# ---- design 1 ----
design_1/clk_routes.png
The bar under the picture is 10 um long.
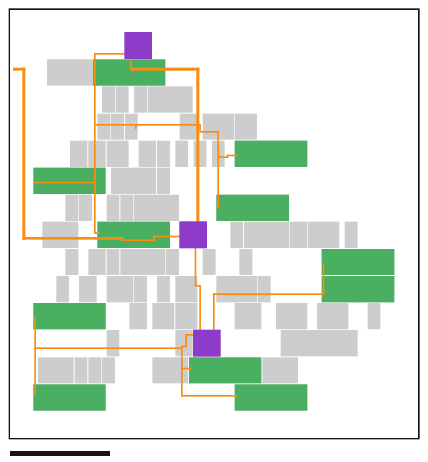
[src/rtl/input_conditioner.sv]
// rtl/input_conditioner.sv - two-flop synchronizer + debounce FSM for a bouncing level input
// Optional FALL pulse output is built only when FALL_PULSE_EN is defined.

module input_conditioner #(
  parameter int DB_CYCLES = 16,
  parameter int CNT_W     = 5
) (
  input  logic CLK,
  input  logic RST,
  input  logic RAW,
  output logic CLEAN,
  output logic RISE
`ifdef FALL_PULSE_EN
  ,
  output logic FALL
`endif
);

  typedef enum logic [1:0] {
    IDLE_LOW  = 2'd0,
    CHK_HIGH  = 2'd1,
    IDLE_HIGH = 2'd2,
    CHK_LOW   = 2'd3
  } state_t;

  localparam logic [CNT_W-1:0] CNT_LAST = CNT_W'(DB_CYCLES - 1);

  logic             r_sync1;
  logic             r_sync2;
  state_t           r_state;
  logic [CNT_W-1:0] r_cnt;
  logic             r_clean;
  logic             r_rise;

  state_t           w_state_nxt;
  logic [CNT_W-1:0] w_cnt_nxt;
  logic             w_clean_nxt;
  logic             w_rise_nxt;

`ifdef FALL_PULSE_EN
  logic r_fall;
  logic w_fall_nxt;
`endif

  // RAW is asynchronous; only r_sync2 is safe to decide on
  always_ff @(posedge CLK) begin
    if (RST) begin
      r_sync1 <= 1'b0;
      r_sync2 <= 1'b0;
      r_state <= IDLE_LOW;
      r_cnt   <= '0;
      r_clean <= 1'b0;
      r_rise  <= 1'b0;
    end else begin
      r_sync1 <= RAW;
      r_sync2 <= r_sync1;
      r_state <= w_state_nxt;
      r_cnt   <= w_cnt_nxt;
      r_clean <= w_clean_nxt;
      r_rise  <= w_rise_nxt;
    end
  end

`ifdef FALL_PULSE_EN
  always_ff @(posedge CLK) begin
    if (RST) begin
      r_fall <= 1'b0;
    end else begin
      r_fall <= w_fall_nxt;
    end
  end
`endif

  always_comb begin
    w_state_nxt = r_state;
    w_cnt_nxt   = r_cnt;
    w_clean_nxt = r_clean;
    w_rise_nxt  = 1'b0;
`ifdef FALL_PULSE_EN
    w_fall_nxt  = 1'b0;
`endif
    case (r_state)
      IDLE_LOW: begin
        w_clean_nxt = 1'b0;
        if (r_sync2) begin
          w_state_nxt = CHK_HIGH;
          w_cnt_nxt   = CNT_W'(1);
        end else begin
          w_cnt_nxt   = '0;
        end
      end
      CHK_HIGH: begin
        if (!r_sync2) begin
          w_state_nxt = IDLE_LOW;
          w_cnt_nxt   = '0;
        end else if (r_cnt == CNT_LAST) begin
          w_state_nxt = IDLE_HIGH;
          w_cnt_nxt   = '0;
          w_clean_nxt = 1'b1;
          w_rise_nxt  = 1'b1;
        end else begin
          w_cnt_nxt   = r_cnt + CNT_W'(1);
        end
      end
      IDLE_HIGH: begin
        w_clean_nxt = 1'b1;
        if (!r_sync2) begin
          w_state_nxt = CHK_LOW;
          w_cnt_nxt   = CNT_W'(1);
        end else begin
          w_cnt_nxt   = '0;
        end
      end
      CHK_LOW: begin
        if (r_sync2) begin
          w_state_nxt = IDLE_HIGH;
          w_cnt_nxt   = '0;
        end else if (r_cnt == CNT_LAST) begin
          w_state_nxt = IDLE_LOW;
          w_cnt_nxt   = '0;
          w_clean_nxt = 1'b0;
`ifdef FALL_PULSE_EN
          w_fall_nxt  = 1'b1;
`endif
        end else begin
          w_cnt_nxt   = r_cnt + CNT_W'(1);
        end
      end
      default: begin
        w_state_nxt = IDLE_LOW;
        w_cnt_nxt   = '0;
        w_clean_nxt = 1'b0;
      end
    endcase
  end

  assign CLEAN = r_clean;
  assign RISE  = r_rise;
`ifdef FALL_PULSE_EN
  assign FALL  = r_fall;
`endif

endmodule

[config.mk]
export PLATFORM = sky130hd
export DESIGN_NAME = input_conditioner
export DESIGN_NICKNAME = d
export VERILOG_FILES = /design/src/rtl/input_conditioner.sv
export SDC_FILE = /design/constraint.sdc
export NUM_CORES = 1
export LEC_CHECK = 0
export ABC_AREA = 1
export CORE_AREA = 2 2 39 41
export CTS_CLUSTER_SIZE = 24
export DETAILED_ROUTE_END_ITERATION = 10
export DIE_AREA = 0 0 41 43
export PLACE_DENSITY = 0.66
export SLEW_MARGIN = 20
export SYNTH_ARGS = -nofsm -noshare
export SYNTH_HDL_FRONTEND = slang
export SYNTH_SLANG_ARGS = --single-unit
[constraint.sdc]
create_clock -name CLK -period 1.9 [get_ports CLK]
set_input_delay 0.285 -clock CLK [delete_from_list [all_inputs] [get_ports CLK]]
set_output_delay 0.285 -clock CLK [all_outputs]
set_load 0.01 [all_outputs]
==> flow_metrics.env <==
# flow metrics
export IMPL_floorplan_die_height_um=43
export IMPL_synthDominantAreaCellType="sky130_fd_sc_hd__dfxtp_1"
export IMPL_total_leakage_power_nw=0.267
export IMPL_power_density_nw_per_um2=1030
export IMPL_finalCoreUtilization_pct=47.2
export IMPL_detail_route_wl_per_cell_um=9.97
export IMPL_max_cap_violations=0
export IMPL_ys_warn_count=0
export IMPL_grt_max_degree=8
export IMPL_ys_sh_mux_pct=0
export IMPL_layout_clock_cell_area_share_pct=4.02
export IMPL_post_place_ws_ps=548
export IMPL_clk_path_buf_depth=2
export IMPL_cts_tree="done"
export IMPL_run_status="finished clean"
export IMPL_synthXorXnorAreaFrac_pct=3.09
export IMPL_drt_met1_wl_um=408
export IMPL_enable_flop_cells=0
export IMPL_nFlopsAndLatches=11
export IMPL_tns_ps=0
export IMPL_seqCellArea_um2=220
export IMPL_relative_max_transition_margin_pct=79.6
export IMPL_synth_area_um2=567
export IMPL_prevailing_logic_family_in_the_synthesized_netlist="simple AND/OR/NAND/NOR gates"
export IMPL_min_tclk_post_route_ps=1430
export IMPL_worst_slew_pin_slew_ps=302
export IMPL_detail_route_drc_violations=0
export IMPL_layout_clock_buffers=4
export IMPL_wl_met3_um=23
export IMPL_peak_clock_frequency_supported_by_timing_mhz=700
export IMPL_inverters=10
export IMPL_synth_cell_type_count=21
export IMPL_setup_ws_ps=472
export IMPL_layout_comb_gates_multi_input=48
export IMPL_grtUsageMet2_pct=21.6
export IMPL_layout_area_comb_um2=309
export IMPL_final_period_utilization_pct=75.2
export IMPL_post_synth_area_hogs="sky130_fd_sc_hd__dfxtp_1 39%, sky130_fd_sc_hd__ha_1 13%, sky130_fd_sc_hd__nand2_1 7.3%, sky130_fd_sc_hd__inv_1 6.0%, sky130_fd_sc_hd__nor2_1 6.0%"
export IMPL_final_estimated_routing_congestion_in_global_placement=0.826
export IMPL_synth_top_cells_by_count="11 x sky130_fd_sc_hd__dfxtp_1, 11 x sky130_fd_sc_hd__nand2_1, 9 x sky130_fd_sc_hd__inv_1, 9 x sky130_fd_sc_hd__nor2_1, 6 x sky130_fd_sc_hd__ha_1"
export IMPL_nNonClkBuffers=4
export IMPL_antenna_found_initial=0
export IMPL_detail_route_first_pass_iterations=2
export IMPL_post_route_cells_drive_above_1_share_pct=13.0
export IMPL_cts_setup_buffers=0
export IMPL_startpoint_type="flop"
export IMPL_critical_path_class="flop to primary output"
export IMPL_groute_layer_met3_usage_pct=4.71
export IMPL_ys_area_um2=567
export IMPL_synthToLayoutAreaGrowth_pct=15.2
export IMPL_global_route_usage_met1_pct=16.3
export IMPL_ios=5
export IMPL_worst_hold_path_endpoint="r_sync2"
export IMPL_timing_hold_ws_ps=411
export IMPL_timing_critical_path_slowest_stage_cell="sky130_fd_sc_hd__clkdlybuf4s50_1"
export IMPL_max_flop_register="r_cnt"
export IMPL_routed_via_count=436
export IMPL_path_cells="clkdlybuf4s50_1"
export IMPL_yosys_area_share_simple_pct=29.4
export IMPL_worst_clock_skew_ps=2.08
export IMPL_die_width_um=41
## Picture notes: design_1/clk_routes.png
legend:
  flip-flops:
    colour: green
    count: 11
  clock drivers:
    colour: purple
    count: 3
  clock wires:
    colour: orange
    length: 182 um
routed clock nets: 4
clock latency on the worst-skew pair: 270 ps
share of total power in the clock network: 24.2%

## where the power goes
part / total [mW] / internal (mW) / switching, mW / leakage, nW
combinational: 0.222 / 0.0991 / 0.123 / 0.162
clock: 0.163 / 0.0814 / 0.0816 / 0.0150
sequential: 0.288 / 0.262 / 0.0265 / 0.0896
total: 0.673 / 0.442 / 0.231 / 0.267
## stage by stage
step | area (um2) | std cells
detailed placement | 627 | 89
CTS | 653 | 93
floorplan | 567 | 69
global placement | 627 | 89
finish | 653 | 93
global route | 653 | 93

# ---- design 2 ----
File: config.mk
export PLATFORM = sky130hd
export DESIGN_NAME = mux3_rr_arbiter
export DESIGN_NICKNAME = d
export VERILOG_FILES = /design/src/rtl/mux3_rr_arbiter.sv
export SDC_FILE = /design/constraint.sdc
export NUM_CORES = 1
export LEC_CHECK = 0
export CAP_MARGIN = 20
export CORE_AREA = 10 10 56 58
export CTS_CLUSTER_SIZE = 10
export DETAILED_ROUTE_END_ITERATION = 7
export DIE_AREA = 0 0 66 68
export PLACE_DENSITY = 0.61
export SYNTH_ARGS = -nofsm -noshare
export SYNTH_HDL_FRONTEND = slang
export SYNTH_SLANG_ARGS = --single-unit
File: constraint.sdc
create_clock -name clk -period 4.4 [get_ports clk]
set_input_delay 0.44 -clock clk [delete_from_list [all_inputs] [get_ports clk]]
set_output_delay 0.44 -clock clk [all_outputs]
set_load 0.005 [all_outputs]
File: src/rtl/mux3_rr_arbiter.sv
// mux3_rr_arbiter
//   Round-robin arbiter that shares one datapath resource among three
//   requesters (A, B, C). It drives the 3:1 bus-mux select, pulses res_start
//   on the first cycle of each grant, and holds the grant until res_done.
//
// Ports
//   clk          system clock, rising edge
//   rst_n        synchronous active-low reset
//   req[2:0]     request lines, bit0=A, bit1=B, bit2=C
//   res_done     resource completion pulse
//   gnt[2:0]     one-hot registered grant, same bit order as req
//   sel[1:0]     mux select: 00=A, 10=B, 01=C
//   res_start    one-cycle pulse on the first cycle of each grant
//   busy         high while a grant is active
//   timeout_err  sticky timeout flag; constant 0 unless ARB_TIMEOUT_EN
//
// Build option
//   ARB_TIMEOUT_EN : if defined, a grant held for TIMEOUT cycles without
//                    res_done is force-released and timeout_err is set.
module mux3_rr_arbiter #(
    parameter int TIMEOUT = 255,
    parameter int CNT_W   = 8
) (
    input  logic       clk,
    input  logic       rst_n,
    input  logic [2:0] req,
    input  logic       res_done,
    output logic [2:0] gnt,
    output logic [1:0] sel,
    output logic       res_start,
    output logic       busy,
    output logic       timeout_err
);

    typedef enum logic {IDLE = 1'b0, BUSY = 1'b1} state_t;

    state_t     state_q, state_d;
    logic [1:0] ptr_q, ptr_d;      // last-served requester index: 0=A, 1=B, 2=C
    logic [2:0] gnt_d;
    logic [1:0] sel_d;
    logic       res_start_d;
    logic       busy_d;
    logic       release_grant;     // current grant ends this cycle

    // First set bit scanning from (p+1) mod 3. Iterating the furthest
    // candidate first lets the nearest one overwrite it.
    function automatic logic [1:0] rr_pick(input logic [2:0] r, input logic [1:0] p);
        logic [1:0] w;
        w = p;
        for (int k = 3; k >= 1; k--) begin
            int i;
            i = (int'(p) + k) % 3;
            if (r[i]) w = 2'(i);
        end
        return w;
    endfunction

    // Datapath mux encoding is not the plain index: B and C are swapped bits.
    function automatic logic [1:0] sel_code(input logic [1:0] idx);
        case (idx)
            2'd1:    return 2'b10;
            2'd2:    return 2'b01;
            default: return 2'b00;
        endcase
    endfunction

`ifdef ARB_TIMEOUT_EN
    logic [CNT_W-1:0] cnt_q;
    logic             tmo_hit;
    logic             timeout_err_q;

    // The counter would reach TIMEOUT at this edge: release now.
    assign tmo_hit = (state_q == BUSY) && !res_done &&
                     (cnt_q == CNT_W'(TIMEOUT - 1));
    assign release_grant = res_done || tmo_hit;

    always_ff @(posedge clk) begin
        if (!rst_n) begin
            cnt_q         <= '0;
            timeout_err_q <= 1'b0;
        end else begin
            if (res_start_d || state_d != BUSY)
                cnt_q <= '0;
            else if (state_q == BUSY && !res_done)
                cnt_q <= cnt_q + 1'b1;
            if (tmo_hit)
                timeout_err_q <= 1'b1;
        end
    end

    assign timeout_err = timeout_err_q;
`else
    logic unused_cfg;
    assign unused_cfg    = ^{TIMEOUT, CNT_W};
    assign release_grant = res_done;
    assign timeout_err   = 1'b0;
`endif

    // Next-state / next-output logic
    always_comb begin
        logic [1:0] win;
        state_d     = state_q;
        ptr_d       = ptr_q;
        gnt_d       = gnt;
        sel_d       = sel;
        res_start_d = 1'b0;
        busy_d      = busy;
        win         = rr_pick(req, ptr_q);

        case (state_q)
            IDLE: begin
                if (req != 3'b000) begin
                    state_d     = BUSY;
                    gnt_d       = 3'b001 << win;
                    sel_d       = sel_code(win);
                    res_start_d = 1'b1;
                    busy_d      = 1'b1;
                    ptr_d       = win;
                end
            end
            BUSY: begin
                if (release_grant) begin
                    if (req != 3'b000) begin
                        // Back-to-back grant, no idle gap.
                        gnt_d       = 3'b001 << win;
                        sel_d       = sel_code(win);
                        res_start_d = 1'b1;
                        ptr_d       = win;
                    end else begin
                        // sel keeps the last code to avoid mux churn.
                        state_d = IDLE;
                        gnt_d   = 3'b000;
                        busy_d  = 1'b0;
                    end
                end
            end
            default: begin
                state_d = IDLE;
                gnt_d   = 3'b000;
                busy_d  = 1'b0;
            end
        endcase
    end

    always_ff @(posedge clk) begin
        if (!rst_n) begin
            state_q   <= IDLE;
            ptr_q     <= 2'd2;   // C last served, so A wins first
            gnt       <= 3'b000;
            sel       <= 2'b00;
            res_start <= 1'b0;
            busy      <= 1'b0;
        end else begin
            state_q   <= state_d;
            ptr_q     <= ptr_d;
            gnt       <= gnt_d;
            sel       <= sel_d;
            res_start <= res_start_d;
            busy      <= busy_d;
        end
    end

endmodule
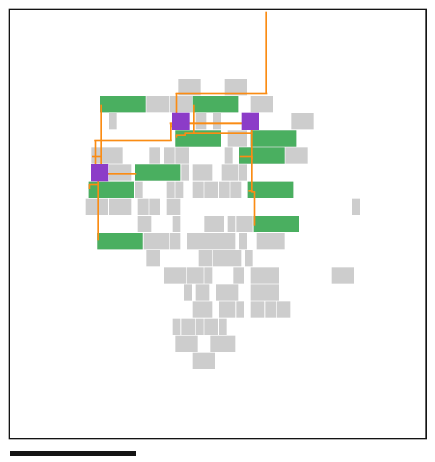
design_2/clk_routes.png
The bar under the picture is 20 um long.
legend:
  clock wires:
    colour: orange
    length: 132 um
  flip-flops:
    colour: green
    count: 10
  clock drivers:
    colour: purple
    count: 3
routed clock nets: 4
clock latency on the worst-skew pair: 260 ps
clock group power: 80.3 uW

==> flow_metrics.env <==
# flow metrics
export IMPL_cp_slowest_stage_delay_ps=390
export IMPL_log_warnings=28
export IMPL_detail_route_antenna_nets=0
export IMPL_prevailing_logic_family_in_the_synthesized_netlist="AND-OR/OR-AND gates"
export IMPL_site_row_count=17
export IMPL_crit_fanout=8
export IMPL_cts_setup_buffers=0
export IMPL_port_buffer_count=12
export IMPL_final_estimated_routing_congestion_in_global_placement=0.727
export IMPL_synth_area_um2=592
export IMPL_clk_path_buf_depth=2
export IMPL_detail_route_drc_violations=0
export IMPL_ys_warn_count=0
export IMPL_adder_share_pct=6.34
export IMPL_power_frac_seq_pct=32.5
export IMPL_yosys_cell_count_top_type="sky130_fd_sc_hd__dfxtp_1"
export IMPL_post_route_cells_drive_above_1_share_pct=9.41
export IMPL_largest_reg_flops=3
export IMPL_post_synth_area_hogs="sky130_fd_sc_hd__dfxtp_1 34%, sky130_fd_sc_hd__ha_1 6.3%, sky130_fd_sc_hd__nand2_1 5.1%, sky130_fd_sc_hd__nor2b_1 4.2%, sky130_fd_sc_hd__inv_1 3.8%"
export IMPL_min_delay_start="gnt[2]"
export IMPL_synth_async_reset_ratio_pct=0
export IMPL_gr_total_overflow=0
export IMPL_worstSetupEndpoint="gnt[0]"
export IMPL_critical_path_class="flop to flop"
export IMPL_comb_cell_power_uw=178
export IMPL_worst_hold_path_endpoint="gnt[2]"
export IMPL_cts_made_buffers=3
export IMPL_switching_power_uw=131
export IMPL_finalSetupViolCount=0
export IMPL_timing_critical_path_slowest_stage_cell="sky130_fd_sc_hd__dfxtp_1"
export IMPL_critPathTopFamily="AND-OR/OR-AND gates"
export IMPL_end_kind="flop"
export IMPL_finalCoreUtilization_pct=36.8
export IMPL_final_nets=95
export IMPL_timing_hold_ws_ps=448
export IMPL_min_tclk_post_route_ps=1990
export IMPL_syn_instance_count=70
export IMPL_r2r_start="ptr_q[0]"
export IMPL_grt_usage_pct=6.06
export IMPL_route_detailed_vias_per_inst=4.66
export IMPL_startpoint_type="flop"
export IMPL_grt_pass1_wl_um=2140
export IMPL_core_region_area_um2=2110
export IMPL_floorplan_die_area_um2=4490
export IMPL_dr_wl_met2_um=661
export IMPL_r2r_slack_ps=2410
export IMPL_enable_flop_cells=0
export IMPL_run_status="finished clean"
export IMPL_highest_signal_layer="met3"
export IMPL_final_design_area_no_fill_um2=776
export IMPL_postSynthAreaPerCell_um2=8.45
export IMPL_ys_area_um2=592
export IMPL_combinationalPowerShare_pct=46.5
export IMPL_cts_htree_levels=1
export IMPL_clk_pin_slew_worst_setup_hold_paths_ps=60
export IMPL_detail_route_wl_per_cell_um=11.4
export IMPL_finalPower_uw=382
export IMPL_total_leakage_power_nw=0.320
export IMPL_synth_seq_area_share_pct=33.8
## per-layer routing
| metal | vias to the layer above | track usage, % |
|---|---|---|
| met2 | 10 | 10.3 |
| met3 | 0 | 3.43 |
| met4 | 0 | 1.57 |
| li1 | 278 | - |
| met1 | 239 | 6.41 |
| met5 | - | 0 |
## layout make-up
cell class | instances | area, um2
Multi-Input combinational cell | 53 | 362
Inverter | 6 | 22.5
Fill cell | 220 | 1330
Tap cell | 28 | 35.0
Timing Repair Buffer | 12 | 120
Sequential cell | 10 | 200
Clock buffer | 4 | 36.3

# ---- design 3 ----
--- config.mk ---
export PLATFORM = sky130hd
export DESIGN_NAME = rx_4phase
export DESIGN_NICKNAME = d
export VERILOG_FILES = /design/src/rtl/rx_4phase_pkg.sv /design/src/rtl/rx_4phase_sync_2ff.sv /design/src/rtl/rx_4phase.sv
export SDC_FILE = /design/constraint.sdc
export NUM_CORES = 1
export LEC_CHECK = 0
export CAP_MARGIN = 20
export CORE_MARGIN = 5
export CORE_UTILIZATION = 25
export CTS_CLUSTER_DIAMETER = 100
export DETAILED_ROUTE_END_ITERATION = 8
export GPL_ROUTABILITY_DRIVEN = 0
export HOLD_SLACK_MARGIN = 0.15
export PLACE_DENSITY = 0.58
export SETUP_SLACK_MARGIN = 0.05
export SYNTH_ARGS = -nofsm -noshare
export SYNTH_HDL_FRONTEND = slang
export SYNTH_SLANG_ARGS = --single-unit
--- constraint.sdc ---
create_clock -name clk -period 3.8 [get_ports clk]
set_clock_uncertainty 0.2 [all_clocks]
set_input_delay 0.57 -clock clk [delete_from_list [all_inputs] [get_ports clk]]
set_output_delay 0.57 -clock clk [all_outputs]
set_load 0.005 [all_outputs]
--- src/rtl/rx_4phase_pkg.sv ---
// Shared definitions for the four-phase receive endpoint: data-width default
// and FSM state encoding (also used by the matching transmitter).
package rx_4phase_pkg;
    localparam int DATA_WIDTH_DEF = 8;

    typedef enum logic {
        IDLE  = 1'b0,
        ACKED = 1'b1
    } state_t;
endpackage

--- src/rtl/rx_4phase_sync_2ff.sv ---
// Parameterized-depth flop-chain synchronizer with async active-high reset.
// Legal depths are 2 and 3.
module sync_2ff #(
    parameter int STAGES = 2
) (
    input  logic clk,
    input  logic reset,
    input  logic din,
    output logic dout
);
    logic [STAGES-1:0] chain;

    always_ff @(posedge clk or posedge reset) begin
        if (reset) chain <= '0;
        else       chain <= {chain[STAGES-2:0], din};
    end

    assign dout = chain[STAGES-1];
endmodule

--- src/rtl/rx_4phase.sv ---
// Four-phase bundled-data receiver: synchronizes req, captures input_rx into a
// 2-entry FIFO and completes the handshake on ack; consumer pops via rd.
module rx_4phase
    import rx_4phase_pkg::*;
#(
    parameter int DATA_WIDTH  = DATA_WIDTH_DEF,
    parameter int SYNC_STAGES = 2
) (
    input  logic                  clk,
    input  logic                  reset,
    input  logic                  req,
    input  logic [DATA_WIDTH-1:0] input_rx,
    output logic                  ack,
    output logic [DATA_WIDTH-1:0] output_rx,
    output logic                  d,
    output logic                  f,
    input  logic                  rd
);
    logic req_s;

    sync_2ff #(.STAGES(SYNC_STAGES)) u_req_sync (
        .clk  (clk),
        .reset(reset),
        .din  (req),
        .dout (req_s)
    );

    state_t                state, state_nxt;
    logic                  wr_en, pop, has_room;
    logic [DATA_WIDTH-1:0] mem [2];
    logic                  wr_ptr, rd_ptr;
    logic [1:0]            count;

    // Room is judged from the registered count only; a same-cycle pop does not
    // make space for a same-cycle write.
    assign has_room = (count < 2'd2);
    assign pop      = rd && d;

    always_ff @(posedge clk or posedge reset) begin
        if (reset) state <= IDLE;
        else       state <= state_nxt;
    end

    always_comb begin
        state_nxt = state;
        case (state)
            IDLE:    if (req_s && has_room) state_nxt = ACKED;
            ACKED:   if (!req_s)            state_nxt = IDLE;
            default: state_nxt = IDLE;
        endcase
    end

    // ack is the state flop itself, so it stays glitch-free.
    always_comb begin
        ack   = (state == ACKED);
        wr_en = (state == IDLE) && req_s && has_room;
    end

    always_ff @(posedge clk or posedge reset) begin
        if (reset) begin
            wr_ptr <= 1'b0;
            rd_ptr <= 1'b0;
            count  <= 2'd0;
        end else begin
            if (wr_en) wr_ptr <= ~wr_ptr;
            if (pop)   rd_ptr <= ~rd_ptr;
            case ({wr_en, pop})
                2'b10:   count <= count + 2'd1;
                2'b01:   count <= count - 2'd1;
                default: count <= count;
            endcase
        end
    end

    always_ff @(posedge clk or posedge reset) begin
        if (reset) begin
            mem[0] <= '0;
            mem[1] <= '0;
        end else if (wr_en) begin
            mem[wr_ptr] <= input_rx;
        end
    end

    assign output_rx = mem[rd_ptr];
    assign d         = (count != 2'd0);
    assign f         = (count == 2'd2);
endmodule

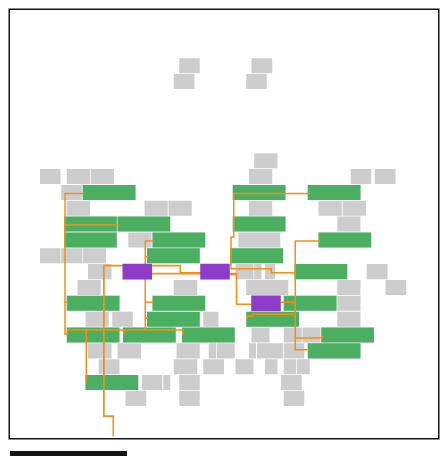
design_3/clk_routes.png
The bar under the picture is 20 um long.
legend:
  clock wires:
    colour: orange
    length: 246 um
  flip-flops:
    colour: green
    count: 23
  clock drivers:
    colour: purple
    count: 3
routed clock nets: 4

==> flow_metrics.env <==
# flow metrics
export IMPL_log_warnings=26
export IMPL_ios=23
export IMPL_detail_route_drc_violations=0
export IMPL_postCtsHoldBufs=0
export IMPL_worst_ir_drop_vdd_mv=0.347
export IMPL_synth_top_area_share_pct=57.1
export IMPL_prevailing_logic_family_in_the_synthesized_netlist="multiplexers"
export IMPL_final_period_utilization_pct=65.9
export IMPL_relative_max_transition_margin_pct=44.1
export IMPL_largest_reg_flops=16
export IMPL_total_leakage_power_nw=0.561
export IMPL_compound_area_share_pct=0.745
export IMPL_dp_cells=136
export IMPL_r2r_slack_ps=1850
export IMPL_antenna_found_initial=0
export IMPL_fin_cells=140
export IMPL_timing_critical_path_slowest_stage_cell="sky130_fd_sc_hd__dfrtp_1"
export IMPL_critical_path_cell_count=2
export IMPL_largest_registers="mem: 16 flops, count: 2 flops, u_req_sync.chain: 2 flops"
export IMPL_power_density_nw_per_um2=799
export IMPL_synth_top_cells_by_count="23 x sky130_fd_sc_hd__dfrtp_1, 22 x sky130_fd_sc_hd__mux2_2, 3 x sky130_fd_sc_hd__inv_1, 3 x sky130_fd_sc_hd__xnor2_1"
export IMPL_startpoint_type="flop"
export IMPL_worst_slew_pin_slew_ps=838
export IMPL_cts_root_buf="sky130_fd_sc_hd__clkbuf_8"
export IMPL_post_synth_area_hogs="sky130_fd_sc_hd__dfrtp_1 57%, sky130_fd_sc_hd__mux2_2 25%, sky130_fd_sc_hd__nor2_8 4.0%, sky130_fd_sc_hd__xnor2_1 2.6%, sky130_fd_sc_hd__mux2_1 2.2%"
export IMPL_adder_share_pct=1.24
export IMPL_floorplan_die_height_um=73.5
export IMPL_wl_met3_um=77
export IMPL_max_cap_violations=0
export IMPL_synth_cell_type_count=16
export IMPL_timing_hold_ws_ps=158
export IMPL_syn_nets=79
export IMPL_tns_ps=0
export IMPL_cts_setup_buffers=0
export IMPL_detail_route_wl_per_cell_um=12.5
export IMPL_synth_async_reset_ratio_pct=100
export IMPL_cp_slowest_stage_delay_ps=630
export IMPL_run_status="finished clean"
export IMPL_groute_layer_met3_usage_pct=2.74
export IMPL_grt_setup_unrepaired="false"
export IMPL_routed_wl_um=1750
export IMPL_yosys_area_share_simple_pct=7.08
export IMPL_clkSinkCount=23
export IMPL_global_route_usage_met1_pct=9.22
export IMPL_layout_top_cells="23 x sky130_fd_sc_hd__dfrtp_1, 22 x sky130_fd_sc_hd__mux2_2, 22 x sky130_fd_sc_hd__clkdlybuf4s50_1"
export IMPL_min_delay_start="u_req_sync.chain[0]"
export IMPL_grt_usage_pct=7.43
export IMPL_path_cells="mux2_2 > clkdlybuf4s50_1"
export IMPL_final_design_area_no_fill_um2=1320
export IMPL_die_width_um=73.5
export IMPL_dr_wl_met2_um=891
export IMPL_grt_pass1_wl_um=3020
export IMPL_placed_area_um2=1270
export IMPL_dominantRegCellSynth="sky130_fd_sc_hd__dfrtp_1"
export IMPL_ys_area_um2=1010
export IMPL_initialDrtViolationCount=18
export IMPL_min_tclk_post_route_ps=2510
export IMPL_detail_route_antenna_nets=0
export IMPL_regToRegEndpoint="count[1]"
export IMPL_grtUsageMet2_pct=11.6
export IMPL_ys_sh_mux_pct=26.8
export IMPL_worstSetupEndpoint="output_rx[5]"
export IMPL_clk_pin_slew_worst_setup_hold_paths_ps=80
export IMPL_drt_met1_wl_um=750
export IMPL_crit_buf_inv=1
export IMPL_floorplanUtilization_pct=25.5
-- report_power, final --
part / internal [mW] / switching, mW / leakage (nW)
Sequential: 0.359 / 0.0884 / 0.273
Clock: 0.0729 / 0.0702 / 0.0255
Combinational: 0.321 / 0.144 / 0.263
Total: 0.753 / 0.303 / 0.561
-- area by class of cell --
class / instances / area share, %
Inverter: 3 / 0.852
Multi-Input combinational cell: 38 / 30.7
Sequential cell: 23 / 43.6
Tap cell: 50 / 4.73
Clock inverter: 1 / 0.379
Clock buffer: 3 / 3.12
Timing Repair Buffer: 22 / 16.7

# ---- design 4 ----
design_4/flops_by_reg.png
Other sequential cells in the stronger grey, the rest of the logic in the fainter grey.
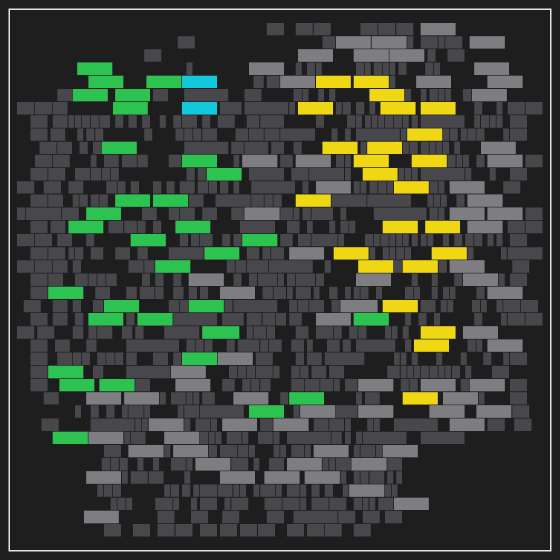
File: src/rtl/adder_seq_ctrl_if.sv
// rtl/adder_seq_ctrl_if.sv - request/result bundle for the byte-serial add/subtract sequencer
interface adder_seq_ctrl_if #(
  parameter int NBYTES = 4
);
  localparam int W = 8 * NBYTES;

  logic         Start;
  logic         Sub;
  logic [W-1:0] A;
  logic [W-1:0] B;
  logic         Busy;
  logic         Done;
  logic [W-1:0] Sum;
  logic         Cout;
  logic         Overflow;

  modport master (
    output Start, Sub, A, B,
    input  Busy, Done, Sum, Cout, Overflow
  );

  modport slave (
    input  Start, Sub, A, B,
    output Busy, Done, Sum, Cout, Overflow
  );
endinterface

File: src/rtl/adder_seq_ctrl.sv
// rtl/adder_seq_ctrl.sv - multi-precision add/subtract sequenced one byte per cycle through one 8-bit adder
// Operands latch on an accepted Start; result and flags update only on DONE entry.
module adder_8bit (
  input  logic [7:0] a,
  input  logic [7:0] b,
  input  logic       cin,
  output logic [7:0] sum,
  output logic       cout
);
  assign {cout, sum} = {1'b0, a} + {1'b0, b} + {8'd0, cin};
endmodule

module adder_seq_ctrl #(
  parameter int NBYTES = 4
) (
  input  logic             clk,
  input  logic             reset,
  adder_seq_ctrl_if.slave  bus
);
  localparam int W  = 8 * NBYTES;
  localparam int IW = (NBYTES > 1) ? $clog2(NBYTES) : 1;

  typedef enum logic [1:0] {IDLE, RUN, DONE} state_t;

  state_t        state, state_next;
  logic [W-1:0]  sa, sb, sr, sr_next;
  logic [W-1:0]  sum_q;
  logic          c, cout_q, ovf_q;
  logic [IW-1:0] idx;
  logic          busy, done, accept, last;
  logic [7:0]    add_sum;
  logic          add_cout;

  adder_8bit u_add (
    .a    (sa[7:0]),
    .b    (sb[7:0]),
    .cin  (c),
    .sum  (add_sum),
    .cout (add_cout)
  );

  assign last = (idx == IW'(NBYTES - 1));
  // New byte enters at the top so byte 0 ends up in [7:0] after NBYTES shifts.
  assign sr_next = (sr >> 8) | (W'(add_sum) << (W - 8));

  always_comb begin
    state_next = state;
    busy       = 1'b0;
    done       = 1'b0;
    accept     = 1'b0;
    case (state)
      IDLE: begin
        if (bus.Start) begin
          accept     = 1'b1;
          state_next = RUN;
        end
      end
      RUN: begin
        busy = 1'b1;
        if (last) state_next = DONE;
      end
      DONE: begin
        done = 1'b1;
        if (bus.Start) begin
          accept     = 1'b1;
          state_next = RUN;
        end else begin
          state_next = IDLE;
        end
      end
      default: state_next = IDLE;
    endcase
  end

  always_ff @(posedge clk) begin
    if (reset) begin
      state  <= IDLE;
      sa     <= '0;
      sb     <= '0;
      sr     <= '0;
      c      <= 1'b0;
      idx    <= '0;
      sum_q  <= '0;
      cout_q <= 1'b0;
      ovf_q  <= 1'b0;
    end else begin
      state <= state_next;
      if (accept) begin
        // Subtract as A + ~B + 1: the +1 rides in on the initial carry.
        sa  <= bus.A;
        sb  <= bus.Sub ? ~bus.B : bus.B;
        c   <= bus.Sub;
        idx <= '0;
      end else if (busy) begin
        sa  <= sa >> 8;
        sb  <= sb >> 8;
        sr  <= sr_next;
        c   <= add_cout;
        idx <= idx + 1'b1;
        if (last) begin
          sum_q  <= sr_next;
          cout_q <= add_cout;
          ovf_q  <= (sa[7] == sb[7]) && (add_sum[7] != sa[7]);
        end
      end
    end
  end

  assign bus.Busy     = busy;
  assign bus.Done     = done;
  assign bus.Sum      = sum_q;
  assign bus.Cout     = cout_q;
  assign bus.Overflow = ovf_q;
endmodule
File: src/flat_wrapper.sv
// flat-port wrapper written by rule: the top's interface ports become plain ports
module adder_seq_ctrl_flat 
#(
  parameter int NBYTES = 4
)
  (clk, reset, bus_Start, bus_Sub, bus_A, bus_B, bus_Busy, bus_Done, bus_Sum, bus_Cout, bus_Overflow);
  adder_seq_ctrl_if #(.NBYTES(NBYTES)) bus_i ();
  input  logic clk;
  input  logic reset;
  input wire logic [$bits(bus_i.Start)-1:0] bus_Start;
  input wire logic [$bits(bus_i.Sub)-1:0] bus_Sub;
  input wire logic [$bits(bus_i.A)-1:0] bus_A;
  input wire logic [$bits(bus_i.B)-1:0] bus_B;
  output wire logic [$bits(bus_i.Busy)-1:0] bus_Busy;
  output wire logic [$bits(bus_i.Done)-1:0] bus_Done;
  output wire logic [$bits(bus_i.Sum)-1:0] bus_Sum;
  output wire logic [$bits(bus_i.Cout)-1:0] bus_Cout;
  output wire logic [$bits(bus_i.Overflow)-1:0] bus_Overflow;
  assign bus_i.Start = bus_Start;
  assign bus_i.Sub = bus_Sub;
  assign bus_i.A = bus_A;
  assign bus_i.B = bus_B;
  assign bus_Busy = bus_i.Busy;
  assign bus_Done = bus_i.Done;
  assign bus_Sum = bus_i.Sum;
  assign bus_Cout = bus_i.Cout;
  assign bus_Overflow = bus_i.Overflow;
  adder_seq_ctrl #(.NBYTES(NBYTES)) u_core (.clk(clk), .reset(reset), .bus(bus_i));
endmodule
File: config.mk
export PLATFORM = sky130hd
export DESIGN_NAME = adder_seq_ctrl_flat
export DESIGN_NICKNAME = d
export VERILOG_FILES = /design/src/rtl/adder_seq_ctrl_if.sv /design/src/rtl/adder_seq_ctrl.sv /design/src/flat_wrapper.sv
export SDC_FILE = /design/constraint.sdc
export NUM_CORES = 1
export LEC_CHECK = 0
export CORE_UTILIZATION = 45
export DETAILED_ROUTE_END_ITERATION = 7
export PLACE_DENSITY = 0.75
export SYNTH_ARGS = -nofsm -noshare
export SYNTH_HDL_FRONTEND = slang
export SYNTH_HIERARCHICAL = 1
export SYNTH_SLANG_ARGS = --single-unit
File: constraint.sdc
create_clock -name clk -period 2 [get_ports clk]
set_input_delay 0.3 -clock clk [delete_from_list [all_inputs] [get_ports clk]]
set_output_delay 0.3 -clock clk [all_outputs]
set_load 0.05 [all_outputs]
==> flow_metrics.env <==
# flow metrics
export IMPL_yosys_cell_count_top_type="sky130_fd_sc_hd__nand2_1"
export IMPL_clock_latency_late_pin_ps=410
export IMPL_comb_cell_power_uw=928
export IMPL_worst_slew_pin_slew_ps=528
export IMPL_finalSetupViolCount=0
export IMPL_enable_flop_cells=0
export IMPL_layout_clock_cell_area_share_pct=7.93
export IMPL_synthToLayoutAreaGrowth_pct=34.1
export IMPL_cts_tree="done"
export IMPL_cp_required_ps=2320
export IMPL_crit_buf_inv=0
export IMPL_worst_ir_drop_vdd_mv=0.456
export IMPL_synth_async_reset_ratio_pct=0
export IMPL_violations="DRC"
export IMPL_initialDrtViolationCount=360
export IMPL_worst_clock_skew_ps=6.87
export IMPL_detail_route_wl_per_cell_um=14.7
export IMPL_power_frac_seq_pct=41.6
export IMPL_layout_top_cells="168 x sky130_fd_sc_hd__nand2_1, 125 x sky130_fd_sc_hd__dfxtp_1, 99 x sky130_fd_sc_hd__clkdlybuf4s50_1, 84 x sky130_fd_sc_hd__a21oi_1, 45 x sky130_fd_sc_hd__nor3_1"
export IMPL_synth_cell_type_count=37
export IMPL_hpwlAfterDp_um=8600
export IMPL_core_region_area_um2=11500
export IMPL_antenna_found_initial=0
export IMPL_ys_area_um2=5390
export IMPL_critPathTopFamily="AND-OR/OR-AND gates"
export IMPL_critical_path_class="flop to flop"
export IMPL_cp_slowest_stage_delay_ps=410
export IMPL_path_cells="ha_1 > nand2b_1 > o221a_2 > o211ai_1 > or3b_4 > a311oi_2"
export IMPL_min_path_cells=2
export IMPL_syn_instance_count=659
export IMPL_gr_total_overflow=0
export IMPL_finalPower_mw=6.66
export IMPL_crit_fanout=4
export IMPL_die_width_um=111
export IMPL_layout_clock_buffers=19
export IMPL_cts_htree_levels=4
export IMPL_grt_max_degree=91
export IMPL_cts_made_buffers=17
export IMPL_worst_hold_path_endpoint="u_core/state[0]"
export IMPL_end_kind="flop"
export IMPL_inverters=4
export IMPL_min_delay_start="reset"
export IMPL_power_share_clock_pct=44.5
export IMPL_nNonClkBuffers=124
export IMPL_final_nonclk_buf_share_pct=18.0
export IMPL_worst_r2r_cell_count=6
export IMPL_highest_signal_layer="met4"
export IMPL_site_row_count=39
export IMPL_synth_top_cells_by_count="168 x sky130_fd_sc_hd__nand2_1, 127 x sky130_fd_sc_hd__dfxtp_1, 87 x sky130_fd_sc_hd__a21oi_1, 45 x sky130_fd_sc_hd__nor3_1, 34 x sky130_fd_sc_hd__xor2_1"
export IMPL_tns_ps=0
export IMPL_ios=104
export IMPL_power_density_nw_per_um2=922
export IMPL_final_nets=823
export IMPL_grtUsageMet2_pct=37.2
export IMPL_power_report_internal_total_mw=4.95
export IMPL_run_status="finished, violations left"
export IMPL_worst_hold_path_type="input pin to flop"
export IMPL_route_detailed_vias_per_inst=5.41
export IMPL_dp_cells=867
export IMPL_detail_route_drc_violations=15
export IMPL_clk_pin_slew_worst_setup_hold_paths_ps=60
export IMPL_grt_usage_pct=21.9
export IMPL_layout_area_comb_um2=2610
export IMPL_routed_via_count=4878
export IMPL_grt_pass1_wl_um=22100
export IMPL_drt_met1_wl_um=5750
export IMPL_clock_power_mw=2.96
export IMPL_startpoint_type="flop"
About design_4/flops_by_reg.png:
legend:
  u_core/sb:
    colour: green
    placed_flops: 32
  u_core/idx:
    colour: cyan
    placed_flops: 2
  u_core/sr:
    colour: yellow
    placed_flops: 24
not coloured: 69
power attributed to sequential cells: 2.77 mW
sequential cell area share: 35.2%
final standard cell utilization of the core: 62.7%
register area: 2540 um2

timing repair:
| item | 4_1_cts | 5_1_grt |
|---|---|---|
| gates cloned | 0 | 0 |
| pin swaps | 1 | 12 |
| buffers inserted | 1 | 1 |
| resized | 5 | 7 |
| endpoints found under the setup margin | 6 | 5 |
logic make-up (layout without fill, tap and decap cells):
logic type / Yosys count / after routing / synth area share [%]
compound gates: 148 / 148 / 16.7
buf+inv: 61 / 160 / 5.67
simple gates: 275 / 275 / 21.6
flops: 127 / 127 / 47.2
fa+ha+maj: 10 / 10 / 2.60
mux: 1 / 1 / 0.186
xor+xnor: 37 / 37 / 6.02

# ---- design 5 ----
design_5/clk_routes.png
The bar under the picture is 50 um long.
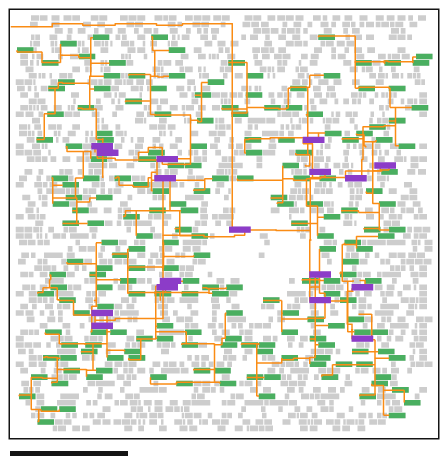
**src/rtl/dcache_pkg.sv**
```systemverilog
// Shared definitions for the direct-mapped data cache controller:
// FSM encoding and the line/offset address field positions.
package dcache_pkg;
   localparam int LINE_WORDS = 4;
   localparam int WORD_W     = 32;
   localparam int LINE_W     = LINE_WORDS * WORD_W;
   localparam int OFF_LO     = 2;   // word offset field [3:2]
   localparam int OFF_HI     = 3;
   localparam int LADDR_LO   = 4;   // line address field [31:4]

   typedef enum logic [2:0] {
      IDLE    = 3'd0,
      FILL    = 3'd1,
      INSTALL = 3'd2,
      RESPOND = 3'd3,
      WRITE   = 3'd4
   } state_t;
endpackage

```
**src/rtl/dcache_line_buf.sv**
```systemverilog
// Word buffer that assembles a line from serial memory beats and
// returns the requested word once the line is complete.
module dcache_line_buf #(
   parameter int WORDS  = 4,
   parameter int DATA_W = 32
) (
   input  logic                            clk,
   input  logic                            reset,
   input  logic                            wr_en,
   input  logic [$clog2(WORDS)-1:0]        wr_idx,
   input  logic [DATA_W-1:0]               wr_data,
   input  logic [$clog2(WORDS)-1:0]        rd_idx,
   output logic [DATA_W-1:0]               rd_data,
   output logic [WORDS-1:0][DATA_W-1:0]    line
);

   always_ff @(posedge clk) begin
      if (reset)      line         <= '0;
      else if (wr_en) line[wr_idx] <= wr_data;
   end

   assign rd_data = line[rd_idx];

endmodule

```
**src/rtl/dcache_controller.sv**
```systemverilog
// Direct-mapped D-cache sequencer: single-cycle read hits, word-serial line
// fill on read miss, write-through/no-write-allocate stores, perf counters.
module dcache_controller
   import dcache_pkg::*;
#(
   parameter int ADDR_W = 32,
   parameter int DATA_W = WORD_W,
   parameter int WORDS  = LINE_WORDS,
   parameter int CNT_W  = 16
) (
   input  logic                    clk,
   input  logic                    reset,
   input  logic                    cpu_read,
   input  logic                    cpu_write,
   input  logic [ADDR_W-1:0]       cpu_addr,
   input  logic [DATA_W-1:0]       cpu_wdata,
   output logic [DATA_W-1:0]       cpu_rdata,
   output logic                    cpu_ready,
   output logic [ADDR_W-1:0]       cache_addr,
   output logic                    cache_read,
   input  logic                    cache_hit,
   input  logic [DATA_W-1:0]       cache_rdata,
   output logic                    cache_fill,
   output logic [WORDS*DATA_W-1:0] cache_line,
   output logic                    cache_wr_word,
   output logic                    mem_req,
   output logic                    mem_we,
   output logic [ADDR_W-1:0]       mem_addr,
   output logic [DATA_W-1:0]       mem_wdata,
   input  logic                    mem_ack,
   input  logic [DATA_W-1:0]       mem_rdata,
   output logic [CNT_W-1:0]        hit_cnt,
   output logic [CNT_W-1:0]        miss_cnt
);

   localparam int BW = $clog2(WORDS);

   state_t                       state, state_d;
   logic [BW-1:0]                beat;
   logic [ADDR_W-1:0]            addr_q;
   logic                         hit_q;
   logic                         accept, fill_wr, hit_inc, miss_inc;
   logic [DATA_W-1:0]            buf_rdata;
   logic [WORDS-1:0][DATA_W-1:0] buf_line;

   dcache_line_buf #(.WORDS(WORDS), .DATA_W(DATA_W)) u_buf (
      .clk     (clk),
      .reset   (reset),
      .wr_en   (fill_wr),
      .wr_idx  (beat),
      .wr_data (mem_rdata),
      .rd_idx  (addr_q[OFF_LO+BW-1:OFF_LO]),
      .rd_data (buf_rdata),
      .line    (buf_line)
   );

   always_ff @(posedge clk) begin
      if (reset) begin
         state    <= IDLE;
         beat     <= '0;
         addr_q   <= '0;
         hit_q    <= 1'b0;
         hit_cnt  <= '0;
         miss_cnt <= '0;
      end else begin
         state <= state_d;
         if (accept) begin
            addr_q <= cpu_addr;
            hit_q  <= cache_hit;
            beat   <= '0;
         end else if (fill_wr) begin
            beat <= beat + 1'b1;
         end
         if (hit_inc  && hit_cnt  != '1) hit_cnt  <= hit_cnt  + 1'b1;
         if (miss_inc && miss_cnt != '1) miss_cnt <= miss_cnt + 1'b1;
      end
   end

   always_comb begin
      state_d       = state;
      accept        = 1'b0;
      fill_wr       = 1'b0;
      hit_inc       = 1'b0;
      miss_inc      = 1'b0;
      cpu_ready     = 1'b0;
      cpu_rdata     = '0;
      cache_addr    = addr_q;
      cache_read    = 1'b0;
      cache_fill    = 1'b0;
      cache_line    = '0;
      cache_wr_word = 1'b0;
      mem_req       = 1'b0;
      mem_we        = 1'b0;
      mem_addr      = '0;
      mem_wdata     = '0;
      // Outputs are held at zero for the whole reset cycle.
      if (reset) begin
         cache_addr = '0;
      end else begin
         case (state)
            IDLE: begin
               cache_addr = cpu_addr;
               cache_read = cpu_read | cpu_write;
               if (cpu_write) begin
                  accept  = 1'b1;
                  state_d = WRITE;
               end else if (cpu_read) begin
                  if (cache_hit) begin
                     cpu_ready = 1'b1;
                     cpu_rdata = cache_rdata;
                     hit_inc   = 1'b1;
                  end else begin
                     accept   = 1'b1;
                     miss_inc = 1'b1;
                     state_d  = FILL;
                  end
               end
            end
            FILL: begin
               mem_req  = 1'b1;
               mem_addr = {addr_q[ADDR_W-1:OFF_LO+BW], beat, 2'b00};
               fill_wr  = mem_ack;
               if (mem_ack && beat == BW'(WORDS-1)) state_d = INSTALL;
            end
            INSTALL: begin
               cache_fill = 1'b1;
               cache_line = buf_line;
               state_d    = RESPOND;
            end
            RESPOND: begin
               cpu_ready = 1'b1;
               cpu_rdata = buf_rdata;
               state_d   = IDLE;
            end
            WRITE: begin
               mem_req   = 1'b1;
               mem_we    = 1'b1;
               mem_addr  = addr_q;
               mem_wdata = cpu_wdata;
               if (mem_ack) begin
                  cpu_ready     = 1'b1;
                  cache_wr_word = hit_q;
                  state_d       = IDLE;
               end
            end
            default: state_d = IDLE;
         endcase
      end
   end

endmodule

```
**config.mk**
```make
export PLATFORM = sky130hd
export DESIGN_NAME = dcache_controller
export DESIGN_NICKNAME = d
export VERILOG_FILES = /design/src/rtl/dcache_pkg.sv /design/src/rtl/dcache_line_buf.sv /design/src/rtl/dcache_controller.sv
export SDC_FILE = /design/constraint.sdc
export NUM_CORES = 1
export LEC_CHECK = 0
export CELL_PAD_IN_SITES_DETAIL_PLACEMENT = 0
export CELL_PAD_IN_SITES_GLOBAL_PLACEMENT = 1
export CORE_MARGIN = 2
export CORE_UTILIZATION = 35
export CTS_CLUSTER_DIAMETER = 200
export DETAILED_ROUTE_END_ITERATION = 16
export PLACE_DENSITY_LB_ADDON = 0.1
export SLEW_MARGIN = 30
export SYNTH_ARGS = -nofsm -noshare
export SYNTH_HDL_FRONTEND = slang
export SYNTH_HIERARCHICAL = 1
export SYNTH_SLANG_ARGS = --single-unit
```
**constraint.sdc**
```tcl
create_clock -name clk -period 4.5 [get_ports clk]
set_clock_uncertainty 0.2 [all_clocks]
set_input_delay 0.45 -clock clk [delete_from_list [all_inputs] [get_ports clk]]
set_output_delay 0.45 -clock clk [all_outputs]
set_load 0.01 [all_outputs]
```
==> flow_metrics.env <==
# flow metrics
export IMPL_run_status="finished clean"
export IMPL_clock_latency_late_pin_ps=440
export IMPL_final_period_utilization_pct=86.6
export IMPL_ios=428
export IMPL_drt_met1_wl_um=18000
export IMPL_floorplanUtilization_pct=35.2
export IMPL_worst_hold_path_endpoint="miss_cnt[0]"
export IMPL_nFlopsAndLatches=198
export IMPL_r2r_start="state[2]"
export IMPL_dominantRegCellSynth="sky130_fd_sc_hd__dfxtp_1"
export IMPL_routed_via_count=10100
export IMPL_antenna_found_initial=1
export IMPL_ys_sh_mux_pct=18.6
export IMPL_routed_wl_um=38700
export IMPL_groute_layer_met3_usage_pct=6.00
export IMPL_layout_top_cells="426 x sky130_fd_sc_hd__clkdlybuf4s50_1, 196 x sky130_fd_sc_hd__dfxtp_1, 192 x sky130_fd_sc_hd__and2_1, 162 x sky130_fd_sc_hd__nand2b_1, 129 x sky130_fd_sc_hd__mux2i_1"
export IMPL_cts_tree="done"
export IMPL_cp_required_ps=3850
export IMPL_detail_route_drc_violations=0
export IMPL_worst_ir_drop_vdd_mv=0.255
export IMPL_port_buffer_count=427
export IMPL_power_report_internal_total_mw=2.85
export IMPL_power_density_nw_per_um2=241
export IMPL_syn_nets=1347
export IMPL_finalSetupViolCount=0
export IMPL_floorplan_die_area_um2=33000
export IMPL_detail_route_first_pass_iterations=4
export IMPL_ys_cells=1210
export IMPL_cts_made_buffers=17
export IMPL_cp_startpoint="state[0]"
export IMPL_detail_route_antenna_nets=0
export IMPL_cts_root_buf="sky130_fd_sc_hd__clkbuf_16"
export IMPL_cts_resized_gates=0
export IMPL_min_delay_start="reset"
export IMPL_n_tap_cell=402
export IMPL_clk_pin_slew_worst_setup_hold_paths_ps=80
export IMPL_prevailing_logic_family_in_the_synthesized_netlist="simple AND/OR/NAND/NOR gates"
export IMPL_synthToLayoutAreaGrowth_pct=46.5
export IMPL_comb_cell_power_uw=545
export IMPL_peak_clock_frequency_supported_by_timing_mhz=257
export IMPL_combinationalPowerShare_pct=14.0
export IMPL_power_attributed_to_sequential_cells_mw=1.82
export IMPL_synth_area_um2=11000
export IMPL_lay_top_count="sky130_fd_sc_hd__clkdlybuf4s50_1"
export IMPL_comb_cell_share_pct=41.0
export IMPL_worstSetupEndpoint="cpu_ready"
export IMPL_syn_instance_count=1210
export IMPL_final_nonclk_buf_share_pct=27.6
export IMPL_timing_critical_path_slowest_stage_cell="sky130_fd_sc_hd__clkdlybuf4s50_1"
export IMPL_worst_slew_pin_slew_ps=812
export IMPL_grt_max_degree=130
export IMPL_yosys_area_share_simple_pct=30.4
export IMPL_die_width_um=182
export IMPL_ys_area_um2=11000
export IMPL_detail_route_wl_per_cell_um=19.4
export IMPL_sequential_cell_area_share_pct=24.5
export IMPL_clkSinkCount=198
export IMPL_synth_seq_area_share_pct=35.9
export IMPL_path_cells="nor2b_1 > and2_2 > buf_4 > nor2_1 > o21ai_0 > clkdlybuf4s50_1"
export IMPL_regToRegEndpoint="hit_cnt[11]"
export IMPL_dr_wl_met2_um=18000
export IMPL_nNonClkBuffers=450
export IMPL_critPathTopFamily="buffers and inverters"
export IMPL_layout_area_comb_um2=6630
export IMPL_total_leakage_power_nw=6.20
export IMPL_min_tclk_post_route_ps=3900
export IMPL_synth_cell_type_count=54
export IMPL_power_share_switching_pct=26.7
export IMPL_global_route_usage_met1_pct=31.2
export IMPL_floorplan_die_height_um=182
## Picture notes: design_5/clk_routes.png
legend:
  clock drivers:
    colour: purple
    count: 17
  flip-flops:
    colour: green
    count: 198
  clock wires:
    colour: orange
    length: 2690 um
routed clock nets: 18
share of total power in the clock network: 39.2%
clock group power: 1.53 mW

==> sequential cells by signal (all words and copies together) (netlist names) <==
| register | cells |
|---|---|
| addr_q | 32 |
| beat | 2 |
| hit_cnt | 16 |
| hit_q | 1 |
| miss_cnt | 16 |
| state | 3 |
| u_buf/line | 128 |
==> through the flow <==
step           hold slack, ps  setup slack [ps]  std cells  instance area, um2  utilization, %
2_1_floorplan             241              2140       1210               11000               -
3_3_place_gp              269              1100       1963               15600            49.8
3_5_place_dp              277              1020       1963               15600            49.8
4_1_cts                   234               578       1995               16200            51.6
5_1_grt                   260               417       1995               16200            51.6
6_report                  255               603       1997               16200            51.6

# ---- design 6 ----
design_6/flops_by_reg.png
Other sequential cells in the stronger grey, the rest of the logic in the fainter grey.
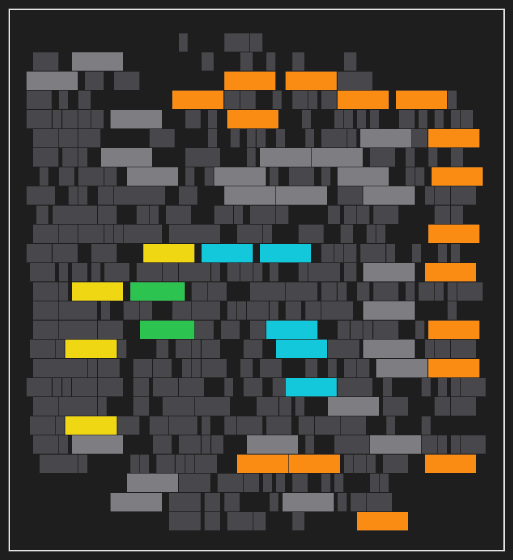
design_6/clocks.png
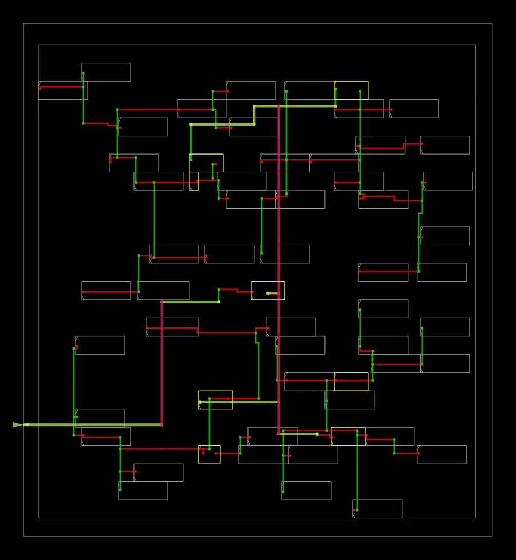
File: src/rtl/lutram_cfg_write_ctrl.sv
// rtl/lutram_cfg_write_ctrl.sv - LUT-RAM config loader and round-robin single-bit write arbiter
// Optional even-parity check per config word: LUTRAM_CFG_PARITY_EN
module lutram_cfg_write_ctrl #(
  parameter int ADDR_BITS = 4,
  parameter int MEM_SIZE  = 2**ADDR_BITS,
  parameter int NUM_LUTS  = 4,
  parameter int SEL_BITS  = (NUM_LUTS > 1) ? $clog2(NUM_LUTS) : 1
) (
  input  logic                 clk,
  input  logic                 rst,
  input  logic                 cfg_start,
  input  logic                 cfg_valid,
  input  logic                 cfg_bit,
  output logic                 cfg_ready,
  output logic                 cfg_busy,
  output logic                 cfg_done,
  output logic                 cfg_err,
  output logic [MEM_SIZE-1:0]  config_out,
  output logic [NUM_LUTS-1:0]  cen_out,
  input  logic                 req0_valid,
  input  logic                 req1_valid,
  output logic                 req0_ready,
  output logic                 req1_ready,
  input  logic [SEL_BITS-1:0]  req0_lut,
  input  logic [SEL_BITS-1:0]  req1_lut,
  input  logic [ADDR_BITS-1:0] req0_addr,
  input  logic [ADDR_BITS-1:0] req1_addr,
  input  logic                 req0_data,
  input  logic                 req1_data,
  output logic [NUM_LUTS-1:0]  write_en,
  output logic [ADDR_BITS-1:0] waddr,
  output logic                 data_in
);

  localparam int CNT_W = $clog2(MEM_SIZE + 1);
`ifdef LUTRAM_CFG_PARITY_EN
  localparam int LAST_BIT = MEM_SIZE;
`else
  localparam int LAST_BIT = MEM_SIZE - 1;
`endif
  localparam logic [NUM_LUTS-1:0] ONE = NUM_LUTS'(1);

  typedef enum logic [1:0] {IDLE, SHIFT, LOAD, DONE} state_t;

  state_t               state, state_nxt;
  logic [CNT_W-1:0]     bit_cnt;
  logic [SEL_BITS-1:0]  lut_cnt;
  logic [MEM_SIZE-1:0]  shreg;
  logic [MEM_SIZE-1:0]  word_q;
  logic                 rr;
  logic                 take_bit;
  logic                 last_bit;
  logic                 par_bad;
  logic                 arb_en;
  logic                 grant0;
  logic                 grant1;

  assign take_bit = (state == SHIFT) && cfg_valid;
  assign last_bit = (bit_cnt == CNT_W'(LAST_BIT));

`ifdef LUTRAM_CFG_PARITY_EN
  logic err_q;
  // The parity bit arrives after the full word is already in shreg
  assign par_bad = take_bit && last_bit && (cfg_bit != ^shreg);
  assign cfg_err = err_q;

  always_ff @(posedge clk) begin
    if (rst) begin
      err_q <= 1'b0;
    end else if (state == IDLE && cfg_start) begin
      err_q <= 1'b0;
    end else if (par_bad) begin
      err_q <= 1'b1;
    end
  end
`else
  assign par_bad = 1'b0;
  assign cfg_err = 1'b0;
`endif

  always_comb begin
    state_nxt = state;
    case (state)
      IDLE:    if (cfg_start) state_nxt = SHIFT;
      SHIFT:   if (take_bit && last_bit) state_nxt = par_bad ? DONE : LOAD;
      LOAD:    state_nxt = (lut_cnt == SEL_BITS'(NUM_LUTS - 1)) ? DONE : SHIFT;
      default: state_nxt = IDLE;
    endcase
  end

  assign cfg_ready  = (state == SHIFT);
  assign cfg_busy   = (state != IDLE);
  assign cfg_done   = (state == DONE);
  assign cen_out    = (state == LOAD) ? (ONE << lut_cnt) : '0;
  assign config_out = (state == LOAD) ? shreg : word_q;

  // Arbitration is frozen while configuring and in the cycle configuration starts
  assign arb_en = !rst && (state == IDLE) && !cfg_start;
  assign grant0 = arb_en && req0_valid && (!req1_valid || !rr);
  assign grant1 = arb_en && req1_valid && (!req0_valid || rr);
  assign req0_ready = grant0;
  assign req1_ready = grant1;

  always_ff @(posedge clk) begin
    if (rst) begin
      state    <= IDLE;
      bit_cnt  <= '0;
      lut_cnt  <= '0;
      shreg    <= '0;
      word_q   <= '0;
      rr       <= 1'b0;
      write_en <= '0;
      waddr    <= '0;
      data_in  <= 1'b0;
    end else begin
      state    <= state_nxt;
      write_en <= '0;
      case (state)
        IDLE: begin
          if (cfg_start) begin
            bit_cnt <= '0;
            lut_cnt <= '0;
          end
        end
        SHIFT: begin
          if (take_bit) begin
            if (bit_cnt < CNT_W'(MEM_SIZE)) shreg[bit_cnt[ADDR_BITS-1:0]] <= cfg_bit;
            bit_cnt <= bit_cnt + 1'b1;
          end
        end
        LOAD: begin
          word_q <= shreg;
          if (state_nxt == SHIFT) begin
            lut_cnt <= lut_cnt + 1'b1;
            bit_cnt <= '0;
          end
        end
        default: ;
      endcase
      // Out-of-range LUT selects are acknowledged but never strobe a block
      if (grant0) begin
        rr <= 1'b1;
        if (int'(req0_lut) < NUM_LUTS) begin
          write_en <= ONE << req0_lut;
          waddr    <= req0_addr;
          data_in  <= req0_data;
        end
      end else if (grant1) begin
        rr <= 1'b0;
        if (int'(req1_lut) < NUM_LUTS) begin
          write_en <= ONE << req1_lut;
          waddr    <= req1_addr;
          data_in  <= req1_data;
        end
      end
    end
  end

endmodule

File: config.mk
export PLATFORM = sky130hd
export DESIGN_NAME = lutram_cfg_write_ctrl
export DESIGN_NICKNAME = d
export VERILOG_FILES = /design/src/rtl/lutram_cfg_write_ctrl.sv
export SDC_FILE = /design/constraint.sdc
export NUM_CORES = 1
export LEC_CHECK = 0
export CAP_MARGIN = 20
export CORE_ASPECT_RATIO = 1.1
export CORE_MARGIN = 2
export CORE_UTILIZATION = 50
export DETAILED_ROUTE_END_ITERATION = 6
export GPL_ROUTABILITY_DRIVEN = 0
export PLACE_DENSITY = 0.82
export RECOVER_POWER = 50
export SLEW_MARGIN = 20
export SYNTH_ARGS = -nofsm -noshare
export SYNTH_HDL_FRONTEND = slang
export SYNTH_SLANG_ARGS = --single-unit
File: constraint.sdc
create_clock -name clk -period 1.98 [get_ports clk]
set_clock_uncertainty 0.05 [all_clocks]
set_input_delay 0.297 -clock clk [delete_from_list [all_inputs] [get_ports clk]]
set_output_delay 0.297 -clock clk [all_outputs]
set_load 0.02 [all_outputs]
==> flow_metrics.env <==
# flow metrics
export IMPL_globalRoute_busiestLayer="met2"
export IMPL_diodes=0
export IMPL_floorplanUtilization_pct=52.0
export IMPL_cts_resized_gates=28
export IMPL_synth_top_area_share_pct=42.5
export IMPL_clk_path_buf_depth=2
export IMPL_postSynthAreaPerCell_um2=8.48
export IMPL_grt_max_degree=48
export IMPL_r2r_start="state[0]"
export IMPL_grt_pass1_wl_um=8850
export IMPL_power_share_clock_pct=33.3
export IMPL_ys_ff=51
export IMPL_dp_cells=392
export IMPL_layout_cells_largest_class="logic gates"
export IMPL_timing_critical_path_slowest_stage_cell="sky130_fd_sc_hd__dfxtp_2"
export IMPL_grtUsageMet2_pct=35.6
export IMPL_regToRegEndpoint="data_in"
export IMPL_max_cap_violations=0
export IMPL_die_width_um=70.1
export IMPL_gr_total_overflow=0
export IMPL_run_status="finished clean"
export IMPL_layout_clock_buffers=7
export IMPL_startpoint_type="flop"
export IMPL_route_detailed_vias_per_inst=5.09
export IMPL_postCtsHoldBufs=0
export IMPL_peak_clock_frequency_supported_by_timing_mhz=527
export IMPL_nFlopsAndLatches=51
export IMPL_final_max_slew_violation_count=0
export IMPL_detail_route_wl_per_cell_um=12.6
export IMPL_routed_via_count=2041
export IMPL_post_synth_area_hogs="sky130_fd_sc_hd__dfxtp_1 43%, sky130_fd_sc_hd__nand2_1 10%, sky130_fd_sc_hd__mux2i_1 7.5%, sky130_fd_sc_hd__nor2b_1 5.2%, sky130_fd_sc_hd__nor2_1 5.0%"
export IMPL_final_nets=374
export IMPL_total_leakage_power_nw=1.40
export IMPL_min_tclk_post_route_ps=1900
export IMPL_enable_flop_cells=0
export IMPL_power_share_switching_pct=24.4
About design_6/flops_by_reg.png:
legend:
  word_q:
    colour: orange
    placed_flops: 16
  state:
    colour: green
    placed_flops: 2
  waddr:
    colour: yellow
    placed_flops: 4
    where: west
  bit_cnt:
    colour: cyan
    placed_flops: 5
    where: centre
final standard cell utilization of the core: 66.8%
sequential cell area share: 33.2%
register area: 1020 um2
power attributed to sequential cells: 1.05 mW

About design_6/clocks.png:
clock group power: 626 uW
number of sinks on the clock net: 51

-- kinds of logic after synthesis --
kind of cell | Yosys count | synth area share [%]
buffers and inverters | 24 | 5.16
AND-OR/OR-AND | 23 | 8.08
adder cells (fa/ha/maj) | 9 | 4.69
XOR/XNOR | 2 | 0.730
flip-flops | 51 | 42.5
other | 1 | 0.156
AND/OR/NAND/NOR | 153 | 30.2
multiplexers | 20 | 8.44
-- tightest hold or removal path: stages (launching register included) --
cell and delay [ps]:
sky130_fd_sc_hd__dfxtp_1 340, sky130_fd_sc_hd__mux2i_1 70, sky130_fd_sc_hd__nor2_1 70

# ---- design 7 ----
### config.mk
export PLATFORM = sky130hd
export DESIGN_NAME = id_ex_operand_stage_flat
export DESIGN_NICKNAME = d
export VERILOG_FILES = /design/src/rtl/id_ex_operand_stage_if.sv /design/src/rtl/id_ex_operand_stage.sv /design/src/flat_wrapper.sv
export SDC_FILE = /design/constraint.sdc
export NUM_CORES = 1
export LEC_CHECK = 0
export ABC_AREA = 0
export CORE_MARGIN = 4
export CORE_UTILIZATION = 40
export CTS_CLUSTER_SIZE = 8
export DETAILED_ROUTE_END_ITERATION = 12
export HOLD_SLACK_MARGIN = 0.08
export MAX_ROUTING_LAYER = met4
export PLACE_DENSITY = 0.87
export SYNTH_ARGS = -nofsm -noshare
export SYNTH_HDL_FRONTEND = slang
export SYNTH_SLANG_ARGS = --single-unit
### constraint.sdc
create_clock -name clk -period 7.68 [get_ports clk]
set_input_delay 1.536 -clock clk [delete_from_list [all_inputs] [get_ports clk]]
set_output_delay 1.536 -clock clk [all_outputs]
set_load 0.05 [all_outputs]
### src/rtl/id_ex_operand_stage_if.sv
// Bundle of ID-side, hazard-bypass and EX-side signals for the ID/EX operand stage.
// master drives the ID/bypass inputs; slave is the pipeline register itself.
interface id_ex_operand_stage_if #(
  parameter int DATA_W = 32,
  parameter int REG_AW = 5
);
  // stall/flush are level controls sampled at the rising edge; flush beats stall.
  // There is no ready path: the upstream sees a stall as "do not advance".
  logic              stall;
  logic              flush;

  logic              id_valid;
  logic [3:0]        id_alucontrol;
  logic [DATA_W-1:0] id_rsdata;
  logic [DATA_W-1:0] id_rtdata;
  logic [DATA_W-1:0] id_imm;
  logic [4:0]        id_shamt;
  logic [REG_AW-1:0] id_rs;
  logic [REG_AW-1:0] id_rt;
  logic [REG_AW-1:0] id_rd;
  logic              id_alusrc;
  logic              id_regwrite;
  logic              id_memread;
  logic              id_memwrite;
  logic              id_memtoreg;

  logic              mem_regwrite;
  logic [REG_AW-1:0] mem_rd;
  logic [DATA_W-1:0] mem_result;
  logic              wb_regwrite;
  logic [REG_AW-1:0] wb_rd;
  logic [DATA_W-1:0] wb_data;

  logic              ex_valid;
  logic [3:0]        ex_alucontrol;
  logic [DATA_W-1:0] ex_a;
  logic [DATA_W-1:0] ex_b;
  logic [4:0]        ex_shamt;
  logic [DATA_W-1:0] ex_storedata;
  logic [REG_AW-1:0] ex_rd;
  logic              ex_regwrite;
  logic              ex_memread;
  logic              ex_memwrite;
  logic              ex_memtoreg;

  modport master (
    output stall, flush,
    output id_valid, id_alucontrol, id_rsdata, id_rtdata, id_imm, id_shamt,
    output id_rs, id_rt, id_rd, id_alusrc,
    output id_regwrite, id_memread, id_memwrite, id_memtoreg,
    output mem_regwrite, mem_rd, mem_result, wb_regwrite, wb_rd, wb_data,
    input  ex_valid, ex_alucontrol, ex_a, ex_b, ex_shamt, ex_storedata, ex_rd,
    input  ex_regwrite, ex_memread, ex_memwrite, ex_memtoreg
  );

  modport slave (
    input  stall, flush,
    input  id_valid, id_alucontrol, id_rsdata, id_rtdata, id_imm, id_shamt,
    input  id_rs, id_rt, id_rd, id_alusrc,
    input  id_regwrite, id_memread, id_memwrite, id_memtoreg,
    input  mem_regwrite, mem_rd, mem_result, wb_regwrite, wb_rd, wb_data,
    output ex_valid, ex_alucontrol, ex_a, ex_b, ex_shamt, ex_storedata, ex_rd,
    output ex_regwrite, ex_memread, ex_memwrite, ex_memtoreg
  );
endinterface

### src/rtl/id_ex_operand_stage.sv
// ID/EX pipeline register with MEM/WB operand forwarding, stall, flush and
// stall-time capture of values retiring from WB.
module id_ex_operand_stage #(
  parameter int DATA_W = 32,
  parameter int REG_AW = 5
) (
  input  logic              clk,
  input  logic              rst_n,
  id_ex_operand_stage_if.slave bus
);

  logic              valid_q;
  logic [3:0]        alucontrol_q;
  logic [DATA_W-1:0] rsdata_q;
  logic [DATA_W-1:0] rtdata_q;
  logic [DATA_W-1:0] imm_q;
  logic [4:0]        shamt_q;
  logic [REG_AW-1:0] rs_q;
  logic [REG_AW-1:0] rt_q;
  logic [REG_AW-1:0] rd_q;
  logic              alusrc_q;
  logic              regwrite_q;
  logic              memread_q;
  logic              memwrite_q;
  logic              memtoreg_q;

  logic wb_hit_rs;
  logic wb_hit_rt;
  logic mem_hit_rs;
  logic mem_hit_rt;

  // Register 0 is hardwired, so a write to it is never a producer.
  assign wb_hit_rs  = bus.wb_regwrite  && (bus.wb_rd  != '0) && (bus.wb_rd  == rs_q);
  assign wb_hit_rt  = bus.wb_regwrite  && (bus.wb_rd  != '0) && (bus.wb_rd  == rt_q);
  assign mem_hit_rs = bus.mem_regwrite && (bus.mem_rd != '0) && (bus.mem_rd == rs_q);
  assign mem_hit_rt = bus.mem_regwrite && (bus.mem_rd != '0) && (bus.mem_rd == rt_q);

  always_ff @(posedge clk or negedge rst_n) begin
    if (!rst_n) begin
      valid_q      <= 1'b0;
      alucontrol_q <= '0;
      rsdata_q     <= '0;
      rtdata_q     <= '0;
      imm_q        <= '0;
      shamt_q      <= '0;
      rs_q         <= '0;
      rt_q         <= '0;
      rd_q         <= '0;
      alusrc_q     <= 1'b0;
      regwrite_q   <= 1'b0;
      memread_q    <= 1'b0;
      memwrite_q   <= 1'b0;
      memtoreg_q   <= 1'b0;
    end else if (bus.flush) begin
      valid_q      <= 1'b0;
      alucontrol_q <= '0;
      rsdata_q     <= '0;
      rtdata_q     <= '0;
      imm_q        <= '0;
      shamt_q      <= '0;
      rs_q         <= '0;
      rt_q         <= '0;
      rd_q         <= '0;
      alusrc_q     <= 1'b0;
      regwrite_q   <= 1'b0;
      memread_q    <= 1'b0;
      memwrite_q   <= 1'b0;
      memtoreg_q   <= 1'b0;
    end else if (bus.stall) begin
      // A value retiring from WB while held would otherwise be lost once WB moves on.
      if (wb_hit_rs) rsdata_q <= bus.wb_data;
      if (wb_hit_rt) rtdata_q <= bus.wb_data;
    end else begin
      valid_q      <= bus.id_valid;
      alucontrol_q <= bus.id_alucontrol;
      rsdata_q     <= bus.id_rsdata;
      rtdata_q     <= bus.id_rtdata;
      imm_q        <= bus.id_imm;
      shamt_q      <= bus.id_shamt;
      rs_q         <= bus.id_rs;
      rt_q         <= bus.id_rt;
      rd_q         <= bus.id_rd;
      alusrc_q     <= bus.id_alusrc;
      regwrite_q   <= bus.id_regwrite & bus.id_valid;
      memread_q    <= bus.id_memread  & bus.id_valid;
      memwrite_q   <= bus.id_memwrite & bus.id_valid;
      memtoreg_q   <= bus.id_memtoreg & bus.id_valid;
    end
  end

  logic [DATA_W-1:0] fwd_rs;
  logic [DATA_W-1:0] fwd_rt;

  // MEM is the younger producer, so it wins over WB.
  always_comb begin
    fwd_rs = rsdata_q;
    if (mem_hit_rs)     fwd_rs = bus.mem_result;
    else if (wb_hit_rs) fwd_rs = bus.wb_data;

    fwd_rt = rtdata_q;
    if (mem_hit_rt)     fwd_rt = bus.mem_result;
    else if (wb_hit_rt) fwd_rt = bus.wb_data;
  end

  assign bus.ex_valid      = valid_q;
  assign bus.ex_alucontrol = alucontrol_q;
  assign bus.ex_a          = fwd_rs;
  assign bus.ex_b          = alusrc_q ? imm_q : fwd_rt;
  assign bus.ex_shamt      = shamt_q;
  assign bus.ex_storedata  = fwd_rt;
  assign bus.ex_rd         = rd_q;
  assign bus.ex_regwrite   = regwrite_q;
  assign bus.ex_memread    = memread_q;
  assign bus.ex_memwrite   = memwrite_q;
  assign bus.ex_memtoreg   = memtoreg_q;

endmodule

### src/flat_wrapper.sv
// flat-port wrapper written by rule: the top's interface ports become plain ports
module id_ex_operand_stage_flat 
#(
  parameter int DATA_W = 32,
  parameter int REG_AW = 5
)
  (clk, rst_n, bus_stall, bus_flush, bus_id_valid, bus_id_alucontrol, bus_id_rsdata, bus_id_rtdata, bus_id_imm, bus_id_shamt, bus_id_rs, bus_id_rt, bus_id_rd, bus_id_alusrc, bus_id_regwrite, bus_id_memread, bus_id_memwrite, bus_id_memtoreg, bus_mem_regwrite, bus_mem_rd, bus_mem_result, bus_wb_regwrite, bus_wb_rd, bus_wb_data, bus_ex_valid, bus_ex_alucontrol, bus_ex_a, bus_ex_b, bus_ex_shamt, bus_ex_storedata, bus_ex_rd, bus_ex_regwrite, bus_ex_memread, bus_ex_memwrite, bus_ex_memtoreg);
  id_ex_operand_stage_if #(.DATA_W(DATA_W), .REG_AW(REG_AW)) bus_i ();
  input  logic clk;
  input  logic rst_n;
  input wire logic [$bits(bus_i.stall)-1:0] bus_stall;
  input wire logic [$bits(bus_i.flush)-1:0] bus_flush;
  input wire logic [$bits(bus_i.id_valid)-1:0] bus_id_valid;
  input wire logic [$bits(bus_i.id_alucontrol)-1:0] bus_id_alucontrol;
  input wire logic [$bits(bus_i.id_rsdata)-1:0] bus_id_rsdata;
  input wire logic [$bits(bus_i.id_rtdata)-1:0] bus_id_rtdata;
  input wire logic [$bits(bus_i.id_imm)-1:0] bus_id_imm;
  input wire logic [$bits(bus_i.id_shamt)-1:0] bus_id_shamt;
  input wire logic [$bits(bus_i.id_rs)-1:0] bus_id_rs;
  input wire logic [$bits(bus_i.id_rt)-1:0] bus_id_rt;
  input wire logic [$bits(bus_i.id_rd)-1:0] bus_id_rd;
  input wire logic [$bits(bus_i.id_alusrc)-1:0] bus_id_alusrc;
  input wire logic [$bits(bus_i.id_regwrite)-1:0] bus_id_regwrite;
  input wire logic [$bits(bus_i.id_memread)-1:0] bus_id_memread;
  input wire logic [$bits(bus_i.id_memwrite)-1:0] bus_id_memwrite;
  input wire logic [$bits(bus_i.id_memtoreg)-1:0] bus_id_memtoreg;
  input wire logic [$bits(bus_i.mem_regwrite)-1:0] bus_mem_regwrite;
  input wire logic [$bits(bus_i.mem_rd)-1:0] bus_mem_rd;
  input wire logic [$bits(bus_i.mem_result)-1:0] bus_mem_result;
  input wire logic [$bits(bus_i.wb_regwrite)-1:0] bus_wb_regwrite;
  input wire logic [$bits(bus_i.wb_rd)-1:0] bus_wb_rd;
  input wire logic [$bits(bus_i.wb_data)-1:0] bus_wb_data;
  output wire logic [$bits(bus_i.ex_valid)-1:0] bus_ex_valid;
  output wire logic [$bits(bus_i.ex_alucontrol)-1:0] bus_ex_alucontrol;
  output wire logic [$bits(bus_i.ex_a)-1:0] bus_ex_a;
  output wire logic [$bits(bus_i.ex_b)-1:0] bus_ex_b;
  output wire logic [$bits(bus_i.ex_shamt)-1:0] bus_ex_shamt;
  output wire logic [$bits(bus_i.ex_storedata)-1:0] bus_ex_storedata;
  output wire logic [$bits(bus_i.ex_rd)-1:0] bus_ex_rd;
  output wire logic [$bits(bus_i.ex_regwrite)-1:0] bus_ex_regwrite;
  output wire logic [$bits(bus_i.ex_memread)-1:0] bus_ex_memread;
  output wire logic [$bits(bus_i.ex_memwrite)-1:0] bus_ex_memwrite;
  output wire logic [$bits(bus_i.ex_memtoreg)-1:0] bus_ex_memtoreg;
  assign bus_i.stall = bus_stall;
  assign bus_i.flush = bus_flush;
  assign bus_i.id_valid = bus_id_valid;
  assign bus_i.id_alucontrol = bus_id_alucontrol;
  assign bus_i.id_rsdata = bus_id_rsdata;
  assign bus_i.id_rtdata = bus_id_rtdata;
  assign bus_i.id_imm = bus_id_imm;
  assign bus_i.id_shamt = bus_id_shamt;
  assign bus_i.id_rs = bus_id_rs;
  assign bus_i.id_rt = bus_id_rt;
  assign bus_i.id_rd = bus_id_rd;
  assign bus_i.id_alusrc = bus_id_alusrc;
  assign bus_i.id_regwrite = bus_id_regwrite;
  assign bus_i.id_memread = bus_id_memread;
  assign bus_i.id_memwrite = bus_id_memwrite;
  assign bus_i.id_memtoreg = bus_id_memtoreg;
  assign bus_i.mem_regwrite = bus_mem_regwrite;
  assign bus_i.mem_rd = bus_mem_rd;
  assign bus_i.mem_result = bus_mem_result;
  assign bus_i.wb_regwrite = bus_wb_regwrite;
  assign bus_i.wb_rd = bus_wb_rd;
  assign bus_i.wb_data = bus_wb_data;
  assign bus_ex_valid = bus_i.ex_valid;
  assign bus_ex_alucontrol = bus_i.ex_alucontrol;
  assign bus_ex_a = bus_i.ex_a;
  assign bus_ex_b = bus_i.ex_b;
  assign bus_ex_shamt = bus_i.ex_shamt;
  assign bus_ex_storedata = bus_i.ex_storedata;
  assign bus_ex_rd = bus_i.ex_rd;
  assign bus_ex_regwrite = bus_i.ex_regwrite;
  assign bus_ex_memread = bus_i.ex_memread;
  assign bus_ex_memwrite = bus_i.ex_memwrite;
  assign bus_ex_memtoreg = bus_i.ex_memtoreg;
  id_ex_operand_stage #(.DATA_W(DATA_W), .REG_AW(REG_AW)) u_core (.clk(clk), .rst_n(rst_n), .bus(bus_i));
endmodule
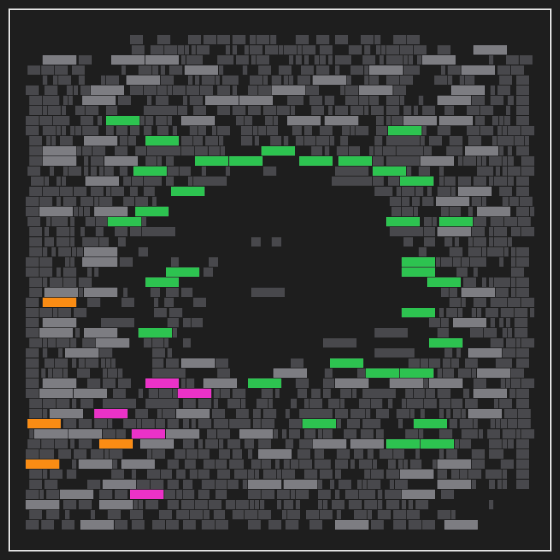
design_7/flops_by_reg.png
Other sequential cells in the stronger grey, the rest of the logic in the fainter grey.
legend:
  u_core.rs_q:
    colour: magenta
    placed_flops: 5
    where: south-west
  u_core.rtdata_q:
    colour: green
    placed_flops: 32
  u_core.bus.ex_alucontrol:
    colour: orange
    placed_flops: 4
    where: south-west
sequential cell area share: 27.7%
power attributed to sequential cells: 728 uW
final standard cell utilization of the core: 62.3%
register area: 3150 um2

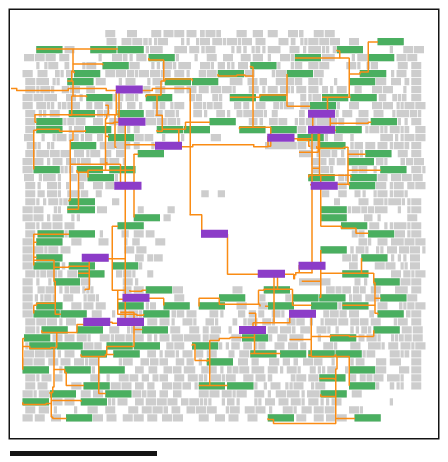
design_7/clk_routes.png
The bar under the picture is 50 um long.
legend:
  clock wires:
    colour: orange
    length: 1860 um
  clock drivers:
    colour: purple
    count: 17
  flip-flops:
    colour: green
    count: 126
flops lie: all over the die

==> flow_metrics.env <==
# flow metrics
export IMPL_run_status="finished clean"
export IMPL_worst_r2r_cell_count=5
export IMPL_clk_path_buf_depth=2
export IMPL_hpwlAfterDp_um=18600
export IMPL_setup_ws_ps=1140
export IMPL_power_report_internal_total_mw=1.48
export IMPL_layout_top_cells="317 x sky130_fd_sc_hd__clkdlybuf4s50_1, 224 x sky130_fd_sc_hd__nor2_1, 125 x sky130_fd_sc_hd__dfrtp_1, 91 x sky130_fd_sc_hd__mux2i_1"
export IMPL_power_share_clock_pct=37.0
export IMPL_prevailing_logic_family_in_the_synthesized_netlist="simple AND/OR/NAND/NOR gates"
export IMPL_core_region_area_um2=18300
export IMPL_timing_hold_ws_ps=513
export IMPL_ys_area_um2=7550
export IMPL_postCtsHoldBufs=0
export IMPL_worst_clock_skew_ps=18.8
export IMPL_synthToLayoutAreaGrowth_pct=50.9
export IMPL_synth_top_area_share_pct=41.8
export IMPL_postSynthAreaPerCell_um2=8.93
export IMPL_min_path_cells=2
export IMPL_grt_max_degree=92
export IMPL_r2r_start="u_core.rs_q[4]"
export IMPL_site_row_count=49
export IMPL_syn_instance_count=845
export IMPL_r2r_slack_ps=5400
export IMPL_placed_area_um2=10800
export IMPL_routed_via_count=7574
export IMPL_log_warnings=26
export IMPL_detail_route_wl_per_cell_um=19.3
export IMPL_critical_path_most_common_cell="sky130_fd_sc_hd__clkdlybuf4s50_1"
export IMPL_syn_nets=1051
export IMPL_floorplanUtilization_pct=41.3
export IMPL_timing_critical_path_slowest_stage_cell="sky130_fd_sc_hd__clkdlybuf4s50_1"
export IMPL_floorplan_die_area_um2=21100
export IMPL_final_hold_viol_count=0
export IMPL_cts_setup_buffers=0
export IMPL_dp_cells=1326
export IMPL_cts_root_buf="sky130_fd_sc_hd__clkbuf_16"
export IMPL_relative_max_transition_margin_pct=29.4
export IMPL_floorplan_die_height_um=145
export IMPL_power_density_nw_per_um2=195
export IMPL_die_width_um=145
export IMPL_clk_pin_slew_worst_setup_hold_paths_ps=60
export IMPL_diodes=0
export IMPL_crit_fanout=34
export IMPL_yosys_area_share_simple_pct=19.1
export IMPL_fin_cells=1358
export IMPL_cp_startpoint="bus_wb_rd[3]"
export IMPL_dominantRegCellSynth="sky130_fd_sc_hd__dfrtp_1"
export IMPL_worst_slew_pin_slew_ps=1060
export IMPL_cts_resized_gates=0
export IMPL_post_route_cells_drive_above_1_share_pct=8.77
export IMPL_tns_ps=0
export IMPL_clock_latency_late_pin_ps=420
export IMPL_final_period_utilization_pct=85.2
export IMPL_min_tclk_post_route_ps=6540
export IMPL_critical_path_class="input pin to primary output"
export IMPL_end_kind="primary output"
export IMPL_routed_wl_um=26200
export IMPL_largest_registers="u_core.imm_q: 32 flops, u_core.rsdata_q: 32 flops, u_core.rtdata_q: 32 flops"
export IMPL_peak_clock_frequency_supported_by_timing_mhz=153
export IMPL_synth_area_um2=7550
export IMPL_clkSinkCount=126
export IMPL_final_estimated_routing_congestion_in_global_placement=0.894
export IMPL_crit_buf_inv=2
export IMPL_startpoint_type="input pin"
export IMPL_regToRegEndpoint="u_core.rsdata_q[9]"
export IMPL_port_buffer_count=320
## worst min-delay path, delay by kind of cell (launching register included)
family             cells  cell delay (ps)
DFF                    1              340
and+or+nand+nor        1               70
AOI/OAI and AO/OA      1               60
## metal layers
layer	routed length, um	track usage [%]	vias up
met4	885	9.45	0
met1	10900	31.3	3620
met3	1970	5.89	60
met2	12500	39.8	347
li1	-	-	3547
met5	0	-	-
## final cells by class
class | count | area [um2]
inverters | 30 | 113
repair buffers | 331 | 3300
clock inverters | 11 | 133
fillers | 1527 | 6880
clock buffers | 21 | 470
multi-input cells | 610 | 3930
well taps | 229 | 287
flip-flops and latches | 126 | 3150

# ---- design 8 ----
## config.mk

```make
export PLATFORM = sky130hd
export DESIGN_NAME = keypad_matrix_emulator
export DESIGN_NICKNAME = d
export VERILOG_FILES = /design/src/rtl/keypad_matrix_emulator.sv
export SDC_FILE = /design/constraint.sdc
export NUM_CORES = 1
export LEC_CHECK = 0
export CAP_MARGIN = 20
export CORE_MARGIN = 4
export CORE_UTILIZATION = 57
export CTS_CLUSTER_SIZE = 30
export DETAILED_ROUTE_END_ITERATION = 10
export PLACE_DENSITY_LB_ADDON = 0.25
export SLEW_MARGIN = 20
export SYNTH_ARGS = -nofsm -noshare
export SYNTH_HDL_FRONTEND = slang
export SYNTH_SLANG_ARGS = --single-unit
```

## constraint.sdc

```tcl
create_clock -name clk -period 2.54 [get_ports clk]
set_input_delay 0.508 -clock clk [delete_from_list [all_inputs] [get_ports clk]]
set_output_delay 0.508 -clock clk [all_outputs]
set_load 0.005 [all_outputs]
```

## src/rtl/keypad_matrix_emulator.sv

```systemverilog
// keypad_matrix_emulator: stands in for a 4x4 membrane keypad, replaying one
// keystroke (press bounce, hold, release bounce, quiet gap) per handshake.
// Ports: clk; rst (async, active-low); key_code/key_valid/key_ready request
//        handshake; col = scanner column drive (active-low); fil = row lines
//        back to the scanner (active-low, idle 1111); busy = keystroke in
//        progress; done = one-cycle pulse in the last cycle of a keystroke.
// Option: define KEYPAD_EMU_LFSR_BOUNCE_EN for pseudo-random contact bounce.
module keypad_matrix_emulator #(
   parameter int CNT_W         = 20,
   parameter int BOUNCE_CYCLES = 27000,
   parameter int BOUNCE_PERIOD = 2700,
   parameter int HOLD_CYCLES   = 540000,
   parameter int GAP_CYCLES    = 270000
) (
   input  logic       clk,
   input  logic       rst,
   input  logic [3:0] key_code,
   input  logic       key_valid,
   output logic       key_ready,
   input  logic [3:0] col,
   output logic [3:0] fil,
   output logic       busy,
   output logic       done
);

   typedef enum logic [2:0] {
      IDLE,
      PRESS_B,
      HOLD,
      REL_B,
      GAP
   } state_t;

   localparam logic [CNT_W-1:0] BOUNCE_LAST = CNT_W'(BOUNCE_CYCLES - 1);
   localparam logic [CNT_W-1:0] HOLD_LAST   = CNT_W'(HOLD_CYCLES - 1);
   localparam logic [CNT_W-1:0] GAP_LAST    = CNT_W'(GAP_CYCLES - 1);

   // Key position of code 0 (row 3, column 1); the cleared latched code.
   localparam logic [3:0] POS_RST = 4'b11_01;

   state_t           state_q, state_d;
   logic [CNT_W-1:0] cnt_q, cnt_d;
   logic [CNT_W-1:0] ph_q, ph_d, ph_step;
   logic             contact_q, contact_d;
   logic [3:0]       pos_q, pos_d;
   logic             busy_q, busy_d;
   logic             done_q, done_d;
   logic             toggle;

   // Code -> {row, column}. The position pair is what gets latched; it
   // identifies the code one-to-one.
   function automatic logic [3:0] key_pos(input logic [3:0] k);
      logic [3:0] p;
      case (k)
         4'h1:    p = 4'b00_00;
         4'h2:    p = 4'b00_01;
         4'h3:    p = 4'b00_10;
         4'hA:    p = 4'b00_11;
         4'h4:    p = 4'b01_00;
         4'h5:    p = 4'b01_01;
         4'h6:    p = 4'b01_10;
         4'hB:    p = 4'b01_11;
         4'h7:    p = 4'b10_00;
         4'h8:    p = 4'b10_01;
         4'h9:    p = 4'b10_10;
         4'hC:    p = 4'b10_11;
         4'hE:    p = 4'b11_00;
         4'h0:    p = 4'b11_01;
         4'hF:    p = 4'b11_10;
         default: p = 4'b11_11;
      endcase
      return p;
   endfunction

`ifdef KEYPAD_EMU_LFSR_BOUNCE_EN
   localparam logic [CNT_W-1:0] MIN_GAP = CNT_W'(BOUNCE_PERIOD / 4);

   logic [15:0] lfsr_q, lfsr_d;

   // ph_q counts cycles since the last toggle, saturating once the minimum
   // spacing has been reached.
   always_comb begin
      lfsr_d  = {lfsr_q[0] ^ lfsr_q[2] ^ lfsr_q[3] ^ lfsr_q[5],
                 lfsr_q[15:1]};
      toggle  = lfsr_q[0] && (ph_q >= MIN_GAP);
      ph_step = ph_q;
      if (toggle) begin
         ph_step = '0;
      end else if (ph_q < MIN_GAP) begin
         ph_step = ph_q + 1'b1;
      end
   end
`else
   localparam logic [CNT_W-1:0] PERIOD_LAST = CNT_W'(BOUNCE_PERIOD - 1);

   // ph_q counts cycles within the current toggle period.
   always_comb begin
      toggle  = (ph_q == PERIOD_LAST);
      ph_step = toggle ? '0 : ph_q + 1'b1;
   end
`endif

   always_comb begin
      state_d   = state_q;
      cnt_d     = cnt_q + 1'b1;
      ph_d      = '0;
      contact_d = contact_q;
      pos_d     = pos_q;
      unique case (state_q)
         IDLE: begin
            cnt_d     = '0;
            contact_d = 1'b0;
            if (key_valid && key_ready) begin
               state_d   = PRESS_B;
               pos_d     = key_pos(key_code);
               contact_d = 1'b1;
            end
         end
         PRESS_B: begin
            if (cnt_q == BOUNCE_LAST) begin
               state_d   = HOLD;
               cnt_d     = '0;
               contact_d = 1'b1;
            end else begin
               ph_d = ph_step;
               if (toggle) contact_d = ~contact_q;
            end
         end
         HOLD: begin
            if (cnt_q == HOLD_LAST) begin
               state_d   = REL_B;
               cnt_d     = '0;
               contact_d = 1'b0;
            end
         end
         REL_B: begin
            if (cnt_q == BOUNCE_LAST) begin
               state_d   = GAP;
               cnt_d     = '0;
               contact_d = 1'b0;
            end else begin
               ph_d = ph_step;
               if (toggle) contact_d = ~contact_q;
            end
         end
         GAP: begin
            contact_d = 1'b0;
            if (cnt_q == GAP_LAST) begin
               state_d = IDLE;
               cnt_d   = '0;
            end
         end
         default: begin
            state_d   = IDLE;
            cnt_d     = '0;
            contact_d = 1'b0;
         end
      endcase
      busy_d = (state_d != IDLE);
      done_d = (state_d == GAP) && (cnt_d == GAP_LAST);
   end

   always_ff @(posedge clk or negedge rst) begin
      if (!rst) begin
         state_q   <= IDLE;
         cnt_q     <= '0;
         ph_q      <= '0;
         contact_q <= 1'b0;
         pos_q     <= POS_RST;
         busy_q    <= 1'b0;
         done_q    <= 1'b0;
`ifdef KEYPAD_EMU_LFSR_BOUNCE_EN
         lfsr_q    <= 16'hACE1;
`endif
      end else begin
         state_q   <= state_d;
         cnt_q     <= cnt_d;
         ph_q      <= ph_d;
         contact_q <= contact_d;
         pos_q     <= pos_d;
         busy_q    <= busy_d;
         done_q    <= done_d;
`ifdef KEYPAD_EMU_LFSR_BOUNCE_EN
         lfsr_q    <= lfsr_d;
`endif
      end
   end

   // Matrix path: combinational from col, like a real membrane contact.
   always_comb begin
      fil = 4'hF;
      if (contact_q && !col[pos_q[1:0]]) fil[pos_q[3:2]] = 1'b0;
   end

   assign key_ready = ~busy_q;
   assign busy      = busy_q;
   assign done      = done_q;

endmodule
```

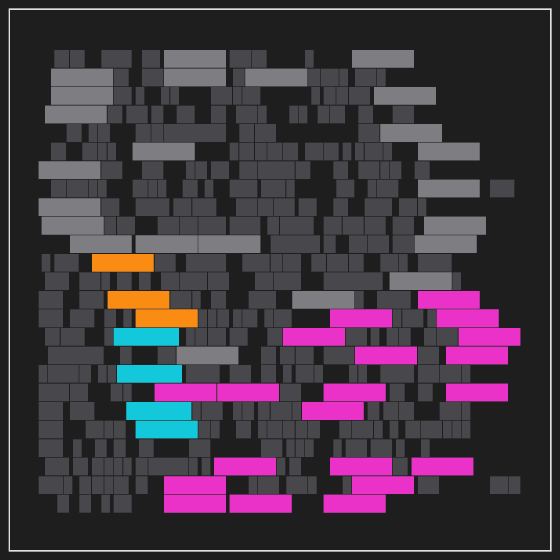
design_8/flops_by_reg.png
Other sequential cells in the stronger grey, the rest of the logic in the fainter grey.
legend:
  state_q:
    colour: orange
    placed_flops: 3
  ph_q:
    colour: magenta
    placed_flops: 20
  pos_q:
    colour: cyan
    placed_flops: 4

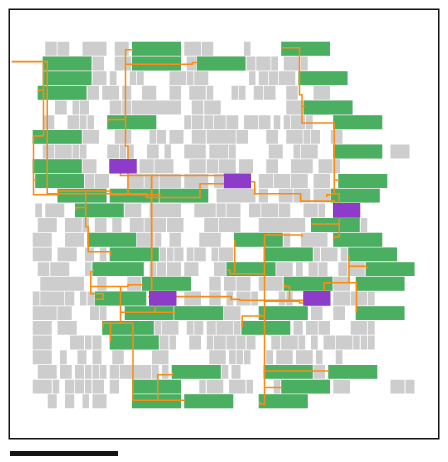
design_8/clk_routes.png
The bar under the picture is 20 um long.
legend:
  flip-flops:
    colour: green
    count: 50
  clock drivers:
    colour: purple
    count: 5
  clock wires:
    colour: orange
    length: 543 um
routed clock nets: 6

==> flow_metrics.env <==
# flow metrics
export IMPL_run_status="finished, violations left"
export IMPL_violations="setup timing"
export IMPL_detail_route_antenna_nets=0
export IMPL_setup_ws_ps=-95.4
export IMPL_final_nets=358
export IMPL_crit_fanout=2
export IMPL_floorplan_die_area_um2=6280
export IMPL_worstSetupEndpoint="fil[3]"
export IMPL_highest_signal_layer="met4"
export IMPL_clkSinkCount=50
export IMPL_diodes=0
export IMPL_layout_comb_gates_multi_input=248
export IMPL_synthToLayoutAreaGrowth_pct=15.8
export IMPL_layout_cells_largest_class="logic gates"
export IMPL_worst_slew_pin_slew_ps=607
export IMPL_relative_max_transition_margin_pct=59.5
export IMPL_finalSetupViolCount=2
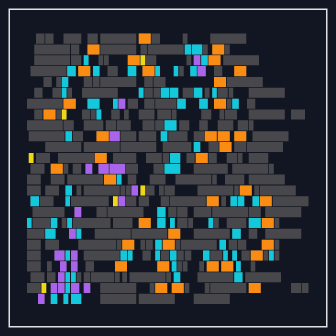
design_8/logic_types.png
legend:
  NAND gates:
    colour: cyan
    cells: 68
  XOR/XNOR gates:
    colour: orange
    cells: 38
  inverting AOI/OAI gates:
    colour: purple
    cells: 21
  inverters:
    colour: yellow
    cells: 6
combinational share of cell area: 47.2%
final cell count without fillers: 413
most common cell after layout, fill and taps aside: sky130_fd_sc_hd__nor2_1

flip-flops by register name (all words and copies together), names as in the netlist:
register,count
contact_q,1
cnt_q,20
done,1
busy,1
ph_q,20
state_q,3
pos_q,4
power by group:
part	switching (mW)	internal [mW]	total, mW
Sequential	0	0.795	0.795
Clock	0.263	0.224	0.488
Combinational	0.0299	0.0225	0.0524
Total	0.293	1.04	1.34

# ---- design 9 ----
File: src/rtl/output_stream.sv
// output_stream: sink stage below a bottom-row node's DOWN port.
// Each value the node writes is captured in order into an internal buffer.
// The host reads the buffer back and watches done/full.
// Optional checker compiles in under `OUTPUT_STREAM_CHECK_EN`. It adds an
// expected-list RAM, the exp_* write port and the mismatches/first_bad/pass outputs.
module output_stream #(
  parameter int unsigned DEPTH = 39,
  parameter int unsigned AW    = $clog2(DEPTH + 1)
) (
  input  logic                 clk,
  input  logic                 rst,
  input  logic                 clear,
  input  logic [AW-1:0]        length,
  input  logic                 wvalid,
  input  logic signed [10:0]   in,
  output logic                 wready,
  output logic [AW-1:0]        count,
  output logic                 done,
  output logic                 full,
  input  logic [AW-1:0]        rd_addr,
  output logic signed [10:0]   rd_data
`ifdef OUTPUT_STREAM_CHECK_EN
  ,
  input  logic                 exp_we,
  input  logic [AW-1:0]        exp_addr,
  input  logic signed [10:0]   exp_data,
  output logic [AW-1:0]        mismatches,
  output logic [AW-1:0]        first_bad,
  output logic                 pass
`endif
);

  typedef enum logic [1:0] {IDLE, ACK, STALL} stateT;

  stateT              state;
  logic [AW-1:0]      effLen;
  logic               capture;
  logic signed [10:0] mem [DEPTH];

  // Requested length clamped to buffer capacity; done/full follow count and length directly
  always_comb begin
    effLen  = (length > AW'(DEPTH)) ? AW'(DEPTH) : length;
    full    = (count == AW'(DEPTH));
    done    = (length != '0) && (count >= effLen);
    capture = (state == IDLE) && wvalid && !full && !done && !clear;
  end

  // Handshake FSM: capture in IDLE, pulse wready in ACK, hold off in STALL
  always_ff @(posedge clk or posedge rst) begin
    if (rst) begin
      state  <= IDLE;
      count  <= '0;
      wready <= 1'b0;
    end else if (clear) begin
      state  <= IDLE;
      count  <= '0;
      wready <= 1'b0;
    end else begin
      case (state)
        IDLE: begin
          wready <= 1'b0;
          if (capture) begin
            count  <= count + AW'(1);
            wready <= 1'b1;
            state  <= ACK;
          end
        end
        ACK: begin
          wready <= 1'b0;
          state  <= (full || done) ? STALL : IDLE;
        end
        STALL: begin
          wready <= 1'b0;
          if (!full && !done) state <= IDLE;
        end
        default: begin
          wready <= 1'b0;
          state  <= IDLE;
        end
      endcase
    end
  end

  // Capture buffer; contents survive reset and are masked on readback by count
  always_ff @(posedge clk) begin
    if (capture) mem[count] <= in;
  end

  // Host readback, zero beyond the captured region
  always_comb begin
    rd_data = '0;
    if (rd_addr < count) rd_data = mem[rd_addr];
  end

`ifdef OUTPUT_STREAM_CHECK_EN
  logic signed [10:0] expMem [DEPTH];
  logic               isBad;
  logic [AW-1:0]      countNext;
  logic [AW-1:0]      misNext;
  logic               doneNext;

  // Expected-list RAM; a same-cycle write to the compared entry is seen next capture
  always_ff @(posedge clk) begin
    if (exp_we && (exp_addr < AW'(DEPTH))) expMem[exp_addr] <= exp_data;
  end

  // Post-edge view of count, mismatches and done used to register pass
  always_comb begin
    isBad     = capture && (in != expMem[count]);
    countNext = capture ? count + AW'(1) : count;
    misNext   = isBad ? mismatches + AW'(1) : mismatches;
    doneNext  = (length != '0) && (countNext >= effLen);
  end

  // Checker scoreboard: mismatch count, first bad index, pass flag
  always_ff @(posedge clk or posedge rst) begin
    if (rst) begin
      mismatches <= '0;
      first_bad  <= AW'(DEPTH);
      pass       <= 1'b0;
    end else if (clear) begin
      mismatches <= '0;
      first_bad  <= AW'(DEPTH);
      pass       <= 1'b0;
    end else begin
      mismatches <= misNext;
      if (isBad && (first_bad == AW'(DEPTH))) first_bad <= count;
      pass <= doneNext && (misNext == '0);
    end
  end
`endif

endmodule

File: config.mk
export PLATFORM = sky130hd
export DESIGN_NAME = output_stream
export DESIGN_NICKNAME = d
export VERILOG_FILES = /design/src/rtl/output_stream.sv
export SDC_FILE = /design/constraint.sdc
export NUM_CORES = 1
export LEC_CHECK = 0
export CORE_ASPECT_RATIO = 1.2
export CORE_MARGIN = 3
export CORE_UTILIZATION = 50
export DETAILED_ROUTE_END_ITERATION = 16
export PLACE_DENSITY = 0.76
export SKIP_LAST_GASP = 1
export SLEW_MARGIN = 20
export SYNTH_ARGS = -nofsm -noshare
export SYNTH_HDL_FRONTEND = slang
export SYNTH_SLANG_ARGS = --single-unit
File: constraint.sdc
create_clock -name clk -period 8.7 [get_ports clk]
set_input_delay 1.74 -clock clk [delete_from_list [all_inputs] [get_ports clk]]
set_output_delay 1.74 -clock clk [all_outputs]
set_load 0.1 [all_outputs]
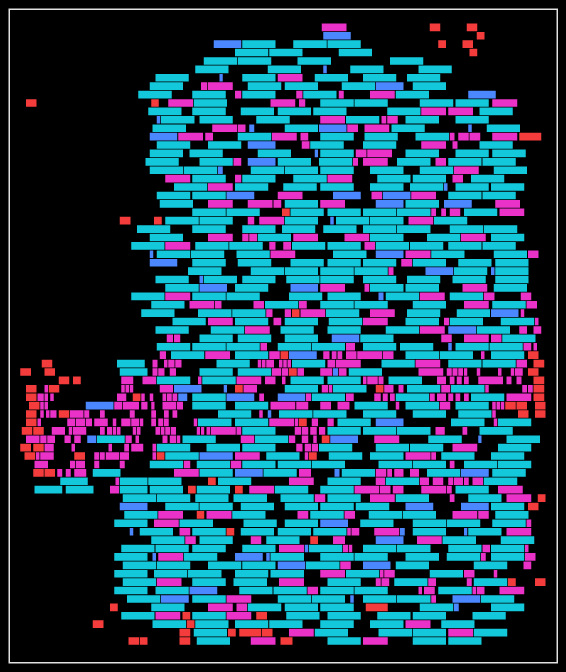
design_9/placement_by_type.png
legend:
  flops:
    colour: cyan
    cells: 438
    share_of_their_area: 68%
  clock drivers and dummy loads:
    colour: blue
    cells: 71
    share_of_their_area: 6.2%
  combinational and other logic:
    colour: magenta
    cells: 402
    share_of_their_area: 22%
  other buffers and delay cells:
    colour: red
    cells: 77
    share_of_their_area: 3.8%

==> flow_metrics.env <==
# flow metrics
export IMPL_cp_required_ps=6960
export IMPL_diodes=0
export IMPL_synthDominantAreaCellType="sky130_fd_sc_hd__edfxtp_1"
export IMPL_comb_cell_power_uw=275
export IMPL_floorplan_die_height_um=211
export IMPL_critical_path_cell_count=9
export IMPL_run_status="finished clean"
export IMPL_crit_buf_inv=3
export IMPL_post_route_cells_drive_above_1_share_pct=22.3
export IMPL_core_region_area_um2=34300
export IMPL_startpoint_type="input pin"
export IMPL_timing_critical_path_slowest_stage_cell="sky130_fd_sc_hd__clkdlybuf4s50_1"
export IMPL_cp_startpoint="rd_addr[2]"
export IMPL_final_period_utilization_pct=78.8
export IMPL_highest_signal_layer="met4"
export IMPL_ys_warn_count=0
export IMPL_cp_slowest_stage_delay_ps=1150
export IMPL_worst_clock_skew_ps=13.9
export IMPL_regToRegEndpoint="mem[22][5]"
export IMPL_power_density_nw_per_um2=213
export IMPL_hpwlAfterDp_um=22800
export IMPL_crit_fanout=59
export IMPL_power_frac_seq_pct=55.1
export IMPL_synth_top_cells_by_count="429 x sky130_fd_sc_hd__edfxtp_1, 96 x sky130_fd_sc_hd__mux4_2, 54 x sky130_fd_sc_hd__nor2_1, 45 x sky130_fd_sc_hd__mux2i_1, 29 x sky130_fd_sc_hd__a21oi_1"
export IMPL_first_global_vias=8961
export IMPL_worstSetupEndpoint="rd_data[0]"
export IMPL_synth_async_reset_ratio_pct=2.05
export IMPL_cts_root_buf="sky130_fd_sc_hd__clkbuf_16"
export IMPL_ys_area_um2=17500
export IMPL_power_share_switching_pct=21.5
export IMPL_floorplan_die_area_um2=37300
export IMPL_floorplanUtilization_pct=51.1
export IMPL_detail_route_drc_violations=0
export IMPL_min_delay_start="state[0]"
export IMPL_worst_hold_path_type="flop to flop"
export IMPL_synth_cell_type_count=47
export IMPL_grt_max_degree=60
export IMPL_tns_ps=0
export IMPL_detail_route_first_pass_iterations=6
export IMPL_worst_ep_arrival_time_ps=5120
export IMPL_power_report_internal_total_mw=3.31
export IMPL_path_cells="buf_4 > buf_12 > mux4_2 > mux2i_1 > a22o_1 > a21oi_1 > o21ai_0 > nor2_1 > clkdlybuf4s50_1"
export IMPL_post_place_ws_ps=1820
export IMPL_lay_top_count="sky130_fd_sc_hd__edfxtp_1"
export IMPL_grt_pass1_wl_um=56800
export IMPL_post_synth_area_hogs="sky130_fd_sc_hd__edfxtp_1 74%, sky130_fd_sc_hd__mux4_2 12%, sky130_fd_sc_hd__mux2i_1 2.6%, sky130_fd_sc_hd__dfrtp_1 1.3%, sky130_fd_sc_hd__nor2_1 1.2%"
export IMPL_peak_clock_frequency_supported_by_timing_mhz=146
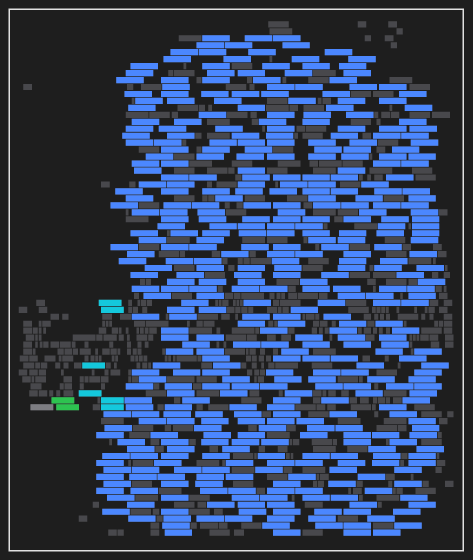
design_9/flops_by_reg.png
Other sequential cells in the stronger grey, the rest of the logic in the fainter grey.
legend:
  count:
    colour: cyan
    placed_flops: 6
  state:
    colour: green
    placed_flops: 2
  mem:
    colour: blue
    placed_flops: 429
not coloured: 1

[cells by family after synthesis]
group           synth area share [%]
mux                             15.2
flops                           74.9
compound gates                  3.61
simple gates                    3.55
buf+inv                         1.70
xor+xnor                       0.150
fa+ha+maj                      0.858
[state kept, by name, summed over array words and instances (netlist names)]
signal  count
mem       429
count       6
state       2
wready      1
[cell type report]
class                      instances  area, um2
fill                            2472      14500
sequential                       438      13100
multi-input combinational        390       4150
clock buffer                      50       1060
timing repair buffer              77        727
tap                              456        571
clock inverter                    21        124
inverter                          12       45.0

# ---- design 10 ----
design_10/clocks.png
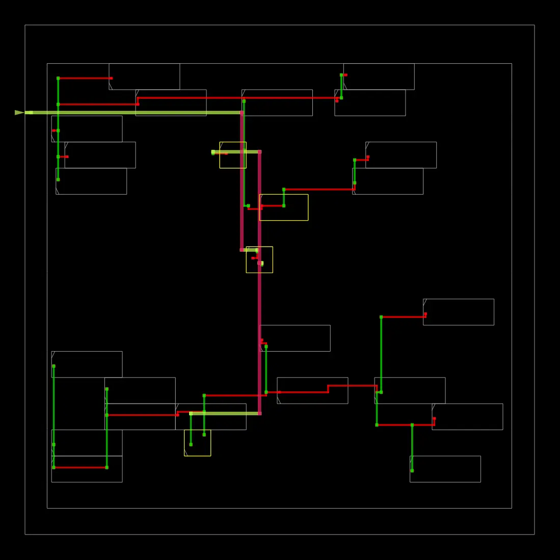
===== src/rtl/in_shift_pkg.sv =====
// Shared types and constants for the input shift register sequencer.
package in_shift_pkg;

    localparam int unsigned N1_DEF = 102;   // bits per lane
    localparam int unsigned N2_DEF = 6;     // lane count

    localparam logic [1:0] MODE_LOAD  = 2'b00;
    localparam logic [1:0] MODE_HOLD  = 2'b01;
    localparam logic [1:0] MODE_SHIFT = 2'b10;

    typedef enum logic [2:0] {
        IDLE  = 3'd0,
        LOAD  = 3'd1,
        HOLD  = 3'd2,
        SHIFT = 3'd3,
        DONE  = 3'd4
    } state_e;

    // Register mode select {SelShift,SelKeep} driven while in a given state
    function automatic logic [1:0] mode_of(input state_e s);
        logic [1:0] m;
        m = MODE_HOLD;
        case (s)
            LOAD:    m = MODE_LOAD;
            SHIFT:   m = MODE_SHIFT;
            default: m = MODE_HOLD;
        endcase
        return m;
    endfunction

endpackage


===== src/rtl/in_shift_bitcnt.sv =====
// Terminal-count counter shared by the LOAD and SHIFT phases.
module in_shift_bitcnt #(
    parameter int unsigned CW = 7
) (
    input  logic          i_clk,
    input  logic          i_rst,
    input  logic          i_clr,
    input  logic          i_en,
    input  logic [CW-1:0] i_term,
    output logic [CW-1:0] o_cnt,
    output logic          o_tc_c
);

    logic [CW-1:0] r_cnt;

    // Terminal flag: counter sits on the programmed last value
    assign o_tc_c = (r_cnt == i_term);
    assign o_cnt  = r_cnt;

    // Count up while enabled, wrap to zero after the terminal value
    always_ff @(posedge i_clk) begin
        if (i_rst || i_clr) begin
            r_cnt <= '0;
        end else if (i_en) begin
            r_cnt <= o_tc_c ? '0 : r_cnt + CW'(1);
        end
    end

endmodule


===== src/rtl/in_shift_ctrl.sv =====
// Frame sequencer for the N2-lane x N1-bit input shift register:
// serial load, held frame with valid/ack handshake, optional shift-out.
// Optional frame counter output enabled by IN_SHIFT_CTRL_FRMCNT_EN.
module in_shift_ctrl
    import in_shift_pkg::*;
#(
    parameter  int unsigned N1 = N1_DEF,
    localparam int unsigned CW = $clog2(N1 + 1)
) (
    input  logic          i_clk,
    input  logic          i_rst,
    input  logic          i_start,
    input  logic          i_abort,
    input  logic          i_ack,
    input  logic [CW-1:0] i_shift_len,
    output logic          o_sel_shift,
    output logic          o_sel_keep,
    output logic          o_busy,
    output logic          o_frame_valid,
    output logic          o_done,
    output logic [CW-1:0] o_bit_cnt
`ifdef IN_SHIFT_CTRL_FRMCNT_EN
    ,
    output logic [15:0]   o_frame_cnt
`endif
);

    state_e        r_state;
    state_e        w_state_next;
    logic [CW-1:0] r_len;
    logic [CW-1:0] w_len_clip;
    logic [CW-1:0] w_term;
    logic [CW-1:0] w_cnt;
    logic          w_tc;
    logic          w_clr;
    logic          w_en;
    logic [1:0]    w_mode_next;
    logic          w_busy_next;
    logic          w_fv_next;
    logic          w_done_next;
    logic          r_sel_shift;
    logic          r_sel_keep;
    logic          r_busy;
    logic          r_fv;
    logic          r_done;

    // Requested shift length clipped to the lane width
    assign w_len_clip = (i_shift_len > CW'(N1)) ? CW'(N1) : i_shift_len;

    // Counter runs in LOAD/SHIFT and restarts on every state change
    assign w_term = (r_state == SHIFT) ? (r_len - CW'(1)) : CW'(N1 - 1);
    assign w_en   = (r_state == LOAD) || (r_state == SHIFT);
    assign w_clr  = (w_state_next != r_state);

    in_shift_bitcnt #(
        .CW (CW)
    ) u_bitcnt (
        .i_clk  (i_clk),
        .i_rst  (i_rst),
        .i_clr  (w_clr),
        .i_en   (w_en),
        .i_term (w_term),
        .o_cnt  (w_cnt),
        .o_tc_c (w_tc)
    );

    // State register with registered Moore outputs
    always_ff @(posedge i_clk) begin
        if (i_rst) begin
            r_state     <= IDLE;
            r_sel_shift <= 1'b0;
            r_sel_keep  <= 1'b1;
            r_busy      <= 1'b0;
            r_fv        <= 1'b0;
            r_done      <= 1'b0;
        end else begin
            r_state     <= w_state_next;
            r_sel_shift <= w_mode_next[1];
            r_sel_keep  <= w_mode_next[0];
            r_busy      <= w_busy_next;
            r_fv        <= w_fv_next;
            r_done      <= w_done_next;
        end
    end

    // Next-state logic; abort overrides every transition
    always_comb begin
        w_state_next = r_state;
        case (r_state)
            IDLE:    if (i_start) w_state_next = LOAD;
            LOAD:    if (w_tc) w_state_next = HOLD;
            HOLD:    if (i_ack) w_state_next = (r_len != '0) ? SHIFT : DONE;
            SHIFT:   if (w_tc) w_state_next = DONE;
            DONE:    w_state_next = IDLE;
            default: w_state_next = IDLE;
        endcase
        if (i_abort) begin
            w_state_next = IDLE;
        end
    end

    // Output decode of the state being entered
    always_comb begin
        w_mode_next = mode_of(w_state_next);
        w_busy_next = (w_state_next != IDLE);
        w_fv_next   = (w_state_next == HOLD);
        w_done_next = (w_state_next == DONE);
    end

    // Shift length captured only when a frame is accepted
    always_ff @(posedge i_clk) begin
        if (i_rst) begin
            r_len <= '0;
        end else if ((r_state == IDLE) && (w_state_next == LOAD)) begin
            r_len <= w_len_clip;
        end
    end

    assign o_sel_shift   = r_sel_shift;
    assign o_sel_keep    = r_sel_keep;
    assign o_busy        = r_busy;
    assign o_frame_valid = r_fv;
    assign o_done        = r_done;
    assign o_bit_cnt     = w_cnt;

`ifdef IN_SHIFT_CTRL_FRMCNT_EN
    logic [15:0] r_frame_cnt;

    // Completed-frame counter, advanced together with the Done pulse
    always_ff @(posedge i_clk) begin
        if (i_rst) begin
            r_frame_cnt <= '0;
        end else if (w_state_next == DONE) begin
            r_frame_cnt <= r_frame_cnt + 16'd1;
        end
    end

    assign o_frame_cnt = r_frame_cnt;
`endif

endmodule


===== config.mk =====
export PLATFORM = sky130hd
export DESIGN_NAME = in_shift_ctrl
export DESIGN_NICKNAME = d
export VERILOG_FILES = /design/src/rtl/in_shift_pkg.sv /design/src/rtl/in_shift_bitcnt.sv /design/src/rtl/in_shift_ctrl.sv
export SDC_FILE = /design/constraint.sdc
export NUM_CORES = 1
export LEC_CHECK = 0
export ABC_AREA = 1
export CAP_MARGIN = 10
export CORE_MARGIN = 2
export CORE_UTILIZATION = 56
export DETAILED_ROUTE_END_ITERATION = 10
export PLACE_DENSITY = 0.89
export SLEW_MARGIN = 20
export SYNTH_ARGS = -nofsm -noshare
export SYNTH_HDL_FRONTEND = slang
export SYNTH_SLANG_ARGS = --single-unit

===== constraint.sdc =====
create_clock -name i_clk -period 5 [get_ports i_clk]
set_clock_uncertainty 0.2 [all_clocks]
set_input_delay 1 -clock i_clk [delete_from_list [all_inputs] [get_ports i_clk]]
set_output_delay 1 -clock i_clk [all_outputs]
set_load 0.05 [all_outputs]

==> flow_metrics.env <==
# flow metrics
export IMPL_min_tclk_post_route_ps=2780
export IMPL_site_row_count=17
export IMPL_switching_power_uw=108
export IMPL_floorplanUtilization_pct=60.1
export IMPL_n_tap_cell=28
export IMPL_worst_slew_pin_slew_ps=507
export IMPL_adder_share_pct=2.80
export IMPL_dominant_power_group="registers"
export IMPL_tns_ps=0
export IMPL_postCtsHoldBufs=0
export IMPL_critical_path_cell_count=1
export IMPL_syn_instance_count=199
export IMPL_synth_area_um2=1340
export IMPL_clk_pin_slew_worst_setup_hold_paths_ps=120
export IMPL_comb_cell_power_uw=74.7
export IMPL_worst_hold_path_type="flop to flop"
export IMPL_min_path_cells=2
export IMPL_grt_usage_pct=25.5
export IMPL_run_status="finished clean"
export IMPL_final_design_area_no_fill_um2=1630
export IMPL_post_synth_area_hogs="sky130_fd_sc_hd__dfxtp_1 33%, sky130_fd_sc_hd__nand2_1 11%, sky130_fd_sc_hd__inv_1 8.1%, sky130_fd_sc_hd__nor2_1 6.2%, sky130_fd_sc_hd__nand3_1 5.2%"
export IMPL_routed_wl_um=3000
export IMPL_final_nonclk_buf_share_pct=14.1
export IMPL_power_density_nw_per_um2=222
export IMPL_grt_setup_unrepaired="false"
export IMPL_clk_path_buf_depth=2
export IMPL_final_period_utilization_pct=55.6
export IMPL_dominantRegCellSynth="sky130_fd_sc_hd__dfxtp_1"
export IMPL_synth_cell_type_count=25
export IMPL_postSynthAreaPerCell_um2=6.75
export IMPL_sequential_cell_area_share_pct=27.0
export IMPL_final_estimated_routing_congestion_in_global_placement=0.821
export IMPL_layout_comb_gates_multi_input=145
export IMPL_diodes=0
## Picture notes: design_10/clocks.png
CTS Buf Count: 3
clock latency on the worst-skew pair: 310 ps
Flop Count: 22

[cells in the final DEF (no fill, tap or decap), types with 6 or more instances in the layout]
cell type	netlist	layout
sky130_fd_sc_hd__a21oi_1	10	10
sky130_fd_sc_hd__clkdlybuf4s50_1	0	23
sky130_fd_sc_hd__dfxtp_1	22	22
sky130_fd_sc_hd__inv_1	29	29
sky130_fd_sc_hd__nand2_1	41	41
sky130_fd_sc_hd__nand2_2	6	6
sky130_fd_sc_hd__nand3_1	14	14
sky130_fd_sc_hd__nand4_1	8	8
sky130_fd_sc_hd__nor2_1	22	22
sky130_fd_sc_hd__nor2_2	11	11

# ---- design 11 ----
--- src/rtl/ws2812_frame_ctrl_if.sv ---
// Pixel-write / frame-request / status bundle between the SoC glue and one
// WS2812 chain sequencer.
interface ws2812_frame_ctrl_if #(
    parameter int ADDR_W = 1
);
    logic              wr_en;
    logic [ADDR_W-1:0] wr_addr;
    logic [23:0]       wr_data;
    logic              start;
    logic              led_d;
    logic              busy;
    logic              done;

    modport master (
        output wr_en, wr_addr, wr_data, start,
        input  led_d, busy, done
    );

    modport slave (
        input  wr_en, wr_addr, wr_data, start,
        output led_d, busy, done
    );
endinterface

--- src/rtl/ws2812_frame_ctrl.sv ---
// WS2812 chain sequencer: GRB pixel buffer, NRZ bit serialiser and latch gap,
// all state in the 16 MHz hfclk domain.
module ws2812_frame_ctrl #(
    parameter int NUM_LEDS  = 2,
    parameter int ADDR_W    = 1,
    parameter int T0H       = 6,
    parameter int T1H       = 13,
    parameter int TBIT      = 20,
    parameter int RESET_CYC = 1280
) (
    input logic               clk,
    input logic               reset,
    ws2812_frame_ctrl_if.slave bus
);

    localparam int CNT_W = (TBIT > 1) ? $clog2(TBIT) : 1;
    localparam int BIT_W = 5;
    localparam int LAT_W = (RESET_CYC > 1) ? $clog2(RESET_CYC) : 1;
    localparam int PIX_W = (NUM_LEDS > 1) ? $clog2(NUM_LEDS) : 1;

    typedef enum logic [1:0] {
        ST_IDLE  = 2'd0,
        ST_SEND  = 2'd1,
        ST_LATCH = 2'd2
    } state_t;

    state_t            state_r, state_s;
    logic [CNT_W-1:0]  cnt_r, cnt_s;
    logic [BIT_W-1:0]  bit_r, bit_s;
    logic [PIX_W-1:0]  pix_idx_r, pix_idx_s;
    logic [LAT_W-1:0]  lat_r, lat_s;
    logic [23:0]       shift_r, shift_s;
    logic              led_r, led_s;
    logic              busy_r, busy_s;
    logic              done_r, done_s;
    logic [23:0]       pix_r [NUM_LEDS];

    logic [PIX_W-1:0]  pix_inc_s;
    logic [CNT_W-1:0]  cnt_inc_s;
    logic [CNT_W-1:0]  th_s;

    assign pix_inc_s = pix_idx_r + PIX_W'(1'b1);
    assign cnt_inc_s = cnt_r + CNT_W'(1'b1);
    assign th_s      = shift_r[23] ? CNT_W'(T1H) : CNT_W'(T0H);

    assign bus.led_d = led_r;
    assign bus.busy  = busy_r;
    assign bus.done  = done_r;

    // Pixel buffer: writable in any state; addresses past the chain are dropped.
    always_ff @(posedge clk or posedge reset) begin
        if (reset) begin
            for (int i = 0; i < NUM_LEDS; i++) begin
                pix_r[i] <= 24'h000000;
            end
        end else if (bus.wr_en) begin
            for (int i = 0; i < NUM_LEDS; i++) begin
                if (bus.wr_addr == ADDR_W'(i)) begin
                    pix_r[i] <= bus.wr_data;
                end
            end
        end
    end

    // Sequencer state and output registers.
    always_ff @(posedge clk or posedge reset) begin
        if (reset) begin
            state_r   <= ST_IDLE;
            cnt_r     <= '0;
            bit_r     <= '0;
            pix_idx_r <= '0;
            lat_r     <= '0;
            shift_r   <= 24'h000000;
            led_r     <= 1'b0;
            busy_r    <= 1'b0;
            done_r    <= 1'b0;
        end else begin
            state_r   <= state_s;
            cnt_r     <= cnt_s;
            bit_r     <= bit_s;
            pix_idx_r <= pix_idx_s;
            lat_r     <= lat_s;
            shift_r   <= shift_s;
            led_r     <= led_s;
            busy_r    <= busy_s;
            done_r    <= done_s;
        end
    end

    // Next-state decode; led_s is the level for the coming cycle, so the
    // line itself only ever toggles from led_r.
    always_comb begin
        state_s   = state_r;
        cnt_s     = cnt_r;
        bit_s     = bit_r;
        pix_idx_s = pix_idx_r;
        lat_s     = lat_r;
        shift_s   = shift_r;
        led_s     = 1'b0;
        busy_s    = busy_r;
        done_s    = 1'b0;

        case (state_r)
            ST_IDLE: begin
                cnt_s     = '0;
                bit_s     = '0;
                pix_idx_s = '0;
                lat_s     = '0;
                if (bus.start) begin
                    state_s = ST_SEND;
                    shift_s = pix_r[0];
                    busy_s  = 1'b1;
                    led_s   = 1'b1;
                end else begin
                    busy_s  = 1'b0;
                end
            end
            ST_SEND: begin
                if (cnt_r == CNT_W'(TBIT - 1)) begin
                    cnt_s = '0;
                    if (bit_r == 5'd23) begin
                        bit_s = '0;
                        if (pix_idx_r == PIX_W'(NUM_LEDS - 1)) begin
                            state_s = ST_LATCH;
                            lat_s   = '0;
                        end else begin
                            pix_idx_s = pix_inc_s;
                            shift_s   = pix_r[pix_inc_s];
                            led_s     = 1'b1;
                        end
                    end else begin
                        bit_s   = bit_r + 5'd1;
                        shift_s = {shift_r[22:0], 1'b0};
                        led_s   = 1'b1;
                    end
                end else begin
                    cnt_s = cnt_inc_s;
                    led_s = (cnt_inc_s < th_s);
                end
            end
            ST_LATCH: begin
                if (lat_r == LAT_W'(RESET_CYC - 1)) begin
                    state_s   = ST_IDLE;
                    lat_s     = '0;
                    cnt_s     = '0;
                    bit_s     = '0;
                    pix_idx_s = '0;
                    busy_s    = 1'b0;
                    done_s    = 1'b1;
                end else begin
                    lat_s = lat_r + LAT_W'(1'b1);
                end
            end
            default: begin
                state_s = ST_IDLE;
                busy_s  = 1'b0;
            end
        endcase
    end

endmodule

--- src/flat_wrapper.sv ---
// flat-port wrapper written by rule: the top's interface ports become plain ports
module ws2812_frame_ctrl_flat 
#(
    parameter int NUM_LEDS  = 2,
    parameter int ADDR_W    = 1,
    parameter int T0H       = 6,
    parameter int T1H       = 13,
    parameter int TBIT      = 20,
    parameter int RESET_CYC = 1280
)
  (clk, reset, bus_wr_en, bus_wr_addr, bus_wr_data, bus_start, bus_led_d, bus_busy, bus_done);
  ws2812_frame_ctrl_if #(.ADDR_W(ADDR_W)) bus_i ();
  input logic clk;
  input logic reset;
  input wire logic [$bits(bus_i.wr_en)-1:0] bus_wr_en;
  input wire logic [$bits(bus_i.wr_addr)-1:0] bus_wr_addr;
  input wire logic [$bits(bus_i.wr_data)-1:0] bus_wr_data;
  input wire logic [$bits(bus_i.start)-1:0] bus_start;
  output wire logic [$bits(bus_i.led_d)-1:0] bus_led_d;
  output wire logic [$bits(bus_i.busy)-1:0] bus_busy;
  output wire logic [$bits(bus_i.done)-1:0] bus_done;
  assign bus_i.wr_en = bus_wr_en;
  assign bus_i.wr_addr = bus_wr_addr;
  assign bus_i.wr_data = bus_wr_data;
  assign bus_i.start = bus_start;
  assign bus_led_d = bus_i.led_d;
  assign bus_busy = bus_i.busy;
  assign bus_done = bus_i.done;
  ws2812_frame_ctrl #(.NUM_LEDS(NUM_LEDS), .ADDR_W(ADDR_W), .T0H(T0H), .T1H(T1H), .TBIT(TBIT), .RESET_CYC(RESET_CYC)) u_core (.clk(clk), .reset(reset), .bus(bus_i));
endmodule
--- config.mk ---
export PLATFORM = sky130hd
export DESIGN_NAME = ws2812_frame_ctrl_flat
export DESIGN_NICKNAME = d
export VERILOG_FILES = /design/src/rtl/ws2812_frame_ctrl_if.sv /design/src/rtl/ws2812_frame_ctrl.sv /design/src/flat_wrapper.sv
export SDC_FILE = /design/constraint.sdc
export NUM_CORES = 1
export LEC_CHECK = 0
export ABC_AREA = 1
export CORE_MARGIN = 2
export CORE_UTILIZATION = 25
export CTS_CLUSTER_SIZE = 14
export DETAILED_ROUTE_END_ITERATION = 10
export PLACE_DENSITY_LB_ADDON = 0.08
export SYNTH_ARGS = -nofsm -noshare
export SYNTH_HDL_FRONTEND = slang
export SYNTH_SLANG_ARGS = --single-unit
--- constraint.sdc ---
create_clock -name clk -period 3.8 [get_ports clk]
set_input_delay 0.76 -clock clk [delete_from_list [all_inputs] [get_ports clk]]
set_output_delay 0.76 -clock clk [all_outputs]
set_load 0.005 [all_outputs]
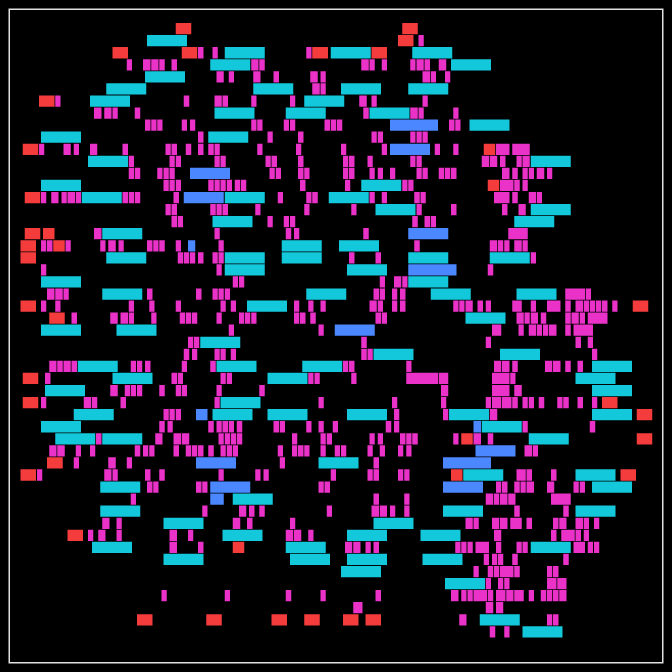
design_11/placement_by_type.png
legend:
  combinational and other logic:
    colour: magenta
    cells: 591
    share_of_their_area: 44%
  flops:
    colour: cyan
    cells: 99
    share_of_their_area: 44%
  clock drivers and dummy loads:
    colour: blue
    cells: 16
    share_of_their_area: 6.0%
  other buffers and delay cells:
    colour: red
    cells: 38
    share_of_their_area: 6.4%

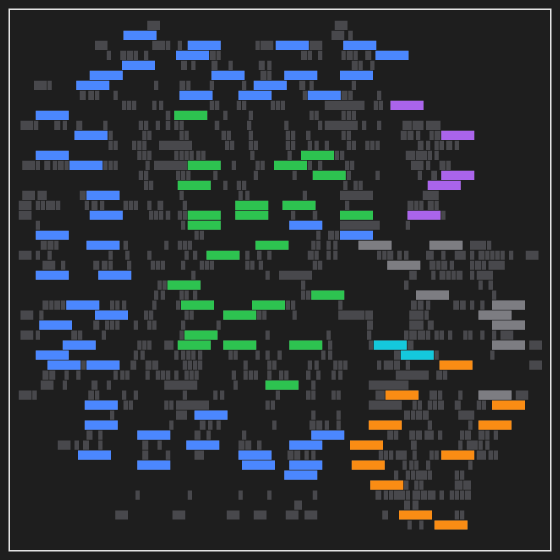
design_11/flops_by_reg.png
Other sequential cells in the stronger grey, the rest of the logic in the fainter grey.
legend:
  u_core.lat_r:
    colour: orange
    placed_flops: 11
    where: south-east
  u_core.bit_r:
    colour: purple
    placed_flops: 5
  u_core.state_r:
    colour: cyan
    placed_flops: 2
  u_core.pix_r:
    colour: blue
    placed_flops: 48
  u_core.shift_r:
    colour: green
    placed_flops: 24
not coloured: 9
final standard cell utilization of the core: 29.8%
sequential cell area share: 41.2%

==> flow_metrics.env <==
# flow metrics
export IMPL_clock_power_mw=1.06
export IMPL_synth_async_reset_ratio_pct=100
export IMPL_diodes=0
export IMPL_log_warnings=26
export IMPL_syn_instance_count=719
export IMPL_regToRegEndpoint="u_core.shift_r[3]"
export IMPL_min_path_cells=2
export IMPL_routed_via_count=4271
export IMPL_lay_top_count="sky130_fd_sc_hd__nand2_1"
export IMPL_final_max_slew_violation_count=0
export IMPL_synth_area_um2=5110
export IMPL_layout_area_comb_um2=2290
export IMPL_final_nonclk_buf_share_pct=6.03
export IMPL_yosys_cell_count_top_type="sky130_fd_sc_hd__nand2_1"
export IMPL_run_status="finished clean"
export IMPL_relative_max_transition_margin_pct=36.9
export IMPL_grt_usage_pct=12.1
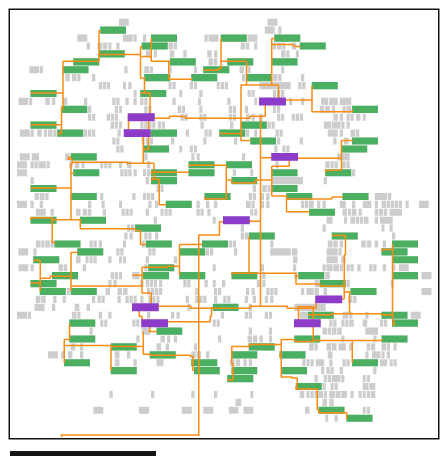
design_11/clk_routes.png
The bar under the picture is 50 um long.
legend:
  flip-flops:
    colour: green
    count: 99
  clock wires:
    colour: orange
    length: 1500 um
  clock drivers:
    colour: purple
    count: 9
flops lie: all over the die
routed clock nets: 10
share of total power in the clock network: 44.7%
clock latency on the worst-skew pair: 350 ps
Worst Skew: 8.48 ps

-- layer usage --
metal	vias up	global-route usage, %	share of wire (%)
li1	2250	-	-
met1	1974	17.3	52
met2	41	18.8	44
met3	6	2.48	2.8
met4	0	3.17	1.1
met5	-	0	0
-- worst min-delay path: stages (launching register included) --
cell and delay, ps:
sky130_fd_sc_hd__dfrtp_1 340, sky130_fd_sc_hd__nand2_1 50, sky130_fd_sc_hd__nand2_1 50


## Gallery

Gate-type map.
(a)
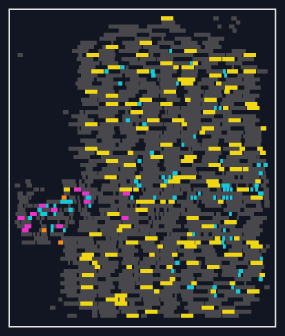
(b)
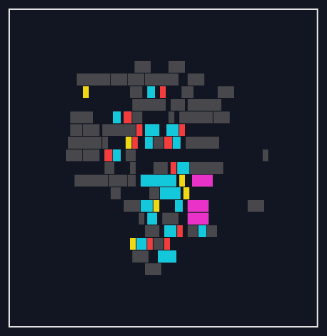
(c)
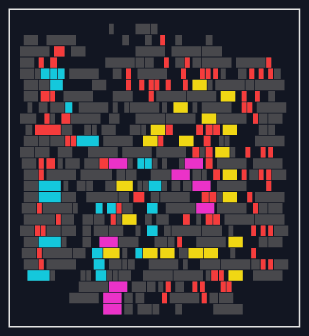
(d)
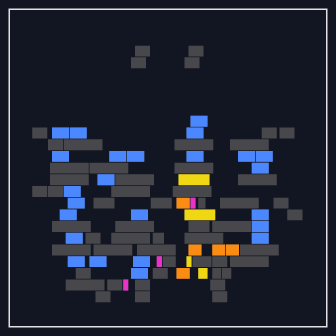
(e)
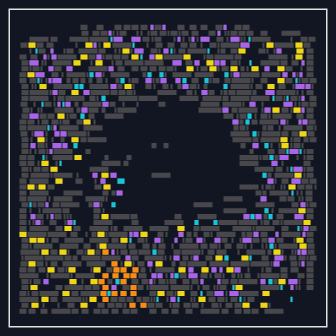
(f)
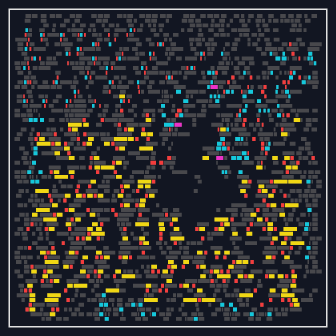
Of these, fewest cells: (b)
Of these, most cells: (f)
| from | picture |
|---|---|
| design 6 | (c) |
| design 7 | (e) |
| design 2 | (b) |
| design 3 | (d) |
| design 9 | (a) |
| design 5 | (f) |


==> screenshots <==
Register map, names as in the netlist.
Other sequential cells in the stronger grey, the rest of the logic in the fainter grey.
Plate I
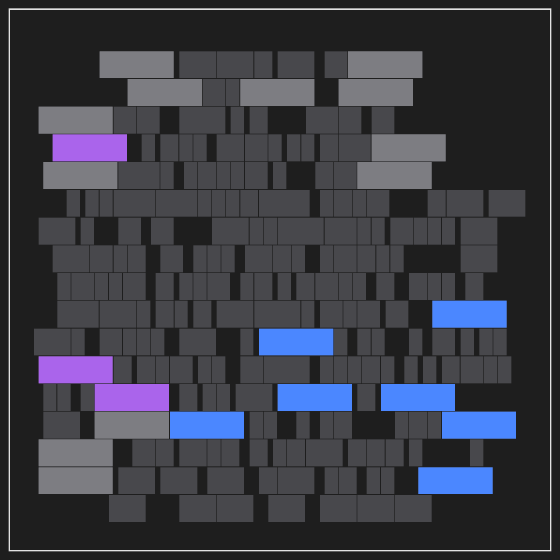
Plate II
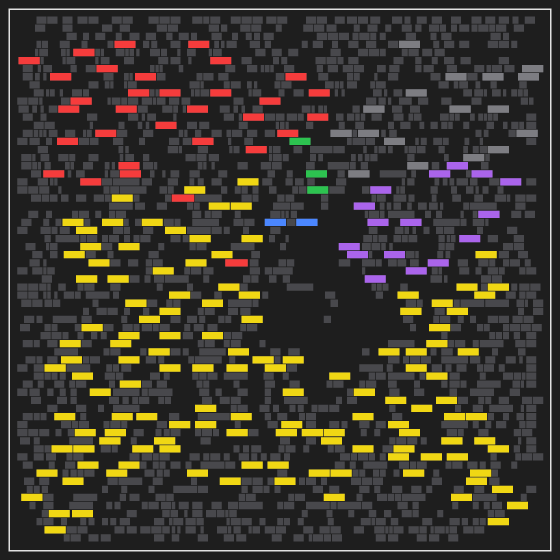
Plate III
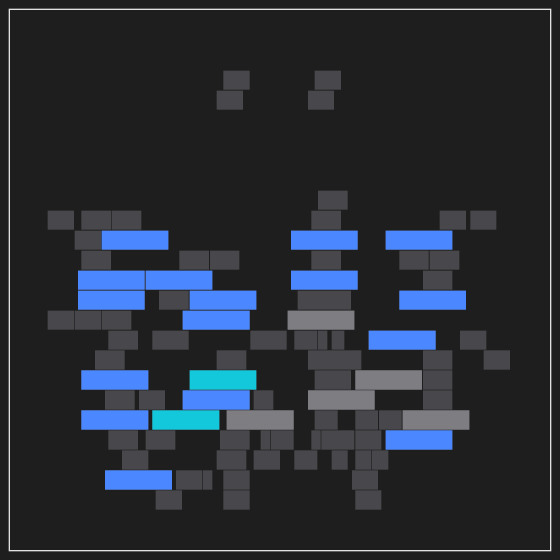
Plate IV
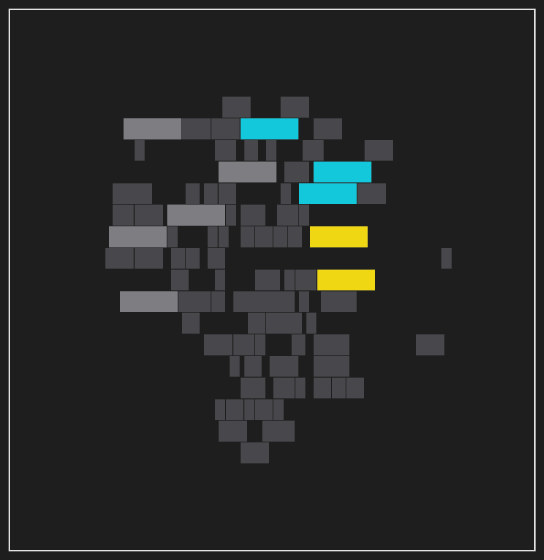
- fewest sequential cells: Plate IV
design 3 -> Plate III
design 2 -> Plate IV
design 10 -> Plate I
design 5 -> Plate II

Power is estimated from default activity; no workload was simulated.
